# ---- design 1 ----
Figure 1. M3 wires (design 1).
Scale: 3 px per µm.
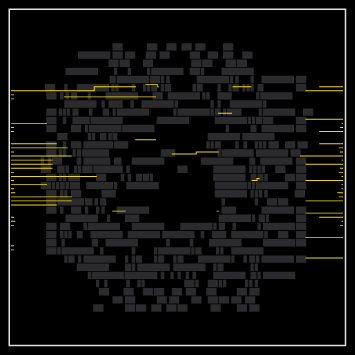

<file path="src/rtl/axis_mux.sv">
// Two-to-one AXI4-Stream multiplexer with beat-boundary source switching and a
// fully registered two-entry skid buffer on the master side.
module axis_mux #(
    parameter int unsigned DATA_WIDTH = 32
) (
    input  logic                  clk,
    input  logic                  resetn,
    input  logic                  s0_tvalid,
    output logic                  s0_tready,
    input  logic [DATA_WIDTH-1:0] s0_tdata,
    input  logic                  s1_tvalid,
    output logic                  s1_tready,
    input  logic [DATA_WIDTH-1:0] s1_tdata,
    input  logic                  select,
    output logic                  m0_tvalid,
    input  logic                  m0_tready,
    output logic [DATA_WIDTH-1:0] m0_tdata,
    output logic                  sel_active,
    output logic                  busy
);

    logic                  select_q, select_d;
    logic                  ready_q, ready_d;
    logic                  out_valid_q, out_valid_d;
    logic                  skid_valid_q, skid_valid_d;
    logic [DATA_WIDTH-1:0] out_data_q, out_data_d;
    logic [DATA_WIDTH-1:0] skid_data_q, skid_data_d;

    logic                  sel_tvalid;
    logic [DATA_WIDTH-1:0] sel_tdata;
    logic                  in_fire;
    logic                  out_fire;

    always_comb begin
        sel_tvalid = select_q ? s1_tvalid : s0_tvalid;
        sel_tdata  = select_q ? s1_tdata : s0_tdata;
        in_fire    = sel_tvalid & ready_q;
        out_fire   = out_valid_q & m0_tready;
    end

    always_comb begin
        out_valid_d  = out_valid_q;
        out_data_d   = out_data_q;
        skid_valid_d = skid_valid_q;
        skid_data_d  = skid_data_q;

        if (out_fire || !out_valid_q) begin
            if (skid_valid_q) begin
                out_data_d   = skid_data_q;
                out_valid_d  = 1'b1;
                skid_valid_d = 1'b0;
            end else begin
                out_valid_d = in_fire;
                if (in_fire) begin
                    out_data_d = sel_tdata;
                end
            end
        end else if (in_fire) begin
            // ready_q is low whenever the skid is full, so this never overwrites a held beat
            skid_data_d  = sel_tdata;
            skid_valid_d = 1'b1;
        end

        ready_d = ~skid_valid_d;
        // A pending, unaccepted beat on the current source pins the selection.
        select_d = (!sel_tvalid || in_fire) ? select : select_q;
    end

    always_ff @(posedge clk or negedge resetn) begin
        if (!resetn) begin
            select_q     <= 1'b0;
            ready_q      <= 1'b0;
            out_valid_q  <= 1'b0;
            skid_valid_q <= 1'b0;
        end else begin
            select_q     <= select_d;
            ready_q      <= ready_d;
            out_valid_q  <= out_valid_d;
            skid_valid_q <= skid_valid_d;
        end
    end

    // Payload registers carry no reset; they are qualified by the valid flags.
    always_ff @(posedge clk) begin
        out_data_q  <= out_data_d;
        skid_data_q <= skid_data_d;
    end

    assign s0_tready  = ready_q & ~select_q;
    assign s1_tready  = ready_q & select_q;
    assign m0_tvalid  = out_valid_q;
    assign m0_tdata   = out_data_q;
    assign sel_active = select_q;
    assign busy       = out_valid_q | skid_valid_q;

endmodule

</file>
<file path="config.mk">
export PLATFORM = sky130hd
export DESIGN_NAME = axis_mux
export DESIGN_NICKNAME = d
export VERILOG_FILES = /design/src/rtl/axis_mux.sv
export SDC_FILE = /design/constraint.sdc
export NUM_CORES = 1
export LEC_CHECK = 0
export ABC_AREA = 1
export CAP_MARGIN = 40
export CORE_MARGIN = 10
export CORE_UTILIZATION = 35
export DETAILED_ROUTE_END_ITERATION = 7
export GPL_ROUTABILITY_DRIVEN = 0
export PLACE_DENSITY = 0.65
export SETUP_SLACK_MARGIN = 0.2
export SYNTH_ARGS = -nofsm -noshare
export SYNTH_HDL_FRONTEND = slang
export SYNTH_SLANG_ARGS = --single-unit
</file>
<file path="constraint.sdc">
create_clock -name clk -period 7.7 [get_ports clk]
set_clock_uncertainty 0.15 [all_clocks]
set_input_delay 1.155 -clock clk [delete_from_list [all_inputs] [get_ports clk]]
set_output_delay 1.155 -clock clk [all_outputs]
set_load 0.03 [all_outputs]
</file>
# ---- design 2 ----
[src/rtl/seg_to_hex_monitor.sv]
// Recovers hex digits from an active-low 7-segment bus (bit0=a .. bit6=g) and offers them over valid/ready.
// Optional macro SEG_HISTORY_EN builds the accepted-digit history shift register; otherwise history reads 0.
module seg_to_hex_monitor #(
  parameter int STABLE_CYCLES = 4,
  parameter int DIGITS        = 4
) (
  input  logic                  clk,
  input  logic                  rst_n,
  input  logic [6:0]            seg_in,
  input  logic                  clear,
  input  logic                  digit_ready,
  output logic [3:0]            digit_out,
  output logic                  digit_valid,
  output logic                  bad_glyph,
  output logic                  overrun,
  output logic [4*DIGITS-1:0]   history,
  output logic [7:0]            digit_count,
  output logic [1:0]            o_dbg_state
);

  // Handshake: digit_valid rises on accept and holds until an edge with digit_ready=1;
  // the digit is transferred at that edge, and a same-edge accept reloads without overrun.
  typedef enum logic [1:0] {ST_IDLE = 2'd0, ST_SETTLE = 2'd1, ST_LOCKED = 2'd2} state_t;

  localparam logic [3:0] CNT_MAX = 4'(STABLE_CYCLES);

  state_t     r_state;
  logic [6:0] r_s_q;
  logic [3:0] r_cnt;

  logic       w_change;
  logic       w_settled;
  logic       w_accept;
  logic       w_bad;
  logic       w_consume;
  logic       w_is_glyph;
  logic       w_is_blank;
  logic [3:0] w_digit;

  assign w_change    = (seg_in != r_s_q);
  assign w_settled   = (r_state == ST_SETTLE) && (r_cnt == CNT_MAX);
  assign w_accept    = w_settled && w_is_glyph && !clear;
  assign w_bad       = w_settled && !w_is_glyph && !w_is_blank && !clear;
  assign w_consume   = digit_valid && digit_ready;
  assign o_dbg_state = r_state;

  always_comb begin
    w_digit    = 4'h0;
    w_is_glyph = 1'b1;
    w_is_blank = 1'b0;
    case (r_s_q)
      7'b1000000: w_digit = 4'h0;
      7'b1111001: w_digit = 4'h1;
      7'b0100100: w_digit = 4'h2;
      7'b0110000: w_digit = 4'h3;
      7'b0011001: w_digit = 4'h4;
      7'b0010010: w_digit = 4'h5;
      7'b0000010: w_digit = 4'h6;
      7'b1111000: w_digit = 4'h7;
      7'b0000000: w_digit = 4'h8;
      7'b0010000: w_digit = 4'h9;
      7'b0001000: w_digit = 4'hA;
      7'b0000011: w_digit = 4'hB;
      7'b1000110: w_digit = 4'hC;
      7'b0100001: w_digit = 4'hD;
      7'b0000110: w_digit = 4'hE;
      7'b0001110: w_digit = 4'hF;
      7'b1111111: begin
        w_is_glyph = 1'b0;
        w_is_blank = 1'b1;
      end
      default:    w_is_glyph = 1'b0;
    endcase
  end

  always_ff @(posedge clk or negedge rst_n) begin
    if (!rst_n) begin
      r_state     <= ST_IDLE;
      r_s_q       <= 7'b1111111;
      r_cnt       <= 4'd1;
      digit_out   <= 4'h0;
      digit_valid <= 1'b0;
      bad_glyph   <= 1'b0;
      overrun     <= 1'b0;
      digit_count <= 8'd0;
    end else begin
      r_s_q     <= seg_in;
      bad_glyph <= w_bad;
      if (clear) begin
        r_state     <= ST_IDLE;
        r_cnt       <= 4'd1;
        digit_valid <= 1'b0;
        overrun     <= 1'b0;
        digit_count <= 8'd0;
      end else begin
        if (w_change) begin
          r_cnt <= 4'd1;
        end else if (r_cnt != CNT_MAX) begin
          r_cnt <= r_cnt + 4'd1;
        end

        case (r_state)
          ST_IDLE:   if (w_change) r_state <= ST_SETTLE;
          // A change on the deciding edge still gets the settled pattern acted on, then re-settles.
          ST_SETTLE: if (r_cnt == CNT_MAX) r_state <= w_change ? ST_SETTLE : ST_LOCKED;
          ST_LOCKED: if (w_change) r_state <= ST_SETTLE;
          default:   r_state <= ST_IDLE;
        endcase

        if (w_accept) begin
          digit_out   <= w_digit;
          digit_valid <= 1'b1;
          if (digit_valid && !digit_ready) overrun <= 1'b1;
          if (digit_count != 8'hFF) digit_count <= digit_count + 8'd1;
        end else if (w_consume) begin
          digit_valid <= 1'b0;
        end
      end
    end
  end

`ifdef SEG_HISTORY_EN
  logic [4*DIGITS-1:0] r_hist;
  logic [4*DIGITS-1:0] w_digit_ext;

  assign w_digit_ext = (4*DIGITS)'(w_digit);

  always_ff @(posedge clk or negedge rst_n) begin
    if (!rst_n) begin
      r_hist <= '0;
    end else if (clear) begin
      r_hist <= '0;
    end else if (w_accept) begin
      r_hist <= (r_hist << 4) | w_digit_ext;
    end
  end

  assign history = r_hist;
`else
  assign history = '0;
`endif

endmodule

[config.mk]
export PLATFORM = sky130hd
export DESIGN_NAME = seg_to_hex_monitor
export DESIGN_NICKNAME = d
export VERILOG_FILES = /design/src/rtl/seg_to_hex_monitor.sv
export SDC_FILE = /design/constraint.sdc
export NUM_CORES = 1
export LEC_CHECK = 0
export ABC_AREA = 1
export CORE_MARGIN = 2
export CORE_UTILIZATION = 28
export CTS_BUF_LIST = sky130_fd_sc_hd__clkbuf_2 sky130_fd_sc_hd__clkbuf_4 sky130_fd_sc_hd__clkbuf_8
export CTS_CLUSTER_SIZE = 25
export DETAILED_ROUTE_END_ITERATION = 16
export GPL_TIMING_DRIVEN = 0
export SETUP_SLACK_MARGIN = 0.15
export SYNTH_ARGS = -nofsm -noshare
export SYNTH_HDL_FRONTEND = slang
export SYNTH_SLANG_ARGS = --single-unit
[constraint.sdc]
create_clock -name clk -period 4.8 [get_ports clk]
set_clock_uncertainty 0.2 [all_clocks]
set_input_delay 0.96 -clock clk [delete_from_list [all_inputs] [get_ports clk]]
set_output_delay 0.96 -clock clk [all_outputs]
set_load 0.05 [all_outputs]
# ---- design 3 ----
<file path="src/rtl/sipo_rx.sv">
// sipo_rx: LSB-first serial-to-parallel receiver with a one-entry valid/ready holding buffer.
// Latency: po_valid rises one clock after the si_en cycle carrying the last bit of a frame.
// Backpressure: a word completing while the buffer is full and not draining is dropped and sets sticky overrun.
// Optional feature macro: SIPO_RX_PARITY_EN (adds one even-parity bit per frame and drives parity_err).
// WIDTH must be at least 2; WIDTH=1 is not supported.

module sipo_rx #(
  parameter int WIDTH = 4
) (
  input  logic             clk,
  input  logic             reset,
  input  logic             si,
  input  logic             si_en,
  input  logic             start,
  output logic [WIDTH-1:0] po,
  output logic             po_valid,
  input  logic             po_ready,
  output logic             overrun,
  input  logic             ovr_clr,
  output logic             busy,
  output logic             parity_err
);

`ifdef SIPO_RX_PARITY_EN
  // Data bits plus one trailing even-parity bit per frame.
  localparam int NBITS = WIDTH + 1;
`else
  localparam int NBITS = WIDTH;
`endif
  localparam int CW = $clog2(NBITS + 1);

  typedef enum logic {
    IDLE  = 1'b0,
    SHIFT = 1'b1
  } state_t;

  state_t           state;
  logic [NBITS-1:0] shreg;
  logic [CW-1:0]    cnt;

  logic [NBITS-1:0] frame_nxt;
  logic             take_start;
  logic             take_bit;
  logic             complete;
  logic             load;
  logic             drop;

  // New bits enter at the top, so the first bit of a frame lands in bit 0 once the frame is full.
  assign frame_nxt  = {si, shreg[NBITS-1:1]};
  // A qualified start always wins, in IDLE as well as mid-frame (silent abort).
  assign take_start = si_en & start;
  assign take_bit   = si_en & ~start & (state == SHIFT);
  // Start sets the counter to 1, so the last bit arrives while cnt == NBITS-1.
  assign complete   = take_bit & (cnt == CW'(NBITS - 1));
  // Refill is allowed when the buffer is empty or is being drained in this same cycle.
  assign load       = complete & (~po_valid | po_ready);
  assign drop       = complete & po_valid & ~po_ready;

  assign busy = (state == SHIFT);

  // Frame FSM: shift register and bit counter.
  always_ff @(posedge clk or negedge reset) begin
    if (!reset) begin
      state <= IDLE;
      shreg <= '0;
      cnt   <= '0;
    end else if (take_start) begin
      state <= SHIFT;
      shreg <= {si, {(NBITS-1){1'b0}}};
      cnt   <= CW'(1);
    end else if (take_bit) begin
      shreg <= frame_nxt;
      if (complete) begin
        state <= IDLE;
        cnt   <= '0;
      end else begin
        cnt   <= cnt + CW'(1);
      end
    end
  end

  // Holding buffer: load on completion when there is room, clear on a handshake otherwise.
  always_ff @(posedge clk or negedge reset) begin
    if (!reset) begin
      po       <= '0;
      po_valid <= 1'b0;
    end else if (load) begin
      po       <= frame_nxt[WIDTH-1:0];
      po_valid <= 1'b1;
    end else if (po_valid && po_ready) begin
      po_valid <= 1'b0;
    end
  end

  // Sticky overrun; a new drop in the same cycle as a clear keeps the flag set.
  always_ff @(posedge clk or negedge reset) begin
    if (!reset) begin
      overrun <= 1'b0;
    end else if (drop) begin
      overrun <= 1'b1;
    end else if (ovr_clr) begin
      overrun <= 1'b0;
    end
  end

`ifdef SIPO_RX_PARITY_EN
  // Parity status travels with the word: loaded, held and dropped exactly like po.
  always_ff @(posedge clk or negedge reset) begin
    if (!reset) begin
      parity_err <= 1'b0;
    end else if (load) begin
      parity_err <= ^frame_nxt;
    end
  end
`else
  assign parity_err = 1'b0;
`endif

endmodule
</file>
<file path="config.mk">
export PLATFORM = sky130hd
export DESIGN_NAME = sipo_rx
export DESIGN_NICKNAME = d
export VERILOG_FILES = /design/src/rtl/sipo_rx.sv
export SDC_FILE = /design/constraint.sdc
export NUM_CORES = 1
export LEC_CHECK = 0
export CORE_MARGIN = 2
export CORE_UTILIZATION = 25
export CTS_CLUSTER_SIZE = 14
export DETAILED_ROUTE_END_ITERATION = 10
export HOLD_SLACK_MARGIN = 0.05
export SYNTH_ARGS = -nofsm -noshare
export SYNTH_HDL_FRONTEND = slang
export SYNTH_SLANG_ARGS = --single-unit
</file>
<file path="constraint.sdc">
create_clock -name clk -period 4.3 [get_ports clk]
set_clock_uncertainty 0.1 [all_clocks]
set_input_delay 0.86 -clock clk [delete_from_list [all_inputs] [get_ports clk]]
set_output_delay 0.86 -clock clk [all_outputs]
set_load 0.01 [all_outputs]
</file>
# ---- design 4 ----
## config.mk

```make
export PLATFORM = sky130hd
export DESIGN_NAME = load_store_unit
export DESIGN_NICKNAME = d
export VERILOG_FILES = /design/src/rtl/lsu_pkg.sv /design/src/rtl/lsu_align.sv /design/src/rtl/load_store_unit.sv
export SDC_FILE = /design/constraint.sdc
export NUM_CORES = 1
export LEC_CHECK = 0
export CORE_AREA = 2 2 120 169
export CTS_BUF_LIST = sky130_fd_sc_hd__clkbuf_16
export DETAILED_ROUTE_END_ITERATION = 16
export DIE_AREA = 0 0 122 171
export PLACE_DENSITY = 0.84
export SYNTH_ARGS = -nofsm -noshare
export SYNTH_HDL_FRONTEND = slang
export SYNTH_SLANG_ARGS = --single-unit
```

## constraint.sdc

```tcl
create_clock -name clk -period 8.5 [get_ports clk]
set_input_delay 2.55 -clock clk [delete_from_list [all_inputs] [get_ports clk]]
set_output_delay 2.55 -clock clk [all_outputs]
set_load 0.1 [all_outputs]
```

## src/rtl/lsu_pkg.sv

```systemverilog
// lsu_pkg: shared types and helpers for the RV32I load/store unit.
//   addr_ctrl_e : funct3 width/sign codes (loads; stores reuse 000/001/010)
//   lsu_state_e : bus sequencing states
//   size_mask   : byte-enable pattern of an access before lane shifting
//   is_legal    : whether a funct3 code is valid for a load or a store
//   is_split    : whether an access crosses a word boundary
package lsu_pkg;

  typedef enum logic [2:0] {
    LB  = 3'b000,
    LH  = 3'b001,
    LW  = 3'b010,
    LBU = 3'b100,
    LHU = 3'b101
  } addr_ctrl_e;

  // Store codes share the encodings of the signed loads.
  localparam logic [2:0] SB = 3'b000;
  localparam logic [2:0] SH = 3'b001;
  localparam logic [2:0] SW = 3'b010;

  typedef enum logic [2:0] {
    S_IDLE  = 3'd0,
    S_BEAT0 = 3'd1,
    S_BEAT1 = 3'd2,
    S_WAIT0 = 3'd3,
    S_WAIT1 = 3'd4,
    S_RESP  = 3'd5
  } lsu_state_e;

  function automatic logic [3:0] size_mask(input logic [2:0] ctrl);
    logic [3:0] m;
    case (ctrl[1:0])
      2'b00:   m = 4'b0001;
      2'b01:   m = 4'b0011;
      2'b10:   m = 4'b1111;
      default: m = 4'b0000;
    endcase
    return m;
  endfunction

  function automatic logic is_legal(input logic write, input logic [2:0] ctrl);
    logic ok;
    case (ctrl)
      3'b000, 3'b001, 3'b010: ok = 1'b1;
      3'b100, 3'b101:         ok = ~write;  // unsigned variants exist only for loads
      default:                ok = 1'b0;
    endcase
    return ok;
  endfunction

  function automatic logic is_split(input logic [2:0] ctrl, input logic [1:0] off);
    logic s;
    case (ctrl[1:0])
      2'b10:   s = (off != 2'b00);
      2'b01:   s = (off == 2'b11);
      default: s = 1'b0;
    endcase
    return s;
  endfunction

endpackage

```

## src/rtl/lsu_align.sv

```systemverilog
// lsu_align: combinational lane steering for the load/store unit.
//   ctrl, off          : funct3 code and byte offset of the access
//   st_data            : right-aligned store data
//   ld_lo, ld_hi       : first and second bus words of a load (ld_hi = 0 if unsplit)
//   be_lo/be_hi        : byte enables for beat 0 / beat 1
//   wdata_lo/wdata_hi  : lane-shifted store data for beat 0 / beat 1
//   ld_data            : merged, extended load result
module lsu_align
  import lsu_pkg::*;
(
  input  logic [2:0]  ctrl,
  input  logic [1:0]  off,
  input  logic [31:0] st_data,
  input  logic [31:0] ld_lo,
  input  logic [31:0] ld_hi,
  output logic [3:0]  be_lo,
  output logic [3:0]  be_hi,
  output logic [31:0] wdata_lo,
  output logic [31:0] wdata_hi,
  output logic [31:0] ld_data
);

  logic [7:0]  be_wide;
  logic [63:0] st_wide;
  logic [63:0] ld_wide;

  // Shift across a two-word window: the upper half is what spills into beat 1.
  always_comb begin
    be_wide  = {4'b0000, size_mask(ctrl)} << off;
    st_wide  = {32'h0000_0000, st_data} << {off, 3'b000};
    ld_wide  = {ld_hi, ld_lo} >> {off, 3'b000};
    be_lo    = be_wide[3:0];
    be_hi    = be_wide[7:4];
    wdata_lo = st_wide[31:0];
    wdata_hi = st_wide[63:32];
    case (ctrl)
      3'b000:  ld_data = {{24{ld_wide[7]}}, ld_wide[7:0]};
      3'b001:  ld_data = {{16{ld_wide[15]}}, ld_wide[15:0]};
      3'b010:  ld_data = ld_wide[31:0];
      3'b100:  ld_data = {24'h00_0000, ld_wide[7:0]};
      3'b101:  ld_data = {16'h0000, ld_wide[15:0]};
      default: ld_data = 32'h0000_0000;
    endcase
  end

endmodule

```

## src/rtl/load_store_unit.sv

```systemverilog
// load_store_unit: memory-stage load/store engine for an RV32I pipeline.
//   req_*  : request from the memory stage (valid/ready handshake)
//   resp_* : one-cycle completion pulse with extended load data or error
//   mem_*  : word-aligned data-memory bus (req held until gnt, rvalid returns data)
// Word-crossing accesses are split into two bus beats. All outputs are flops.
module load_store_unit
  import lsu_pkg::*;
#(
  parameter int DATA_WIDTH = 32,
  parameter int ADDR_WIDTH = 32
) (
  input  logic                  clk,
  input  logic                  rst_n,
  input  logic                  req_valid,
  output logic                  req_ready,
  input  logic                  req_write,
  input  logic [2:0]            req_addr_ctrl,
  input  logic [ADDR_WIDTH-1:0] req_addr,
  input  logic [DATA_WIDTH-1:0] req_wdata,
  output logic                  resp_valid,
  output logic [DATA_WIDTH-1:0] resp_rdata,
  output logic                  resp_err,
  output logic                  mem_req,
  output logic                  mem_we,
  output logic [ADDR_WIDTH-1:0] mem_addr,
  output logic [3:0]            mem_be,
  output logic [DATA_WIDTH-1:0] mem_wdata,
  input  logic                  mem_gnt,
  input  logic                  mem_rvalid,
  input  logic [DATA_WIDTH-1:0] mem_rdata
);

  localparam logic [ADDR_WIDTH-1:0] WORD_STEP = ADDR_WIDTH'(3'd4);

  lsu_state_e state_q, state_d;

  logic                  write_q, write_d;
  logic [2:0]            ctrl_q, ctrl_d;
  logic [ADDR_WIDTH-1:0] addr_q, addr_d;
  logic [DATA_WIDTH-1:0] wdata_q, wdata_d;
  logic [DATA_WIDTH-1:0] lo_q, lo_d;

  logic                  req_ready_q, req_ready_d;
  logic                  resp_valid_q, resp_valid_d;
  logic [DATA_WIDTH-1:0] resp_rdata_q, resp_rdata_d;
  logic                  resp_err_q, resp_err_d;
  logic                  mem_req_q, mem_req_d;
  logic                  mem_we_q, mem_we_d;
  logic [ADDR_WIDTH-1:0] mem_addr_q, mem_addr_d;
  logic [3:0]            mem_be_q, mem_be_d;
  logic [DATA_WIDTH-1:0] mem_wdata_q, mem_wdata_d;

  logic                  accept;
  logic                  split;
  logic                  legal;
  logic [ADDR_WIDTH-1:0] word_addr;
  logic [DATA_WIDTH-1:0] ld_lo, ld_hi, ld_data;
  logic [DATA_WIDTH-1:0] wdata_lo, wdata_hi;
  logic [3:0]            be_lo, be_hi;

  assign req_ready  = req_ready_q;
  assign resp_valid = resp_valid_q;
  assign resp_rdata = resp_rdata_q;
  assign resp_err   = resp_err_q;
  assign mem_req    = mem_req_q;
  assign mem_we     = mem_we_q;
  assign mem_addr   = mem_addr_q;
  assign mem_be     = mem_be_q;
  assign mem_wdata  = mem_wdata_q;

  lsu_align u_align (
    .ctrl     (ctrl_d),
    .off      (addr_d[1:0]),
    .st_data  (wdata_d),
    .ld_lo    (ld_lo),
    .ld_hi    (ld_hi),
    .be_lo    (be_lo),
    .be_hi    (be_hi),
    .wdata_lo (wdata_lo),
    .wdata_hi (wdata_hi),
    .ld_data  (ld_data)
  );

  // Request capture and load-beat selection; *_d fields are the request in flight.
  always_comb begin
    accept = (state_q == S_IDLE) && req_valid;
    if (accept) begin
      write_d = req_write;
      ctrl_d  = req_addr_ctrl;
      addr_d  = req_addr;
      wdata_d = req_wdata;
    end else begin
      write_d = write_q;
      ctrl_d  = ctrl_q;
      addr_d  = addr_q;
      wdata_d = wdata_q;
    end
    split     = is_split(ctrl_d, addr_d[1:0]);
    legal     = is_legal(write_d, ctrl_d);
    word_addr = {addr_d[ADDR_WIDTH-1:2], 2'b00};
    if ((state_q == S_WAIT0) && mem_rvalid) begin
      lo_d = mem_rdata;
    end else begin
      lo_d = lo_q;
    end
    // Second beat completes with the saved first word underneath it.
    if (state_q == S_WAIT1) begin
      ld_lo = lo_q;
      ld_hi = mem_rdata;
    end else begin
      ld_lo = mem_rdata;
      ld_hi = {DATA_WIDTH{1'b0}};
    end
  end

  // Next-state logic.
  always_comb begin
    state_d = state_q;
    case (state_q)
      S_IDLE: begin
        if (accept) begin
          state_d = legal ? S_BEAT0 : S_RESP;
        end else begin
          state_d = S_IDLE;
        end
      end
      S_BEAT0: begin
        if (mem_gnt) begin
          if (write_q) begin
            state_d = split ? S_BEAT1 : S_RESP;
          end else begin
            state_d = S_WAIT0;
          end
        end else begin
          state_d = S_BEAT0;
        end
      end
      S_WAIT0: begin
        if (mem_rvalid) begin
          state_d = split ? S_BEAT1 : S_RESP;
        end else begin
          state_d = S_WAIT0;
        end
      end
      S_BEAT1: begin
        if (mem_gnt) begin
          state_d = write_q ? S_RESP : S_WAIT1;
        end else begin
          state_d = S_BEAT1;
        end
      end
      S_WAIT1: begin
        if (mem_rvalid) begin
          state_d = S_RESP;
        end else begin
          state_d = S_WAIT1;
        end
      end
      S_RESP:  state_d = S_IDLE;
      default: state_d = S_IDLE;
    endcase
  end

  // Output values for the next cycle, derived from the state being entered.
  always_comb begin
    req_ready_d  = (state_d == S_IDLE);
    resp_valid_d = (state_d == S_RESP);
    resp_err_d   = (state_d == S_RESP) && !legal;
    mem_req_d    = (state_d == S_BEAT0) || (state_d == S_BEAT1);
    mem_we_d     = mem_req_d && write_d;
    if ((state_d == S_RESP) && legal && !write_d) begin
      resp_rdata_d = ld_data;
    end else begin
      resp_rdata_d = {DATA_WIDTH{1'b0}};
    end
    case (state_d)
      S_BEAT0: begin
        mem_addr_d  = word_addr;
        mem_be_d    = be_lo;
        mem_wdata_d = write_d ? wdata_lo : {DATA_WIDTH{1'b0}};
      end
      S_BEAT1: begin
        mem_addr_d  = word_addr + WORD_STEP;
        mem_be_d    = be_hi;
        mem_wdata_d = write_d ? wdata_hi : {DATA_WIDTH{1'b0}};
      end
      default: begin
        mem_addr_d  = {ADDR_WIDTH{1'b0}};
        mem_be_d    = 4'b0000;
        mem_wdata_d = {DATA_WIDTH{1'b0}};
      end
    endcase
  end

  // State register.
  always_ff @(posedge clk or negedge rst_n) begin
    if (!rst_n) begin
      state_q <= S_IDLE;
    end else begin
      state_q <= state_d;
    end
  end

  // Request, beat-0 data and registered output flops.
  always_ff @(posedge clk or negedge rst_n) begin
    if (!rst_n) begin
      write_q      <= 1'b0;
      ctrl_q       <= 3'b000;
      addr_q       <= {ADDR_WIDTH{1'b0}};
      wdata_q      <= {DATA_WIDTH{1'b0}};
      lo_q         <= {DATA_WIDTH{1'b0}};
      req_ready_q  <= 1'b1;
      resp_valid_q <= 1'b0;
      resp_rdata_q <= {DATA_WIDTH{1'b0}};
      resp_err_q   <= 1'b0;
      mem_req_q    <= 1'b0;
      mem_we_q     <= 1'b0;
      mem_addr_q   <= {ADDR_WIDTH{1'b0}};
      mem_be_q     <= 4'b0000;
      mem_wdata_q  <= {DATA_WIDTH{1'b0}};
    end else begin
      write_q      <= write_d;
      ctrl_q       <= ctrl_d;
      addr_q       <= addr_d;
      wdata_q      <= wdata_d;
      lo_q         <= lo_d;
      req_ready_q  <= req_ready_d;
      resp_valid_q <= resp_valid_d;
      resp_rdata_q <= resp_rdata_d;
      resp_err_q   <= resp_err_d;
      mem_req_q    <= mem_req_d;
      mem_we_q     <= mem_we_d;
      mem_addr_q   <= mem_addr_d;
      mem_be_q     <= mem_be_d;
      mem_wdata_q  <= mem_wdata_d;
    end
  end

endmodule

```

Figure 2. Clock distribution (design 2).
Scale: 6 px per µm.
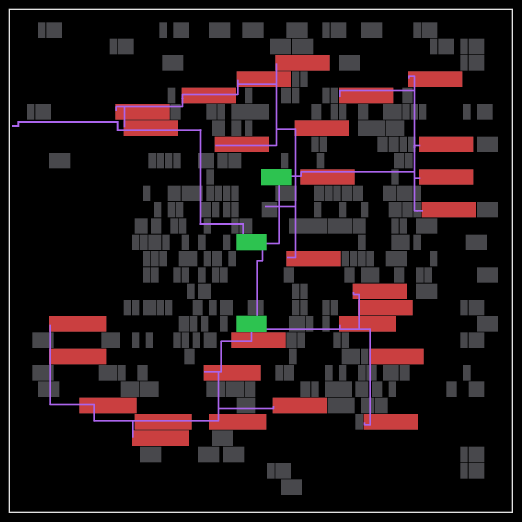
[red] flip-flops | count: 28
[purple] clock wires | length: 371 µm
[green] cells driving clock nets | count: 3
routed clock nets: 4
flops lie: all over the die

==> reports/metrics.cfg, design 2 <==
[cts]
clock_sinks = 28
cts_post_setup_buffers_inserted = 0
clkLatencyLatePin_ps = 270
clkTransAtPathRegs_ps = 100
tritoncts = done

[setup_path]
path_max_fanout = 6
regToRegStartpoint = r_cnt[0]
cp.buffers_inverters = 1
rr_worst_depth = 8
delay_of_the_slowest_cell_on_the_worst_path_ps = 840
crit_chain = clkdlybuf4s50_1

[logic_synthesis]
yosys_cells = 232
synth_largest_type_area_fraction_pct = 28.2
synth_xor_xnor_area_share_pct = 5.92
ys_sh_aoi_pct = 5.01
ys_top_cells_by_count = sky130_fd_sc_hd__nand2_1 (65), sky130_fd_sc_hd__nor2_1 (24), sky130_fd_sc_hd__dfrtp_1 (20), sky130_fd_sc_hd__buf_4 (16), sky130_fd_sc_hd__nand3_1 (16)
synth_area_per_inst_um2 = 7.65
fa_ha_area_share_pct = 2.12

[floorplan]
core_um2 = 6240
core_util_floorplan_pct = 28.4

[route]
m1WireLength_mm = 1.67
wire_per_inst_um = 10.4
detail_route.first_pass.iterations = 4

[final_timing]
relSlewSlack_pct = 56.8
finalSetupViolCount = 0

[global_routing]
pin_count_of_the_biggest_net_entering_global_routing = 29
globalRoute.totalOverflow = 0

[final_layout]
final_layout_top_logic_cells = sky130_fd_sc_hd__nand2_1 (65), sky130_fd_sc_hd__clkdlybuf4s50_1 (25), sky130_fd_sc_hd__nor2_1 (24)
layout_top_cell = sky130_fd_sc_hd__nand2_1
drive_gt1_share_pct = 17.7

[worst_hold_path]
hold_path_class = reg2reg
min_to = overrun

[run_status]
status = complete, no violations

[pwr]
clkPwrFrac_pct = 26.8

## design 2: final cells by class
class	instances	area (µm²)	share of cell area, %
plain buffers	18	128	5.72
repair buffers	26	255	11.4
clock buffers	4	48.8	2.19
multi-input cells	179	910	40.8
inverters	22	82.6	3.70
flip-flops and latches	28	711	31.9
well taps	77	96.3	4.32
## design 2: metal layers
metal,global-route usage (%),vias up
met2,19.6,28
li1,-,798
met1,13.8,682
met4,3.52,0
met3,2.08,4
met5,0,-
## design 2: metrics by stage
stage / utilization [%] / cells / setup WS (ps) / total power, mW / hold slack, ps
after floorplan: - / 247 / 2710 / 0.346 / 322
after global placement: 35.0 / 350 / 2050 / 0.378 / 280
after detailed placement: 35.0 / 350 / 2040 / 0.379 / 288
after CTS: 35.8 / 354 / 2050 / 0.518 / 313
after global routing: 35.7 / 354 / 2010 / 0.539 / 353
final: 35.7 / 354 / 2070 / 0.510 / 305
## design 2: state kept, by name, summed over array words and instances, names as in the netlist
signal,cells
overrun,1
digit_valid,1
r_cnt,4
o_dbg_state,2
digit_out,4
digit_count,8
r_s_q,7
bad_glyph,1
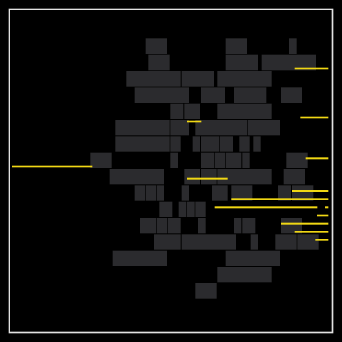
Figure 3: design 3, M3 wires.
Scale: 6 px per µm.
main direction: horizontal
nets with wire on the layer: 12
share of all routed wire: 8.3%

==> reports/metrics.cfg, design 3 <==
[setup_path]
worst_r2r_endpoint = po[3]
endpoint_kind = output port

[route]
m1WireLength_um = 502

[run_status]
status = complete, no violations

[pwr]
p_leak_nw = 0.354
finalPower_uw = 419

[logic_synthesis]
synthFlopType = sky130_fd_sc_hd__dfrtp_1
mappedNetlistNets = 61
ys.warnings.count = 0
synth_largest_type_area_fraction_pct = 52.8

[final_timing]
worstMarginPinSlew_ps = 597
finalCritPeriodShare_pct = 54.6
relSlewSlack_pct = 60.1

[final_layout]
finalCoreUtilization_pct = 34.5

[global_routing]
pin_count_of_the_biggest_net_entering_global_routing = 14

[cts]
cts_made_buffers = 3

[placement]
dpl-instance-area_um2 = 758

## design 3: cell type report
cell class	instances	area share [%]
Sequential cell	13	41.5
Inverter	5	2.39
Multi-Input combinational cell	32	31.7
Tap cell	28	4.47
Timing Repair Buffer	13	16.6
Clock buffer	4	3.35
## design 3: registers in the layout, summed over array words and instances (netlist names)
| name | cells |
|---|---|
| overrun | 1 |
| cnt | 3 |
| busy | 1 |
| shreg | 3 |
| po_valid | 1 |
| po | 4 |
## design 3: how the worst min path moves through the flow
stage / startpoint / to / slack, ps / depth (start not counted)
3_3_place_gp: cnt[2] / cnt[2] / 360 / 1
5_1_grt: cnt[2] / cnt[2] / 420 / 1
6_report: cnt[2] / cnt[2] / 390 / 1
3_5_place_dp: cnt[2] / cnt[2] / 380 / 1
2_1_floorplan: cnt[2] / cnt[2] / 350 / 1
4_1_cts: cnt[2] / cnt[2] / 400 / 1
## design 3: kinds of logic (layout without fill, tap and decap cells)
logic type / Yosys count / count (layout) / share of synthesized area (%)
compound gates: 13 / 13 / 12.8
flops: 13 / 13 / 52.8
simple gates: 12 / 12 / 13.4
buf+inv: 8 / 22 / 6.71
mux: 5 / 5 / 11.6
fa+ha+maj: 1 / 1 / 2.03
other cells: 1 / 1 / 0.609
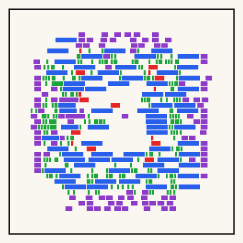
Figure 4: design 1, placed cells, one colour a class.
Scale: 2 px per µm.
[purple] other buffers and delay cells | cells: 110 | share of their area: 27%
[green] all other logic | cells: 186 | share of their area: 20%
[red] clock drivers and dummy loads | cells: 15 | share of their area: 3.6%
[blue] flip-flops | cells: 68 | share of their area: 49%

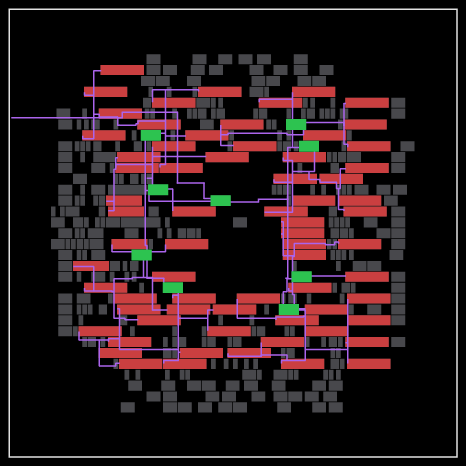
Figure 5: design 1, clock distribution.
Scale: 4 px per µm.
[green] cells driving clock nets | count: 9
[red] flip-flops | count: 68
[purple] clock wires | length: 830 µm
routed clock nets: 10

## Picture notes: Figure 1
main direction: horizontal
wire length on this layer: 481 µm

==> reports/metrics.cfg, design 1 <==
[final_layout]
flow.area_growth_from_synthesis_pct = 44.7
layoutNonFillerInstCount = 484
post-route-cell-area_um2 = 4250
finalCoreUtilization_pct = 51.9
nonClockInverterCount = 9
multi_input_comb_area_um2 = 778
seq_cell_count = 68
final_net_count = 445
drive_gt1_share_pct = 5.01

[final_timing]
relSlewSlack_pct = 55.0
timing.final.hold_violations = 0
maxClockFrequency_ghz = 0.301
fin_ws_ps = 4380

[route]
num_vias = 2265
m1WireLength_mm = 3.09

[setup_path]
worst_setup_path_start_kind = register
endpoint_kind = output port
crit_chain = inv_2 -> buf_4 -> nand2_1 -> clkdlybuf4s50_1
path_max_fanout = 69

[logic_synthesis]
ys_sh_aoi_pct = 7.42
yosys_cells = 268
synth_top_cell_by_area = sky130_fd_sc_hd__edfxtp_1
mappedNetlistNets = 338

[global_routing]
pin_count_of_the_biggest_net_entering_global_routing = 70
met1_usage_pct = 12.3
global_routing_met3_resource_utilization_pct = 4.40
first_global_vias = 2424
grt_use_total_pct = 11.2

[run_status]
status = complete, no violations

[floorplan]
core_util_floorplan_pct = 35.9
row_count = 33
core_um2 = 8180
die-area_um2 = 12500

[flow_run]
warning_count = 26

[placement]
dp.cells = 469
numPortBuffers = 106

[pwr]
p_leak_nw = 1.67

[cts]
tritoncts = done

design 1: worst paths after layout:
check,slack (ps),to,cells after the start
setup / recovery,4380,busy,4
hold / removal,450,m0_tdata[9],2
setup reg to reg,5210,m0_tdata[10],6
hold reg to reg,450,m0_tdata[9],2
max in group asynchronous,6340,m0_tvalid,1
min in group asynchronous,880,sel_active,1
design 1: Yosys cell counts (all sizes together):
master / n
a21oi: 2
a31oi: 32
buf: 12
clkbuf: 2
dfrtp: 4
edfxtp: 64
inv: 9
nand2: 104
nand3: 3
nor2: 35
o21bai: 1
design 1: cell families (layout without fill, tap and decap cells):
kind of cell,count (synthesis),count (layout)
buf+inv,23,134
simple gates,142,142
flops,68,68
compound gates,35,35
design 1: worst max-delay path: cells and delay by family, from the launching register on:
family                 cells  cell delay [ps]
AND/OR/NAND/NOR            1              100
buffers and inverters      3             1200
flip-flops                 1              380
design 1: report_power, final:
part | internal [mW] | total (mW) | switching [mW]
Combinational | 0.132 | 0.320 | 0.188
Sequential | 0.482 | 0.497 | 0.0151
Clock | 0.110 | 0.232 | 0.122
Total | 0.725 | 1.05 | 0.325
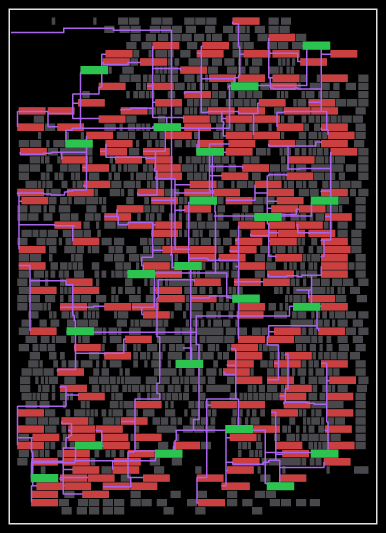
Figure 6: design 4, clock distribution.
Scale: 3 px per µm.
[purple] clock wires | length: 2520 µm
[green] cells driving clock nets | count: 21
[red] flip-flops | count: 206
flops lie: all over the die

==> reports/metrics.cfg, design 4 <==
[run_status]
status = complete, no violations

[final_timing]
relSlewSlack_pct = 22.8
fin_ws_ps = 1870
summed_negative_setup_slack_over_all_endpoints_ps = 0
finalSetupViolCount = 0
worstMarginPinSlew_ps = 1160

[worst_hold_path]
worstHoldPathCells = 1

[global_routing]
first_global_vias = 9528
globalRoute.totalOverflow = 0
met1_usage_pct = 36.3

[floorplan]
die_h_um = 171

[logic_synthesis]
yosys_cells = 1095
ys_chip_area_um2 = 10600

[cts]
clock_sinks = 206
cts_made_buffers = 21
postCtsResizedCells = 0

[final_layout]
final_net_count = 1374
antenna_diode_instance_count = 0

[placement]
hpwlAfterDp_mm = 22.1
place_congestion = 0.983

[setup_path]
crit_chain = clkdlybuf4s50_1 -> or4b_4 -> nand2_1 -> and2_1 -> inv_1 -> ha_1 -> a21o_1 -> a221oi_2 -> o311ai_4 -> nand4_1 -> buf_4 -> nand2b_1 -> o22ai_1
path_max_fanout = 53

[flow_run]
warning_count = 32

[design 4: power by group through the flow]
stage / logic, mW / clock network [mW] / registers (mW)
floorplan: 1.48 / 0 / 2.53
global placement: 3.14 / 0 / 1.59
detailed placement: 3.21 / 0 / 1.61
CTS: 3.23 / 1.04 / 1.60
global route: 3.46 / 1.09 / 1.63
finish: 3.26 / 1.03 / 1.60
[design 4: cells by family (layout without fill, tap and decap cells)]
group,count (synthesis),after routing,synth area share [%]
AOI/OAI and AO/OA,265,265,16.7
xor gates and xnor gates,21,21,1.73
adders and majority gates,6,6,0.706
buffers and inverters,124,306,4.88
DFF,206,206,48.5
muxes,117,117,11.6
other,1,2,0.0353
and+or+nand+nor,355,355,15.9
[design 4: worst reg2reg max path: cells and delay by family, from the launching register on]
| family | cells | cell delay [ps] |
|---|---|---|
| adders and majority gates | 1 | 270 |
| buffers and inverters | 2 | 600 |
| DFF | 1 | 570 |
| AOI/OAI and AO/OA | 4 | 920 |
| and+or+nand+nor | 5 | 2150 |
[design 4: metrics by stage]
step | utilization [%] | cell area (µm²)
floorplan | - | 10600
global placement | 65.8 | 12800
detailed placement | 65.8 | 12800
CTS | 69.7 | 13600
global route | 69.7 | 13600
finish | 69.7 | 13600

==> notes/layouts.md <==
Pictures saved along the way, in no particular order.

The clock network.
shot_01.png
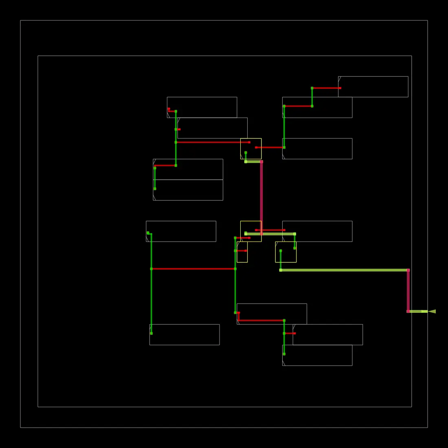
shot_02.png
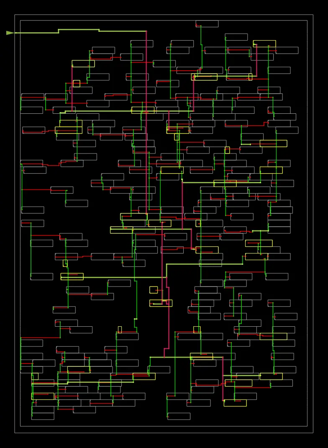
shot_03.png
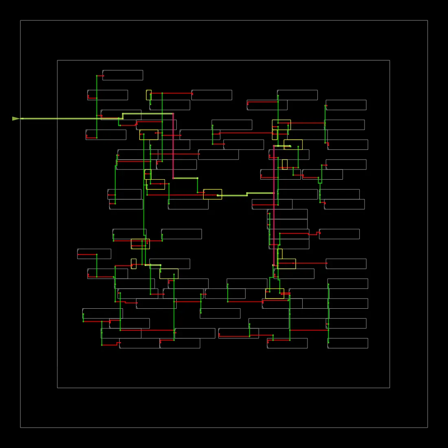
shot_04.png
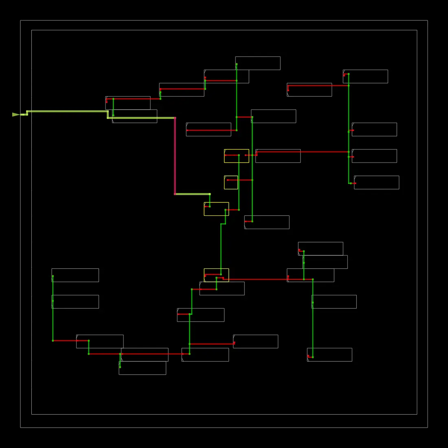
The one with the most clock buffers is shot_02.png.
The one with the most sequential cells is shot_02.png.
shot_03.png comes from design 1.
shot_04.png comes from design 2.
shot_01.png comes from design 3.
shot_02.png comes from design 4.


# ---- design 5 ----
<file path="src/rtl/bomb_pkg.sv">
// Shared types and constants for the time-bomb game sequencer.
package bomb_pkg;

    typedef enum logic [2:0] {
        S_IDLE,
        S_ARMED,
        S_CHECK,
        S_LOCKOUT,
        S_DEFUSED,
        S_EXPLODED
    } state_e;

    // Codes shown on the spare 7-segment digit.
    localparam logic [2:0] ST_IDLE  = 3'd0;
    localparam logic [2:0] ST_ARMED = 3'd1;
    localparam logic [2:0] ST_LOCK  = 3'd2;
    localparam logic [2:0] ST_WON   = 3'd3;
    localparam logic [2:0] ST_BOOM  = 3'd4;

    localparam int DEF_MAX_ATTEMPTS = 3;
    localparam int DEF_LOCKOUT_S    = 2;
    localparam int DEF_A_W          = 4;
    localparam int DEF_B_W          = 3;

    function automatic logic [2:0] status_of(state_e s);
        case (s)
            S_ARMED, S_CHECK: status_of = ST_ARMED;
            S_LOCKOUT:        status_of = ST_LOCK;
            S_DEFUSED:        status_of = ST_WON;
            S_EXPLODED:       status_of = ST_BOOM;
            default:          status_of = ST_IDLE;
        endcase
    endfunction

endpackage

</file>
<file path="src/rtl/bomb_game_controller_sync_edge_detect.sv">
// Two-flop synchronizer for an asynchronous level, followed by a registered
// rising-edge detector: a one-cycle pulse three clocks after the input rises.
module sync_edge_detect (
    input  logic clk,
    input  logic reset,
    input  logic async_i,
    output logic pulse_o
);

    logic meta_q;
    logic sync_q;
    logic sync_dly_q;
    logic pulse_q;

    // NOTE: non-blocking assignments make every flop sample the pre-edge value,
    // which is what turns these four statements into a shift chain.
    always_ff @(posedge clk or posedge reset) begin
        if (reset) begin
            meta_q     <= 1'b0;
            sync_q     <= 1'b0;
            sync_dly_q <= 1'b0;
            pulse_q    <= 1'b0;
        end else begin
            meta_q     <= async_i;
            sync_q     <= meta_q;
            sync_dly_q <= sync_q;
            pulse_q    <= sync_q & ~sync_dly_q;
        end
    end

    assign pulse_o = pulse_q;

endmodule

</file>
<file path="src/rtl/bomb_game_controller.sv">
// Game sequencer: arms the cronometer once the PIN is stored, checks defuse
// attempts, applies post-error lockout and decides between defused and exploded.
module bomb_game_controller
    import bomb_pkg::*;
#(
    parameter int MAX_ATTEMPTS = DEF_MAX_ATTEMPTS,
    parameter int LOCKOUT_S    = DEF_LOCKOUT_S,
    parameter int A_W          = DEF_A_W,
    parameter int B_W          = DEF_B_W
) (
    input  logic           clk,
    input  logic           reset,
    input  logic           tick_1s,
    input  logic           config_done,
    input  logic [A_W-1:0] a_pin,
    input  logic [B_W-1:0] b_pin,
    input  logic [A_W-1:0] guess_a,
    input  logic [B_W-1:0] guess_b,
    input  logic           submit,
    input  logic           time_over,
    output logic           cron_start,
    output logic           game_won,
    output logic           exploded,
    output logic           lockout,
    output logic [2:0]     attempts_left,
    output logic [2:0]     status
);

    localparam logic [2:0] ATTEMPTS_INIT = 3'(MAX_ATTEMPTS);
    localparam logic [3:0] LOCKOUT_END   = 4'(LOCKOUT_S);

    state_e         state_q, state_d;
    logic [2:0]     attempts_q, attempts_d;
    logic [3:0]     lock_cnt_q, lock_cnt_d;
    logic [A_W-1:0] guess_a_q;
    logic [B_W-1:0] guess_b_q;

    logic           sub_p;
    logic           in_play;
    logic           pin_match;

    logic           cron_start_q;
    logic           game_won_q;
    logic           exploded_q;
    logic           lockout_q;
    logic [2:0]     status_q;

    sync_edge_detect u_submit_sync (
        .clk     (clk),
        .reset   (reset),
        .async_i (submit),
        .pulse_o (sub_p)
    );

    assign in_play   = (state_q == S_ARMED) || (state_q == S_CHECK) || (state_q == S_LOCKOUT);
    assign pin_match = ({guess_a_q, guess_b_q} == {a_pin, b_pin});

    // NOTE: every variable gets its hold value first so no path leaves it
    // unassigned, which would otherwise infer a latch.
    always_comb begin
        state_d    = state_q;
        attempts_d = attempts_q;
        lock_cnt_d = lock_cnt_q;

        if (in_play && time_over) begin
            state_d = S_EXPLODED;
        end else if (in_play && !config_done) begin
            // PIN is being re-entered: start a fresh game once it is stored again.
            state_d    = S_IDLE;
            attempts_d = ATTEMPTS_INIT;
            lock_cnt_d = '0;
        end else begin
            unique case (state_q)
                S_IDLE: begin
                    if (config_done) state_d = S_ARMED;
                end
                S_ARMED: begin
                    if (sub_p) state_d = S_CHECK;
                end
                S_CHECK: begin
                    if (pin_match) begin
                        state_d = S_DEFUSED;
                    end else begin
                        attempts_d = (attempts_q == 3'd0) ? 3'd0 : attempts_q - 3'd1;
                        if (attempts_d == 3'd0) begin
                            state_d = S_EXPLODED;
                        end else begin
                            state_d    = S_LOCKOUT;
                            lock_cnt_d = '0;
                        end
                    end
                end
                S_LOCKOUT: begin
                    if (tick_1s) begin
                        lock_cnt_d = lock_cnt_q + 4'd1;
                        if (lock_cnt_d == LOCKOUT_END) state_d = S_ARMED;
                    end
                end
                default: ;
            endcase
        end
    end

    // State, counters and outputs; outputs decode the next state so they line
    // up with the state register on the same edge.
    always_ff @(posedge clk or posedge reset) begin
        if (reset) begin
            state_q      <= S_IDLE;
            attempts_q   <= ATTEMPTS_INIT;
            lock_cnt_q   <= '0;
            guess_a_q    <= '0;
            guess_b_q    <= '0;
            cron_start_q <= 1'b0;
            game_won_q   <= 1'b0;
            exploded_q   <= 1'b0;
            lockout_q    <= 1'b0;
            status_q     <= ST_IDLE;
        end else begin
            state_q    <= state_d;
            attempts_q <= attempts_d;
            lock_cnt_q <= lock_cnt_d;
            if (sub_p) begin
                guess_a_q <= guess_a;
                guess_b_q <= guess_b;
            end
            cron_start_q <= state_d inside {S_ARMED, S_CHECK, S_LOCKOUT, S_DEFUSED};
            game_won_q   <= (state_d == S_DEFUSED);
            exploded_q   <= (state_d == S_EXPLODED);
            lockout_q    <= (state_d == S_LOCKOUT);
            status_q     <= status_of(state_d);
        end
    end

    assign cron_start    = cron_start_q;
    assign game_won      = game_won_q;
    assign exploded      = exploded_q;
    assign lockout       = lockout_q;
    assign attempts_left = attempts_q;
    assign status        = status_q;

endmodule
</file>
<file path="config.mk">
export PLATFORM = sky130hd
export DESIGN_NAME = bomb_game_controller
export DESIGN_NICKNAME = d
export VERILOG_FILES = /design/src/rtl/bomb_pkg.sv /design/src/rtl/bomb_game_controller_sync_edge_detect.sv /design/src/rtl/bomb_game_controller.sv
export SDC_FILE = /design/constraint.sdc
export NUM_CORES = 1
export LEC_CHECK = 0
export ABC_CLOCK_PERIOD_IN_PS = 1800
export CAP_MARGIN = 5
export CORE_UTILIZATION = 45
export CTS_CLUSTER_DIAMETER = 150
export DETAILED_ROUTE_END_ITERATION = 16
export GPL_TIMING_DRIVEN = 0
export MAX_ROUTING_LAYER = met4
export PLACE_DENSITY = 0.8
export SYNTH_ARGS = -nofsm -noshare
export SYNTH_HDL_FRONTEND = slang
export SYNTH_SLANG_ARGS = --single-unit
</file>
<file path="constraint.sdc">
create_clock -name clk -period 1.8 [get_ports clk]
set_input_delay 0.36 -clock clk [delete_from_list [all_inputs] [get_ports clk]]
set_output_delay 0.36 -clock clk [all_outputs]
set_load 0.01 [all_outputs]
</file>
# ---- design 6 ----
$ cat config.mk
export PLATFORM = sky130hd
export DESIGN_NAME = led_scan_driver
export DESIGN_NICKNAME = d
export VERILOG_FILES = /design/src/rtl/led_scan_driver.sv
export SDC_FILE = /design/constraint.sdc
export NUM_CORES = 1
export LEC_CHECK = 0
export ABC_AREA = 1
export CORE_MARGIN = 5
export CORE_UTILIZATION = 47
export CTS_BUF_LIST = sky130_fd_sc_hd__clkbuf_16
export CTS_CLUSTER_DIAMETER = 40
export CTS_CLUSTER_SIZE = 16
export DETAILED_ROUTE_END_ITERATION = 8
export PLACE_DENSITY_LB_ADDON = 0.15
export REMOVE_ABC_BUFFERS = 1
export SLEW_MARGIN = 10
export SYNTH_ARGS = -nofsm -noshare
export SYNTH_HDL_FRONTEND = slang
export SYNTH_SLANG_ARGS = --single-unit
$ cat constraint.sdc
create_clock -name clk -period 3.18 [get_ports clk]
set_input_delay 0.954 -clock clk [delete_from_list [all_inputs] [get_ports clk]]
set_output_delay 0.954 -clock clk [all_outputs]
set_load 0.02 [all_outputs]
$ cat src/rtl/led_scan_driver.sv
// Time-multiplexed common-anode 7-segment scanner with tear-free frame updates.
// Optional leading-zero blanking is compiled in when LED_SCAN_LZB_EN is defined.
module led_scan_driver #(
  parameter int DIGITS           = 8,
  parameter int SCAN_DIV         = 50000,
  parameter int BLANK_CYC        = 16,
  parameter int DIGIT_ACTIVE_LOW = 1
) (
  input  logic                  clk,
  input  logic                  rst,
  input  logic [4*DIGITS-1:0]   bcd_bus,
  input  logic [DIGITS-1:0]     dot_mask,
  input  logic [DIGITS-1:0]     blank_mask,
  input  logic                  load,
  output logic [7:0]            seg_out,
  output logic [DIGITS-1:0]     digit_sel,
  output logic                  frame_start
);

  localparam int CNT_W = $clog2(SCAN_DIV);
  localparam int IDX_W = (DIGITS > 1) ? $clog2(DIGITS) : 1;

  localparam logic [CNT_W-1:0]  SLOT_LAST = CNT_W'(SCAN_DIV - 1);
  localparam logic [CNT_W-1:0]  DARK_END  = CNT_W'(BLANK_CYC);
  localparam logic [IDX_W-1:0]  IDX_LAST  = IDX_W'(DIGITS - 1);
  localparam logic [DIGITS-1:0] SEL_OFF   =
    (DIGIT_ACTIVE_LOW != 0) ? {DIGITS{1'b1}} : {DIGITS{1'b0}};

  localparam logic [0:0] ST_DARK = 1'b0;
  localparam logic [0:0] ST_SHOW = 1'b1;

  // Scan position
  logic [CNT_W-1:0]    slot_cnt_q, slot_cnt_d;
  logic [IDX_W-1:0]    digit_idx_q, digit_idx_d;

  // Frame currently on display and the frame waiting for the next boundary
  logic [4*DIGITS-1:0] act_bcd_q, act_bcd_d;
  logic [DIGITS-1:0]   act_dot_q, act_dot_d;
  logic [DIGITS-1:0]   act_blank_q, act_blank_d;
  logic [4*DIGITS-1:0] pend_bcd_q, pend_bcd_d;
  logic [DIGITS-1:0]   pend_dot_q, pend_dot_d;
  logic [DIGITS-1:0]   pend_blank_q, pend_blank_d;
  logic                pend_valid_q, pend_valid_d;

  // Registered pin drivers
  logic [7:0]          seg_q, seg_d;
  logic [DIGITS-1:0]   sel_q, sel_d;
  logic                fs_q, fs_d;

  logic                boundary;
  logic [0:0]          slot_state;
  logic [3:0]          cur_nib;
  logic                cur_dot;
  logic                cur_blank;
  logic                cur_sup;
  logic [DIGITS-1:0]   lzb_mask;

  function automatic logic [7:0] seg_encode(input logic [3:0] nib);
    case (nib)
      4'h0: seg_encode = 8'hC0;
      4'h1: seg_encode = 8'hF9;
      4'h2: seg_encode = 8'hA4;
      4'h3: seg_encode = 8'hB0;
      4'h4: seg_encode = 8'h99;
      4'h5: seg_encode = 8'h92;
      4'h6: seg_encode = 8'h82;
      4'h7: seg_encode = 8'hF8;
      4'h8: seg_encode = 8'h80;
      4'h9: seg_encode = 8'h90;
      4'hA: seg_encode = 8'h88;
      4'hB: seg_encode = 8'h83;
      4'hC: seg_encode = 8'hC6;
      4'hD: seg_encode = 8'hA1;
      4'hE: seg_encode = 8'h86;
      default: seg_encode = 8'h8E;
    endcase
  endfunction

  assign boundary   = (slot_cnt_q == '0) && (digit_idx_q == '0);
  assign slot_state = (slot_cnt_q < DARK_END) ? ST_DARK : ST_SHOW;

  // NOTE: every always_comb output gets a default first so no path leaves it unassigned (no latches).
  always_comb begin : counter_next
    slot_cnt_d  = slot_cnt_q + CNT_W'(1);
    digit_idx_d = digit_idx_q;
    if (slot_cnt_q == SLOT_LAST) begin
      slot_cnt_d  = '0;
      digit_idx_d = (digit_idx_q == IDX_LAST) ? '0 : digit_idx_q + IDX_W'(1);
    end
  end

  // New frames only reach the display on the boundary cycle, so a scan never mixes two frames.
  always_comb begin : frame_next
    act_bcd_d    = act_bcd_q;
    act_dot_d    = act_dot_q;
    act_blank_d  = act_blank_q;
    pend_bcd_d   = pend_bcd_q;
    pend_dot_d   = pend_dot_q;
    pend_blank_d = pend_blank_q;
    pend_valid_d = pend_valid_q;
    if (boundary) begin
      if (load) begin
        act_bcd_d   = bcd_bus;
        act_dot_d   = dot_mask;
        act_blank_d = blank_mask;
      end else if (pend_valid_q) begin
        act_bcd_d   = pend_bcd_q;
        act_dot_d   = pend_dot_q;
        act_blank_d = pend_blank_q;
      end
      pend_valid_d = 1'b0;
    end else if (load) begin
      pend_bcd_d   = bcd_bus;
      pend_dot_d   = dot_mask;
      pend_blank_d = blank_mask;
      pend_valid_d = 1'b1;
    end
  end

`ifdef LED_SCAN_LZB_EN
  // Suppress zeros from the most significant digit down; digit 0 always shows.
  always_comb begin : lzb_scan
    logic leading;
    leading  = 1'b1;
    lzb_mask = '0;
    for (int k = DIGITS - 1; k >= 1; k--) begin
      if (leading && (act_bcd_q[4*k +: 4] == 4'h0) && !act_dot_q[k]) begin
        lzb_mask[k] = 1'b1;
      end else begin
        leading = 1'b0;
      end
    end
  end
`else
  assign lzb_mask = '0;
`endif

  always_comb begin : digit_mux
    cur_nib   = 4'h0;
    cur_dot   = 1'b0;
    cur_blank = 1'b1;
    cur_sup   = 1'b0;
    for (int k = 0; k < DIGITS; k++) begin
      if (digit_idx_q == IDX_W'(k)) begin
        cur_nib   = act_bcd_q[4*k +: 4];
        cur_dot   = act_dot_q[k];
        cur_blank = act_blank_q[k];
        cur_sup   = lzb_mask[k];
      end
    end
  end

  always_comb begin : output_next
    fs_d  = boundary;
    seg_d = 8'hFF;
    sel_d = SEL_OFF;
    if (slot_state == ST_SHOW) begin
      seg_d = seg_encode(cur_nib);
      if (cur_blank || cur_sup) begin
        seg_d[6:0] = 7'h7F;
      end
      seg_d[7] = ~cur_dot;
      sel_d    = (DIGITS'(1) << digit_idx_q) ^ SEL_OFF;
    end
  end

  // NOTE: sequential state uses non-blocking assignments so every register samples pre-edge values.
  always_ff @(posedge clk) begin
    if (rst) begin
      slot_cnt_q   <= '0;
      digit_idx_q  <= '0;
      // NOTE: frame storage is reset because "all blanked" is the visible power-on picture.
      act_bcd_q    <= '0;
      act_dot_q    <= '0;
      act_blank_q  <= '1;
      pend_bcd_q   <= '0;
      pend_dot_q   <= '0;
      pend_blank_q <= '1;
      pend_valid_q <= 1'b0;
      seg_q        <= 8'hFF;
      sel_q        <= SEL_OFF;
      fs_q         <= 1'b0;
    end else begin
      slot_cnt_q   <= slot_cnt_d;
      digit_idx_q  <= digit_idx_d;
      act_bcd_q    <= act_bcd_d;
      act_dot_q    <= act_dot_d;
      act_blank_q  <= act_blank_d;
      pend_bcd_q   <= pend_bcd_d;
      pend_dot_q   <= pend_dot_d;
      pend_blank_q <= pend_blank_d;
      pend_valid_q <= pend_valid_d;
      seg_q        <= seg_d;
      sel_q        <= sel_d;
      fs_q         <= fs_d;
    end
  end

  assign seg_out     = seg_q;
  assign digit_sel   = sel_q;
  assign frame_start = fs_q;

endmodule
# ---- design 7 ----
<file path="config.mk">
export PLATFORM = sky130hd
export DESIGN_NAME = log_fp_pipe
export DESIGN_NICKNAME = d
export VERILOG_FILES = /design/src/rtl/log_fp_pipe.sv
export SDC_FILE = /design/constraint.sdc
export NUM_CORES = 1
export LEC_CHECK = 0
export CORE_AREA = 8 8 118 120
export DETAILED_ROUTE_END_ITERATION = 10
export DIE_AREA = 0 0 126 128
export GPL_TIMING_DRIVEN = 0
export PLACE_DENSITY = 0.77
export SETUP_SLACK_MARGIN = 0.4
export SLEW_MARGIN = 20
export SYNTH_ARGS = -nofsm -noshare
export SYNTH_HDL_FRONTEND = slang
export SYNTH_SLANG_ARGS = --single-unit
</file>
<file path="constraint.sdc">
create_clock -name clk -period 6.84 [get_ports clk]
set_input_delay 1.71 -clock clk [delete_from_list [all_inputs] [get_ports clk]]
set_output_delay 1.71 -clock clk [all_outputs]
set_load 0.1 [all_outputs]
</file>
<file path="src/rtl/log_fp_pipe.sv">
`default_nettype none
// ============================================================================
// Module   : log_fp_pipe
// Purpose  : Streaming base-b logarithm of IEEE-754 single-precision energies.
//            log_b(x) = (e-127)*log_b(2) + log_b(1.m). The mantissa term comes
//            from an external 1-cycle synchronous LUT. Three pipeline stages
//            advance together under one global valid/ready enable.
// Options  : LOG_FLOOR_EN - clamp results, and the zero/negative outputs,
//            to LOG_FLOOR instead of the most negative code.
// Revision : 1.0 - initial release
// ============================================================================
module log_fp_pipe #(
  parameter int                    MAN_ADDR_WIDTH = 12,
  parameter int                    FRAC_BITS      = 16,
  parameter int                    OUT_WIDTH      = 24,
  parameter logic [FRAC_BITS-1:0]  LOG_BASE_CONST = 16'h4D10,
  parameter int                    CH_WIDTH       = 5,
  parameter logic [OUT_WIDTH-1:0]  LOG_FLOOR      = 24'hF60000
) (
  input  logic                      clk,
  input  logic                      rst_n,
  input  logic                      in_valid,
  output logic                      in_ready,
  input  logic [31:0]               in_data,
  input  logic [CH_WIDTH-1:0]       in_ch,
  output logic [MAN_ADDR_WIDTH-1:0] man_addr,
  input  logic [FRAC_BITS-1:0]      man_data,
  output logic                      out_valid,
  input  logic                      out_ready,
  output logic [OUT_WIDTH-1:0]      out_data,
  output logic [CH_WIDTH-1:0]       out_ch,
  output logic [1:0]                out_flag
);

  // Input classification codes carried alongside each sample
  localparam logic [1:0] c_FLAG_NORM = 2'b00;
  localparam logic [1:0] c_FLAG_ZERO = 2'b01;
  localparam logic [1:0] c_FLAG_NEG  = 2'b10;
  localparam logic [1:0] c_FLAG_INF  = 2'b11;

  // Product of a 9-bit signed exponent and an unsigned FRAC_BITS constant
  localparam int c_PROD_W = 9 + FRAC_BITS + 1;
  // Sum width keeps one guard bit above both the product and the output range
  localparam int c_SUM_W  = ((c_PROD_W > OUT_WIDTH) ? c_PROD_W : OUT_WIDTH) + 1;

  localparam logic signed [c_SUM_W-1:0] c_SAT_MAX =
    {{(c_SUM_W-OUT_WIDTH+1){1'b0}}, {(OUT_WIDTH-1){1'b1}}};
  localparam logic signed [c_SUM_W-1:0] c_SAT_MIN = ~c_SAT_MAX;
  localparam logic [OUT_WIDTH-1:0] c_OUT_MAX = {1'b0, {(OUT_WIDTH-1){1'b1}}};
  localparam logic [OUT_WIDTH-1:0] c_OUT_MIN = {1'b1, {(OUT_WIDTH-1){1'b0}}};

  // Global pipeline enable: everything moves unless the output is blocked
  logic w_adv;

  // Stage 1 state
  logic                      v1_q;
  logic [7:0]                exp1_q;
  logic [MAN_ADDR_WIDTH-1:0] addr1_q;
  logic [CH_WIDTH-1:0]       ch1_q;
  logic [1:0]                flag1_q;

  // Stage 2 state
  logic                      v2_q;
  logic signed [c_PROD_W-1:0] prod2_q;
  logic [FRAC_BITS-1:0]      man2_q;
  logic [CH_WIDTH-1:0]       ch2_q;
  logic [1:0]                flag2_q;

  // Stage 3 (output) state
  logic                      out_valid_q;
  logic [OUT_WIDTH-1:0]      out_data_q;
  logic [OUT_WIDTH-1:0]      out_data_d;
  logic [CH_WIDTH-1:0]       out_ch_q;
  logic [1:0]                out_flag_q;

  logic [7:0]                w_in_exp;
  logic [MAN_ADDR_WIDTH-1:0] w_in_addr;
  logic [1:0]                w_in_flag;

  assign w_adv     = !out_valid_q || out_ready;
  assign in_ready  = w_adv;
  assign w_in_exp  = in_data[30:23];
  assign w_in_addr = in_data[22 -: MAN_ADDR_WIDTH];

  // Mantissa bits below the LUT index do not affect the result
  logic w_unused_in;
  assign w_unused_in = ^in_data[22-MAN_ADDR_WIDTH:0];

  // While stalled the LUT keeps reading the stage-1 address, so man_data
  // still belongs to the stage-1 sample when the pipeline resumes.
  assign man_addr = w_adv ? w_in_addr : addr1_q;

  // Classify the incoming word; inf/NaN wins over zero, zero over sign
  always_comb begin
    w_in_flag = c_FLAG_NORM;
    if (w_in_exp == 8'hFF)
      w_in_flag = c_FLAG_INF;
    else if (w_in_exp == 8'h00)
      w_in_flag = c_FLAG_ZERO;
    else if (in_data[31])
      w_in_flag = c_FLAG_NEG;
  end

  // Stage 1: capture exponent, LUT address, tag and class
  always_ff @(posedge clk or negedge rst_n) begin
    if (!rst_n) begin
      v1_q    <= 1'b0;
      exp1_q  <= '0;
      addr1_q <= '0;
      ch1_q   <= '0;
      flag1_q <= '0;
    end else if (w_adv) begin
      v1_q    <= in_valid;
      exp1_q  <= w_in_exp;
      addr1_q <= w_in_addr;
      ch1_q   <= in_ch;
      flag1_q <= w_in_flag;
    end
  end

  // Exponent term: (e - 127) * log_b(2), signed, at FRAC_BITS scale
  logic signed [8:0]          w_exp_s;
  logic signed [c_PROD_W-1:0] w_exp_ext;
  logic signed [c_PROD_W-1:0] w_const_ext;
  logic signed [c_PROD_W-1:0] w_prod;

  assign w_exp_s     = $signed({1'b0, exp1_q}) - 9'sd127;
  assign w_exp_ext   = {{(c_PROD_W-9){w_exp_s[8]}}, w_exp_s};
  assign w_const_ext = {{(c_PROD_W-FRAC_BITS){1'b0}}, LOG_BASE_CONST};
  assign w_prod      = w_exp_ext * w_const_ext;

  // Stage 2: register the exponent product and the LUT word
  always_ff @(posedge clk or negedge rst_n) begin
    if (!rst_n) begin
      v2_q    <= 1'b0;
      prod2_q <= '0;
      man2_q  <= '0;
      ch2_q   <= '0;
      flag2_q <= '0;
    end else if (w_adv) begin
      v2_q    <= v1_q;
      prod2_q <= w_prod;
      man2_q  <= man_data;
      ch2_q   <= ch1_q;
      flag2_q <= flag1_q;
    end
  end

  logic signed [c_SUM_W-1:0] w_sum;
  logic [OUT_WIDTH-1:0]      w_sat;
  logic [OUT_WIDTH-1:0]      w_low;

  assign w_sum = {{(c_SUM_W-c_PROD_W){prod2_q[c_PROD_W-1]}}, prod2_q}
               + {{(c_SUM_W-FRAC_BITS){1'b0}}, man2_q};

`ifdef LOG_FLOOR_EN
  // Saturate to the output range, then clamp at the floor
  always_comb begin
    w_low = LOG_FLOOR;
    if (w_sum > c_SAT_MAX)
      w_sat = c_OUT_MAX;
    else if (w_sum < c_SAT_MIN)
      w_sat = c_OUT_MIN;
    else
      w_sat = w_sum[OUT_WIDTH-1:0];
    if ($signed(w_sat) < $signed(LOG_FLOOR))
      w_sat = LOG_FLOOR;
  end
`else
  // The floor value only matters when clamping is built in
  logic w_unused_floor;
  assign w_unused_floor = ^LOG_FLOOR;

  // Saturate to the output range
  always_comb begin
    w_low = c_OUT_MIN;
    if (w_sum > c_SAT_MAX)
      w_sat = c_OUT_MAX;
    else if (w_sum < c_SAT_MIN)
      w_sat = c_OUT_MIN;
    else
      w_sat = w_sum[OUT_WIDTH-1:0];
  end
`endif

  // Special inputs override the arithmetic result
  always_comb begin
    out_data_d = w_sat;
    case (flag2_q)
      c_FLAG_ZERO, c_FLAG_NEG: out_data_d = w_low;
      c_FLAG_INF:              out_data_d = c_OUT_MAX;
      default:                 out_data_d = w_sat;
    endcase
  end

  // Stage 3: output register, held while the consumer stalls
  always_ff @(posedge clk or negedge rst_n) begin
    if (!rst_n) begin
      out_valid_q <= 1'b0;
      out_data_q  <= '0;
      out_ch_q    <= '0;
      out_flag_q  <= '0;
    end else if (w_adv) begin
      out_valid_q <= v2_q;
      out_data_q  <= out_data_d;
      out_ch_q    <= ch2_q;
      out_flag_q  <= flag2_q;
    end
  end

  assign out_valid = out_valid_q;
  assign out_data  = out_data_q;
  assign out_ch    = out_ch_q;
  assign out_flag  = out_flag_q;

endmodule
`default_nettype wire
</file>
# ---- design 8 ----
==> src/rtl/button_pulser_if.sv <==
// button_pulser_if: raw push-button inputs and debounced game-pulse outputs.
//   btn_start/btn_p1/btn_p2 : raw active-high buttons, asynchronous to clk
//   P_turn                  : whose turn it is (only with BUTTON_TURN_GATE_EN)
//   start/P1_in/P2_in       : one-cycle pulse per accepted press
//   btn_level               : debounced levels {p2, p1, start}
// Modports: master = board/pin side, slave = button_pulser.
`timescale 1ns/1ps
interface button_pulser_if;
    logic       btn_start;
    logic       btn_p1;
    logic       btn_p2;
`ifdef BUTTON_TURN_GATE_EN
    logic [1:0] P_turn;
`endif
    logic       start;
    logic       P1_in;
    logic       P2_in;
    logic [2:0] btn_level;

`ifdef BUTTON_TURN_GATE_EN
    modport master (output btn_start, btn_p1, btn_p2, P_turn,
                    input  start, P1_in, P2_in, btn_level);
    modport slave  (input  btn_start, btn_p1, btn_p2, P_turn,
                    output start, P1_in, P2_in, btn_level);
`else
    modport master (output btn_start, btn_p1, btn_p2,
                    input  start, P1_in, P2_in, btn_level);
    modport slave  (input  btn_start, btn_p1, btn_p2,
                    output start, P1_in, P2_in, btn_level);
`endif
endinterface

==> src/rtl/button_pulser.sv <==
// button_pulser: synchronizes and debounces the start/P1/P2 buttons and emits
// one single-cycle pulse per clean press for the game FSM.
//   clk      : system clock
//   reset_n  : asynchronous active-low reset
//   bus      : button_pulser_if.slave (raw buttons in, pulses and levels out)
// Optional feature macro BUTTON_TURN_GATE_EN: gates P1_in/P2_in with P_turn.
`timescale 1ns/1ps
module button_pulser #(
    parameter int unsigned DEBOUNCE_CYCLES = 1000000
) (
    input  logic            clk,
    input  logic            reset_n,
    button_pulser_if.slave  bus
);
    localparam int unsigned NCH   = 3;
    localparam int unsigned CNT_W = $clog2(DEBOUNCE_CYCLES);
    localparam logic [CNT_W-1:0] CNT_LAST = CNT_W'(DEBOUNCE_CYCLES - 1);

    localparam logic [1:0] S_RELEASED    = 2'd0;
    localparam logic [1:0] S_PRESS_CHK   = 2'd1;
    localparam logic [1:0] S_PRESSED     = 2'd2;
    localparam logic [1:0] S_RELEASE_CHK = 2'd3;

    logic [NCH-1:0]            sync1_q, sync1_d;
    logic [NCH-1:0]            sync2_q, sync2_d;
    logic [NCH-1:0]            pulse_q, pulse_d;
    logic [NCH-1:0]            level_q, level_d;
    logic [NCH-1:0][1:0]       state_q, state_d;
    logic [NCH-1:0][CNT_W-1:0] cnt_q,   cnt_d;

    // Channel order everywhere is {p2, p1, start}.
    always_comb begin
        sync1_d = {bus.btn_p2, bus.btn_p1, bus.btn_start};
        sync2_d = sync1_q;
    end

    // Per-channel debounce FSM; the counter restarts on every state entry.
    always_comb begin
        state_d = state_q;
        cnt_d   = cnt_q;
        pulse_d = '0;
        level_d = '0;
        for (int i = 0; i < int'(NCH); i++) begin
            case (state_q[i])
                S_RELEASED: begin
                    if (sync2_q[i]) begin
                        state_d[i] = S_PRESS_CHK;
                        cnt_d[i]   = '0;
                    end
                end
                S_PRESS_CHK: begin
                    if (!sync2_q[i]) begin
                        state_d[i] = S_RELEASED;
                    end else if (cnt_q[i] == CNT_LAST) begin
                        state_d[i] = S_PRESSED;
                        pulse_d[i] = 1'b1;
                    end else begin
                        cnt_d[i] = cnt_q[i] + CNT_W'(1);
                    end
                end
                S_PRESSED: begin
                    if (!sync2_q[i]) begin
                        state_d[i] = S_RELEASE_CHK;
                        cnt_d[i]   = '0;
                    end
                end
                default: begin
                    if (sync2_q[i]) begin
                        state_d[i] = S_PRESSED;
                    end else if (cnt_q[i] == CNT_LAST) begin
                        state_d[i] = S_RELEASED;
                    end else begin
                        cnt_d[i] = cnt_q[i] + CNT_W'(1);
                    end
                end
            endcase
            level_d[i] = (state_d[i] == S_PRESSED) || (state_d[i] == S_RELEASE_CHK);
        end
    end

    always_ff @(posedge clk or negedge reset_n) begin
        if (!reset_n) begin
            sync1_q <= '0;
            sync2_q <= '0;
            pulse_q <= '0;
            level_q <= '0;
            state_q <= {NCH{S_RELEASED}};
            cnt_q   <= '0;
        end else begin
            sync1_q <= sync1_d;
            sync2_q <= sync2_d;
            pulse_q <= pulse_d;
            level_q <= level_d;
            state_q <= state_d;
            cnt_q   <= cnt_d;
        end
    end

`ifdef BUTTON_TURN_GATE_EN
    // Turn is checked during the pulse cycle itself; a suppressed press is lost.
    logic p1_turn, p2_turn;
    assign p1_turn = (bus.P_turn == 2'b01);
    assign p2_turn = (bus.P_turn == 2'b10);
`else
    logic p1_turn, p2_turn;
    assign p1_turn = 1'b1;
    assign p2_turn = 1'b1;
`endif

    assign bus.start     = pulse_q[0];
    assign bus.P1_in     = pulse_q[1] & p1_turn;
    assign bus.P2_in     = pulse_q[2] & p2_turn;
    assign bus.btn_level = level_q;
endmodule

==> src/flat_wrapper.sv <==
// flat-port wrapper written by rule: the top's interface ports become plain ports
module button_pulser_flat 
#(
    parameter int unsigned DEBOUNCE_CYCLES = 1000000
)
  (clk, reset_n, bus_btn_start, bus_btn_p1, bus_btn_p2, bus_start, bus_P1_in, bus_P2_in, bus_btn_level);
  button_pulser_if bus_i ();
  input  logic clk;
  input  logic reset_n;
  input wire logic [$bits(bus_i.btn_start)-1:0] bus_btn_start;
  input wire logic [$bits(bus_i.btn_p1)-1:0] bus_btn_p1;
  input wire logic [$bits(bus_i.btn_p2)-1:0] bus_btn_p2;
  output wire logic [$bits(bus_i.start)-1:0] bus_start;
  output wire logic [$bits(bus_i.P1_in)-1:0] bus_P1_in;
  output wire logic [$bits(bus_i.P2_in)-1:0] bus_P2_in;
  output wire logic [$bits(bus_i.btn_level)-1:0] bus_btn_level;
  assign bus_i.btn_start = bus_btn_start;
  assign bus_i.btn_p1 = bus_btn_p1;
  assign bus_i.btn_p2 = bus_btn_p2;
  assign bus_start = bus_i.start;
  assign bus_P1_in = bus_i.P1_in;
  assign bus_P2_in = bus_i.P2_in;
  assign bus_btn_level = bus_i.btn_level;
  button_pulser #(.DEBOUNCE_CYCLES(DEBOUNCE_CYCLES)) u_core (.clk(clk), .reset_n(reset_n), .bus(bus_i));
endmodule
==> config.mk <==
export PLATFORM = sky130hd
export DESIGN_NAME = button_pulser_flat
export DESIGN_NICKNAME = d
export VERILOG_FILES = /design/src/rtl/button_pulser_if.sv /design/src/rtl/button_pulser.sv /design/src/flat_wrapper.sv
export SDC_FILE = /design/constraint.sdc
export NUM_CORES = 1
export LEC_CHECK = 0
export ABC_CLOCK_PERIOD_IN_PS = 2330
export CAP_MARGIN = 20
export CORE_AREA = 2 2 110 112
export CTS_BUF_LIST = sky130_fd_sc_hd__clkbuf_4 sky130_fd_sc_hd__clkbuf_8 sky130_fd_sc_hd__clkbuf_16
export DETAILED_ROUTE_END_ITERATION = 6
export DIE_AREA = 0 0 112 114
export REMOVE_ABC_BUFFERS = 1
export SYNTH_ARGS = -nofsm -noshare
export SYNTH_HDL_FRONTEND = slang
export SYNTH_SLANG_ARGS = --single-unit
==> constraint.sdc <==
create_clock -name clk -period 2.33 [get_ports clk]
set_clock_uncertainty 0.1 [all_clocks]
set_input_delay 0.466 -clock clk [delete_from_list [all_inputs] [get_ports clk]]
set_output_delay 0.466 -clock clk [all_outputs]
set_load 0.01 [all_outputs]

==> screenshots <==
Clock distribution.
picture 1
Scale: 4 px per µm.
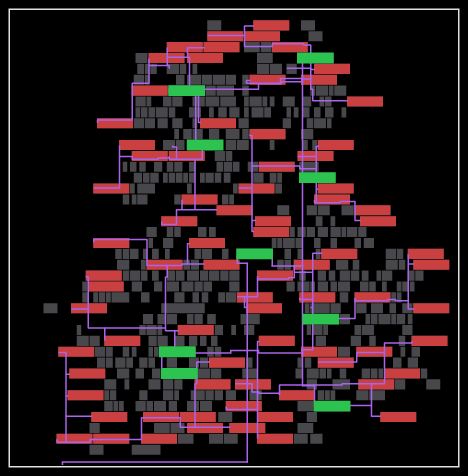
picture 2
Scale: 8 px per µm.
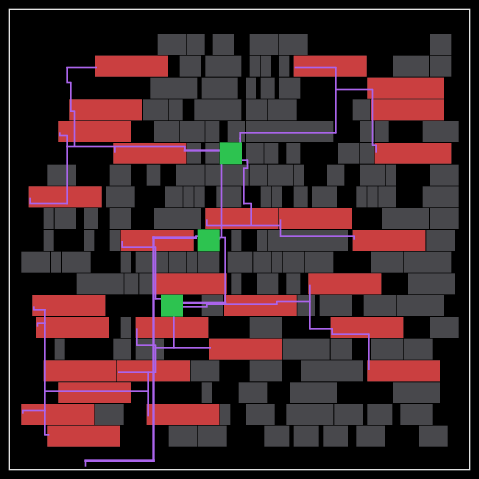
picture 3
Scale: 4 px per µm.
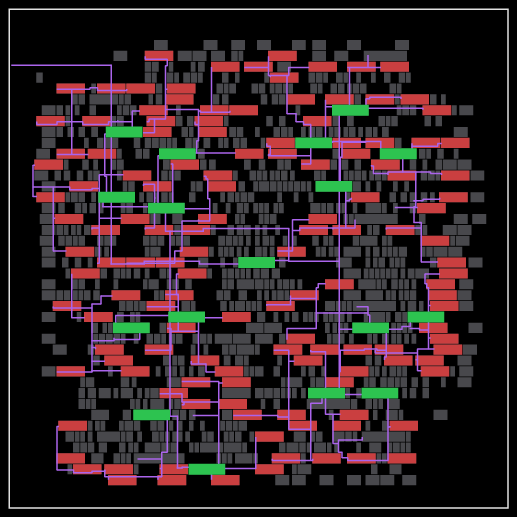
picture 4
Scale: 4 px per µm.
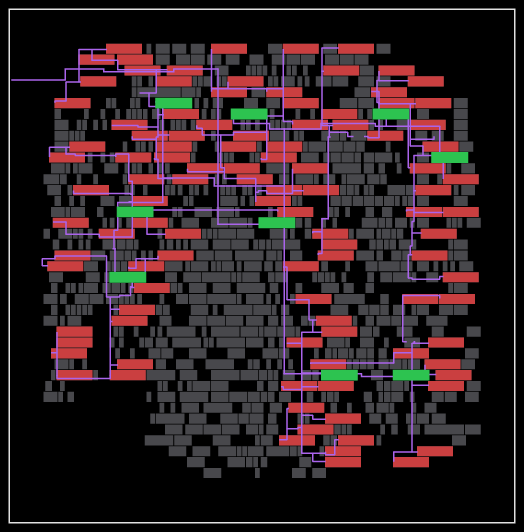
- fewest sequential cells: picture 2
- smallest die: picture 2
- design 5 = picture 2
- design 8 = picture 1
- design 6 = picture 3
- design 7 = picture 4

Figure 7. Nets reached from selected ports (design 7).
Scale: 4 px per µm.
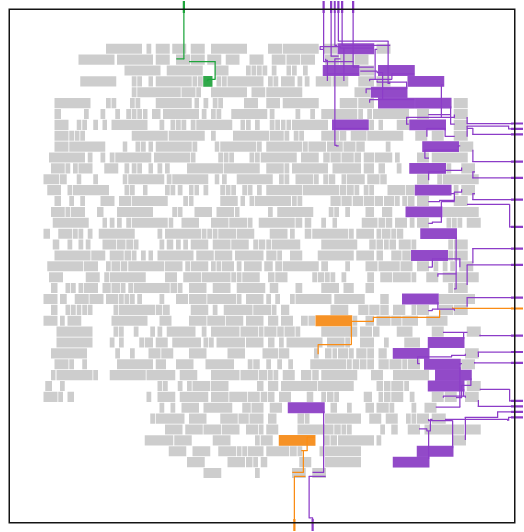
[purple] out_data | bits: 24 | direction: output | edge: 17 right, 6 top, 1 bottom | end cells: 24 | buffers: 24 | wire: 718 µm
[orange] out_flag | bits: 2 | direction: output | edge: 1 bottom, 1 right | end cells: 2 | buffers: 2 | wire: 85.0 µm
[green] out_ready | bits: 1 | direction: input | edge: top | end cells: 1 | buffers: 1 | wire: 26.9 µm

==> reports/metrics.cfg, design 7 <==
[run_status]
status = complete, no violations

[final_layout]
flow.area_growth_from_synthesis_pct = 21.7
layout_top_cell = sky130_fd_sc_hd__nand2_1
seq_area_um2 = 2630
relative_area_of_non_clock_buffer_cells_in_the_final_design_pct = 12.8

[final_timing]
fin_ws_ps = 615
fin_crit_ps = 6220

[logic_synthesis]
netlist_area_um2 = 6340
most_common_cell = sky130_fd_sc_hd__nand2_1

[route]
routed.top_layer = met4
avgViaCountPerCell = 5.37
wl_met2_mm = 7.15
detail_route.first_pass.iterations = 6
antenna_left = 0

[setup_path]
setup.worst_path.end = in_ready
cp_slowest_cell = sky130_fd_sc_hd__dlygate4sd2_1
crit_chain = clkdlybuf4s50_1 -> nor2b_1 -> clkbuf_1 -> inv_2 -> clkbuf_1 -> buf_1 -> dlygate4sd2_1

[global_routing]
top_usage_layer = met2

[cts]
ctsLongestPathBuffers = 2

[placement]
numPortBuffers = 90

==> design 7: worst register-to-register path: stages, from the launching register on <==
cell                      delay (ps)
sky130_fd_sc_hd__dfrtp_1         490
sky130_fd_sc_hd__inv_1           180
sky130_fd_sc_hd__ha_1            430
sky130_fd_sc_hd__inv_1           130
sky130_fd_sc_hd__ha_1            290
sky130_fd_sc_hd__ha_1            300
sky130_fd_sc_hd__inv_1            80
sky130_fd_sc_hd__fa_1            440
sky130_fd_sc_hd__fa_1            550
sky130_fd_sc_hd__inv_1            50
sky130_fd_sc_hd__fa_1            480
sky130_fd_sc_hd__ha_1            310
sky130_fd_sc_hd__a21o_1          180
sky130_fd_sc_hd__a21oi_1         230
sky130_fd_sc_hd__nor2b_1         100
sky130_fd_sc_hd__o41ai_1         420
sky130_fd_sc_hd__o21ai_1         190
sky130_fd_sc_hd__o41ai_2         310
sky130_fd_sc_hd__nor2b_1          80
sky130_fd_sc_hd__o41ai_1         270
==> design 7: repair_timing <==
action | in CTS | in global routing
hold buffers | 0 | 0
pin swaps | 0 | 0
endpoints found under the setup margin | 13 | 11
cloned | 0 | 0
gates resized | 20 | 17
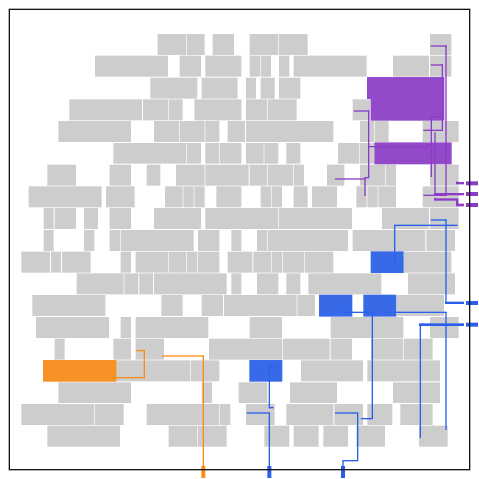
Figure 8: design 5, nets reached from selected ports.
Scale: 8 px per µm.
[purple] attempts_left | bits: 3 | direction: output | edge: right | end cells: 3 | buffers: 3 | wire: 85.2 µm
[blue] guess_a | bits: 4 | direction: input | edge: 2 right, 2 bottom | end cells: 4 | buffers: 4 | wire: 114 µm
[orange] game_won | bits: 1 | direction: output | edge: bottom | end cells: 1 | buffers: 1 | wire: 26.8 µm

==> reports/metrics.cfg, design 5 <==
[setup_path]
regToRegStartpoint = lock_cnt_q[1]
critical-path-top-delay-family = simple AND/OR/NAND/NOR gates
cp.buffers_inverters = 1

[route]
m1WireLength_mm = 1.22
drcViolationCount = 4

[cts]
cts_made_buffers = 3
cts_post_setup_buffers_inserted = 9

[placement]
dp.cells = 185

[run_status]
status = finished with violations
violations_in_the_final_reports = DRC, setup timing

[final_timing]
fin_ws_ps = -42.3
finalSetupViolCount = 3

[floorplan]
row_count = 19
die-area_um2 = 3290

[logic_synthesis]
synthesis.instances = 125
synth_largest_type_area_fraction_pct = 47.2
synth_top_cell_by_area = sky130_fd_sc_hd__dfrtp_1

[final_layout]
post-route-cell-area_um2 = 1930
layout_top_cell = sky130_fd_sc_hd__dfrtp_1
final_net_count = 190

design 5: cell type report:
| class | instances | share of cell area, % |
|---|---|---|
| repair buffers | 38 | 18.9 |
| plain buffers | 2 | 0.454 |
| flip-flops and latches | 28 | 36.4 |
| clock inverters | 1 | 1.56 |
| well taps | 31 | 2.01 |
| clock buffers | 3 | 1.17 |
| multi-input cells | 88 | 38.2 |
| inverters | 7 | 1.36 |
design 5: cells by family after synthesis:
family | synth area share (%)
adders and majority gates | 1.81
DFF | 51.0
and+or+nand+nor | 17.5
buffers and inverters | 2.54
xor gates and xnor gates | 5.72
muxes | 5.72
AOI/OAI and AO/OA | 15.7
design 5: worst max-delay path by stage:
stage	from	endpoint	depth (start not counted)
6_report	a_pin[0]	lock_cnt_q[2]	7
5_1_grt	guess_a_q[3]	lock_cnt_q[2]	7
3_5_place_dp	a_pin[1]	attempts_left[2]	7
3_3_place_gp	a_pin[1]	status[1]	7
4_1_cts	guess_b_q[0]	lock_cnt_q[2]	7
2_1_floorplan	lock_cnt_q[0]	status[0]	7
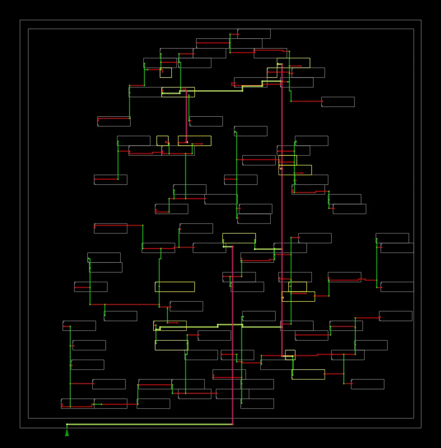
Figure 9: design 8, the clock network.
clock tree sinks: 78
total clock buffers created by CTS: 9
FFs & Latches: 78
total of clock buffers placed in the layout: 12

==> reports/metrics.cfg, design 8 <==
[logic_synthesis]
ys_chip_area_um2 = 4060
synth_xor_xnor_area_share_pct = 2.59
synth.top_cells.by_area = sky130_fd_sc_hd__dfrtp_1 (48%), sky130_fd_sc_hd__o21ai_0 (5.7%), sky130_fd_sc_hd__nand2_1 (4.1%)
ys_top_cells_by_count = sky130_fd_sc_hd__dfrtp_1 (78), sky130_fd_sc_hd__o21ai_0 (46), sky130_fd_sc_hd__nand2_1 (44), sky130_fd_sc_hd__nand3_1 (27), sky130_fd_sc_hd__nor2_1 (21)
synthesis.instances = 429
synth-simple-area-share_pct = 24.1
most_common_cell = sky130_fd_sc_hd__dfrtp_1
synth_largest_type_area_fraction_pct = 48.1

[global_routing]
grt_use_total_pct = 15.2

[worst_hold_path]
hold_path_class = reg2reg
worstHoldPathCells = 0
min_to = u_core.sync2_q[0]

[final_timing]
timing.final.hold_violations = 0
summed_negative_setup_slack_over_all_endpoints_ps = 0
timing_max_transition_violations_final = 0
rsz_0062_raised_after_global_routing = no
finalCritPeriodShare_pct = 94.3

[placement]
numPortBuffers = 10

[flow_run]
warning_count = 25

[setup_path]
worst_ep_arrival_time_ps = 2300
cp_slowest_cell = sky130_fd_sc_hd__or4b_1
required_ps = 2440

[floorplan]
die_w_um = 112
die_h_um = 114
core_um2 = 11700

[run_status]
status = complete, no violations

-- design 8: metrics by stage --
stage,instance area (µm²),instances
floorplan,3960,409
global placement,4440,590
detailed placement,4440,590
CTS,4760,607
global route,4760,607
finish,4760,607
-- design 8: timing repair --
action                                 in CTS  in global routing
buffers inserted                            0                  0
endpoints found under the hold margin      31                  0
hold buffers                                1                  0
resized                                     0                  0
-- design 8: cell type report --
class | instances | area share, %
Clock buffer | 12 | 5.47
Clock inverter | 4 | 1.16
Tap cell | 147 | 3.86
Sequential cell | 78 | 41.0
Inverter | 12 | 0.946
Multi-Input combinational cell | 319 | 41.3
Timing Repair Buffer | 35 | 6.31
-- design 8: per-layer routing --
layer	GRT usage, %	part of all wire [%]	routed length [µm]	up-vias
li1	-	-	-	1660
met3	3.19	3.6	332	15
met5	0	0	0	-
met2	24.4	47	4340	79
met4	6.34	1.8	170	0
met1	20.2	47	4380	1684
-- design 8: state kept, by name, indices dropped and copies added (netlist names) --
| register | count |
|---|---|
| u_core.state_q | 6 |
| u_core.sync1_q | 3 |
| u_core.pulse_q | 3 |
| u_core.bus.btn_level | 3 |
| u_core.cnt_q | 60 |
| u_core.sync2_q | 3 |
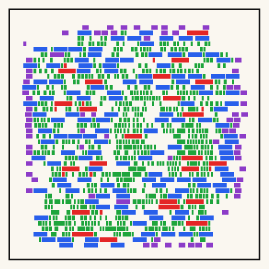
Figure 10: design 6, placed cells, one colour a class.
Scale: 2 px per µm.
[purple] other buffers and delay cells | cells: 75 | share of their area: 10%
[blue] flip-flops | cells: 133 | share of their area: 36%
[green] all other logic | cells: 693 | share of their area: 45%
[red] clock drivers and dummy loads | cells: 32 | share of their area: 8.8%

==> reports/metrics.cfg, design 6 <==
[run_status]
status = complete, no violations

[global_routing]
global_routing_met3_resource_utilization_pct = 4.72
gr-usage-met2_pct = 30.2
grt_first_pass_wirelength_mm = 24.2

[final_timing]
timing_max_transition_violations_final = 0
timing.final.hold_violations = 0

[final_layout]
final_layout_top_logic_cells = sky130_fd_sc_hd__nand2_1 (198), sky130_fd_sc_hd__dfxtp_1 (133), sky130_fd_sc_hd__inv_1 (124)
layout_top_registers = act_bcd_q: 32 flops, pend_bcd_q: 32 flops, slot_cnt_q: 16 flops
fillers = 1238

[route]
routed_wl_mm = 14.3

[cts]
ctsLongestPathBuffers = 2
cts.hold.buffers_added = 0

[logic_synthesis]
synth_area_per_inst_um2 = 7.08
most_common_cell = sky130_fd_sc_hd__nand2_1
synth_xor_xnor_area_share_pct = 0.428
ys_sh_aoi_pct = 20.7
netlist_area_um2 = 6140

[setup_path]
regToRegStartpoint = digit_idx_q[2]

[flow_run]
maxcap_viol_count = 0

design 6: cell type report:
cell class | instances | area (µm²) | area share [%]
tap | 172 | 215 | 2.85
multi-input combinational | 561 | 2770 | 36.7
clock buffer | 17 | 425 | 5.64
sequential | 133 | 2660 | 35.3
inverter | 132 | 505 | 6.70
timing repair buffer | 75 | 751 | 9.95
clock inverter | 15 | 219 | 2.90
design 6: worst max-delay path, cell delays in order, from the launching register on:
cell,delay (ps)
sky130_fd_sc_hd__dfxtp_1,570
sky130_fd_sc_hd__inv_4,80
sky130_fd_sc_hd__ha_1,270
sky130_fd_sc_hd__inv_1,200
sky130_fd_sc_hd__o21ai_0,100
sky130_fd_sc_hd__inv_1,70
sky130_fd_sc_hd__nand2_1,50
sky130_fd_sc_hd__nand2_1,60
sky130_fd_sc_hd__nand2_1,60
sky130_fd_sc_hd__a21boi_2,250
sky130_fd_sc_hd__inv_1,130
sky130_fd_sc_hd__ha_1,220
sky130_fd_sc_hd__nand2_1,120
sky130_fd_sc_hd__o21ai_0,120
sky130_fd_sc_hd__nand2_1,90
sky130_fd_sc_hd__nand2_1,60


==> gallery <==
Placed cells, one colour a class.
(a)
Scale: 2 px per µm.
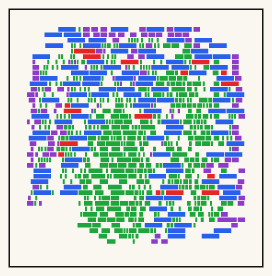
(b)
Scale: 1.5 px per µm.
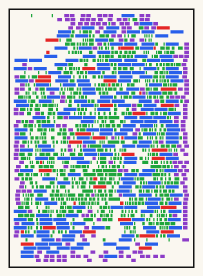
(c)
Scale: 4 px per µm.
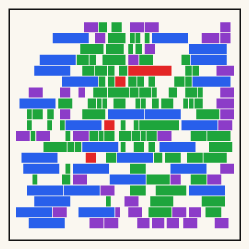
(d)
Scale: 3 px per µm.
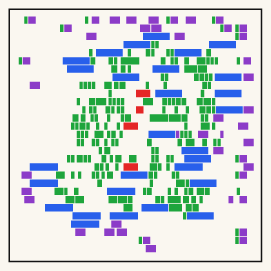
(e)
Scale: 2 px per µm.
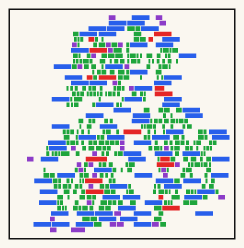
(f)
Scale: 4 px per µm.
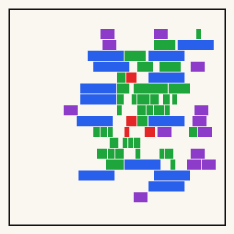
design 5 -> (c)
design 3 -> (f)
design 2 -> (d)
design 4 -> (b)
design 8 -> (e)
design 7 -> (a)
Of these, most sequential cells: (b)
Of these, largest die: (b)


==> screenshots <==
M3 wires.
image #1
Scale: 3 px per µm.
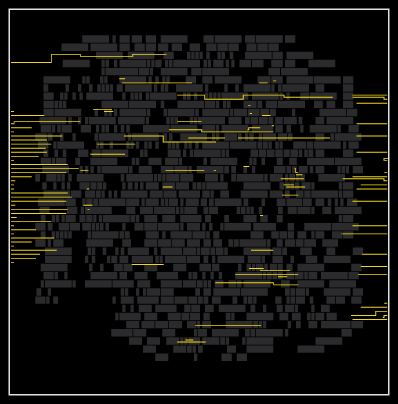
image #2
Scale: 3 px per µm.
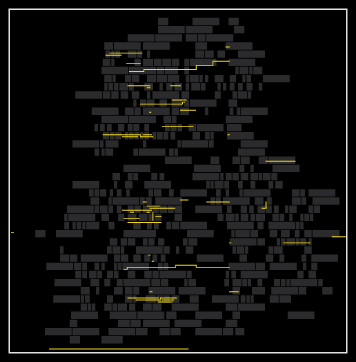
image #3
Scale: 6 px per µm.
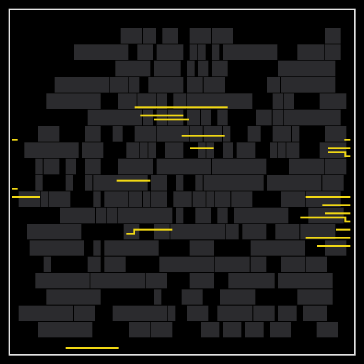
image #4
Scale: 3 px per µm.
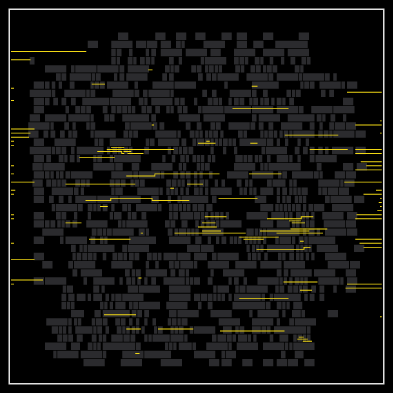
image #5
Scale: 2 px per µm.
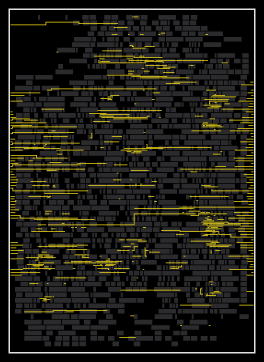
image #6
Scale: 4 px per µm.
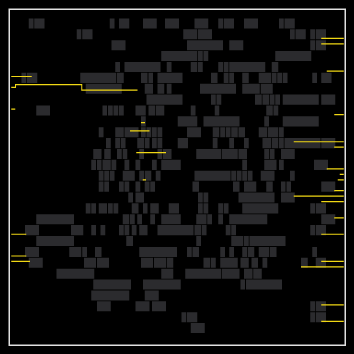
Design 5 is image #3.
Design 4 is image #5.
Design 8 is image #2.
Design 7 is image #1.
Design 2 is image #6.
Design 6 is image #4.

Power is estimated from default activity; no workload was simulated.
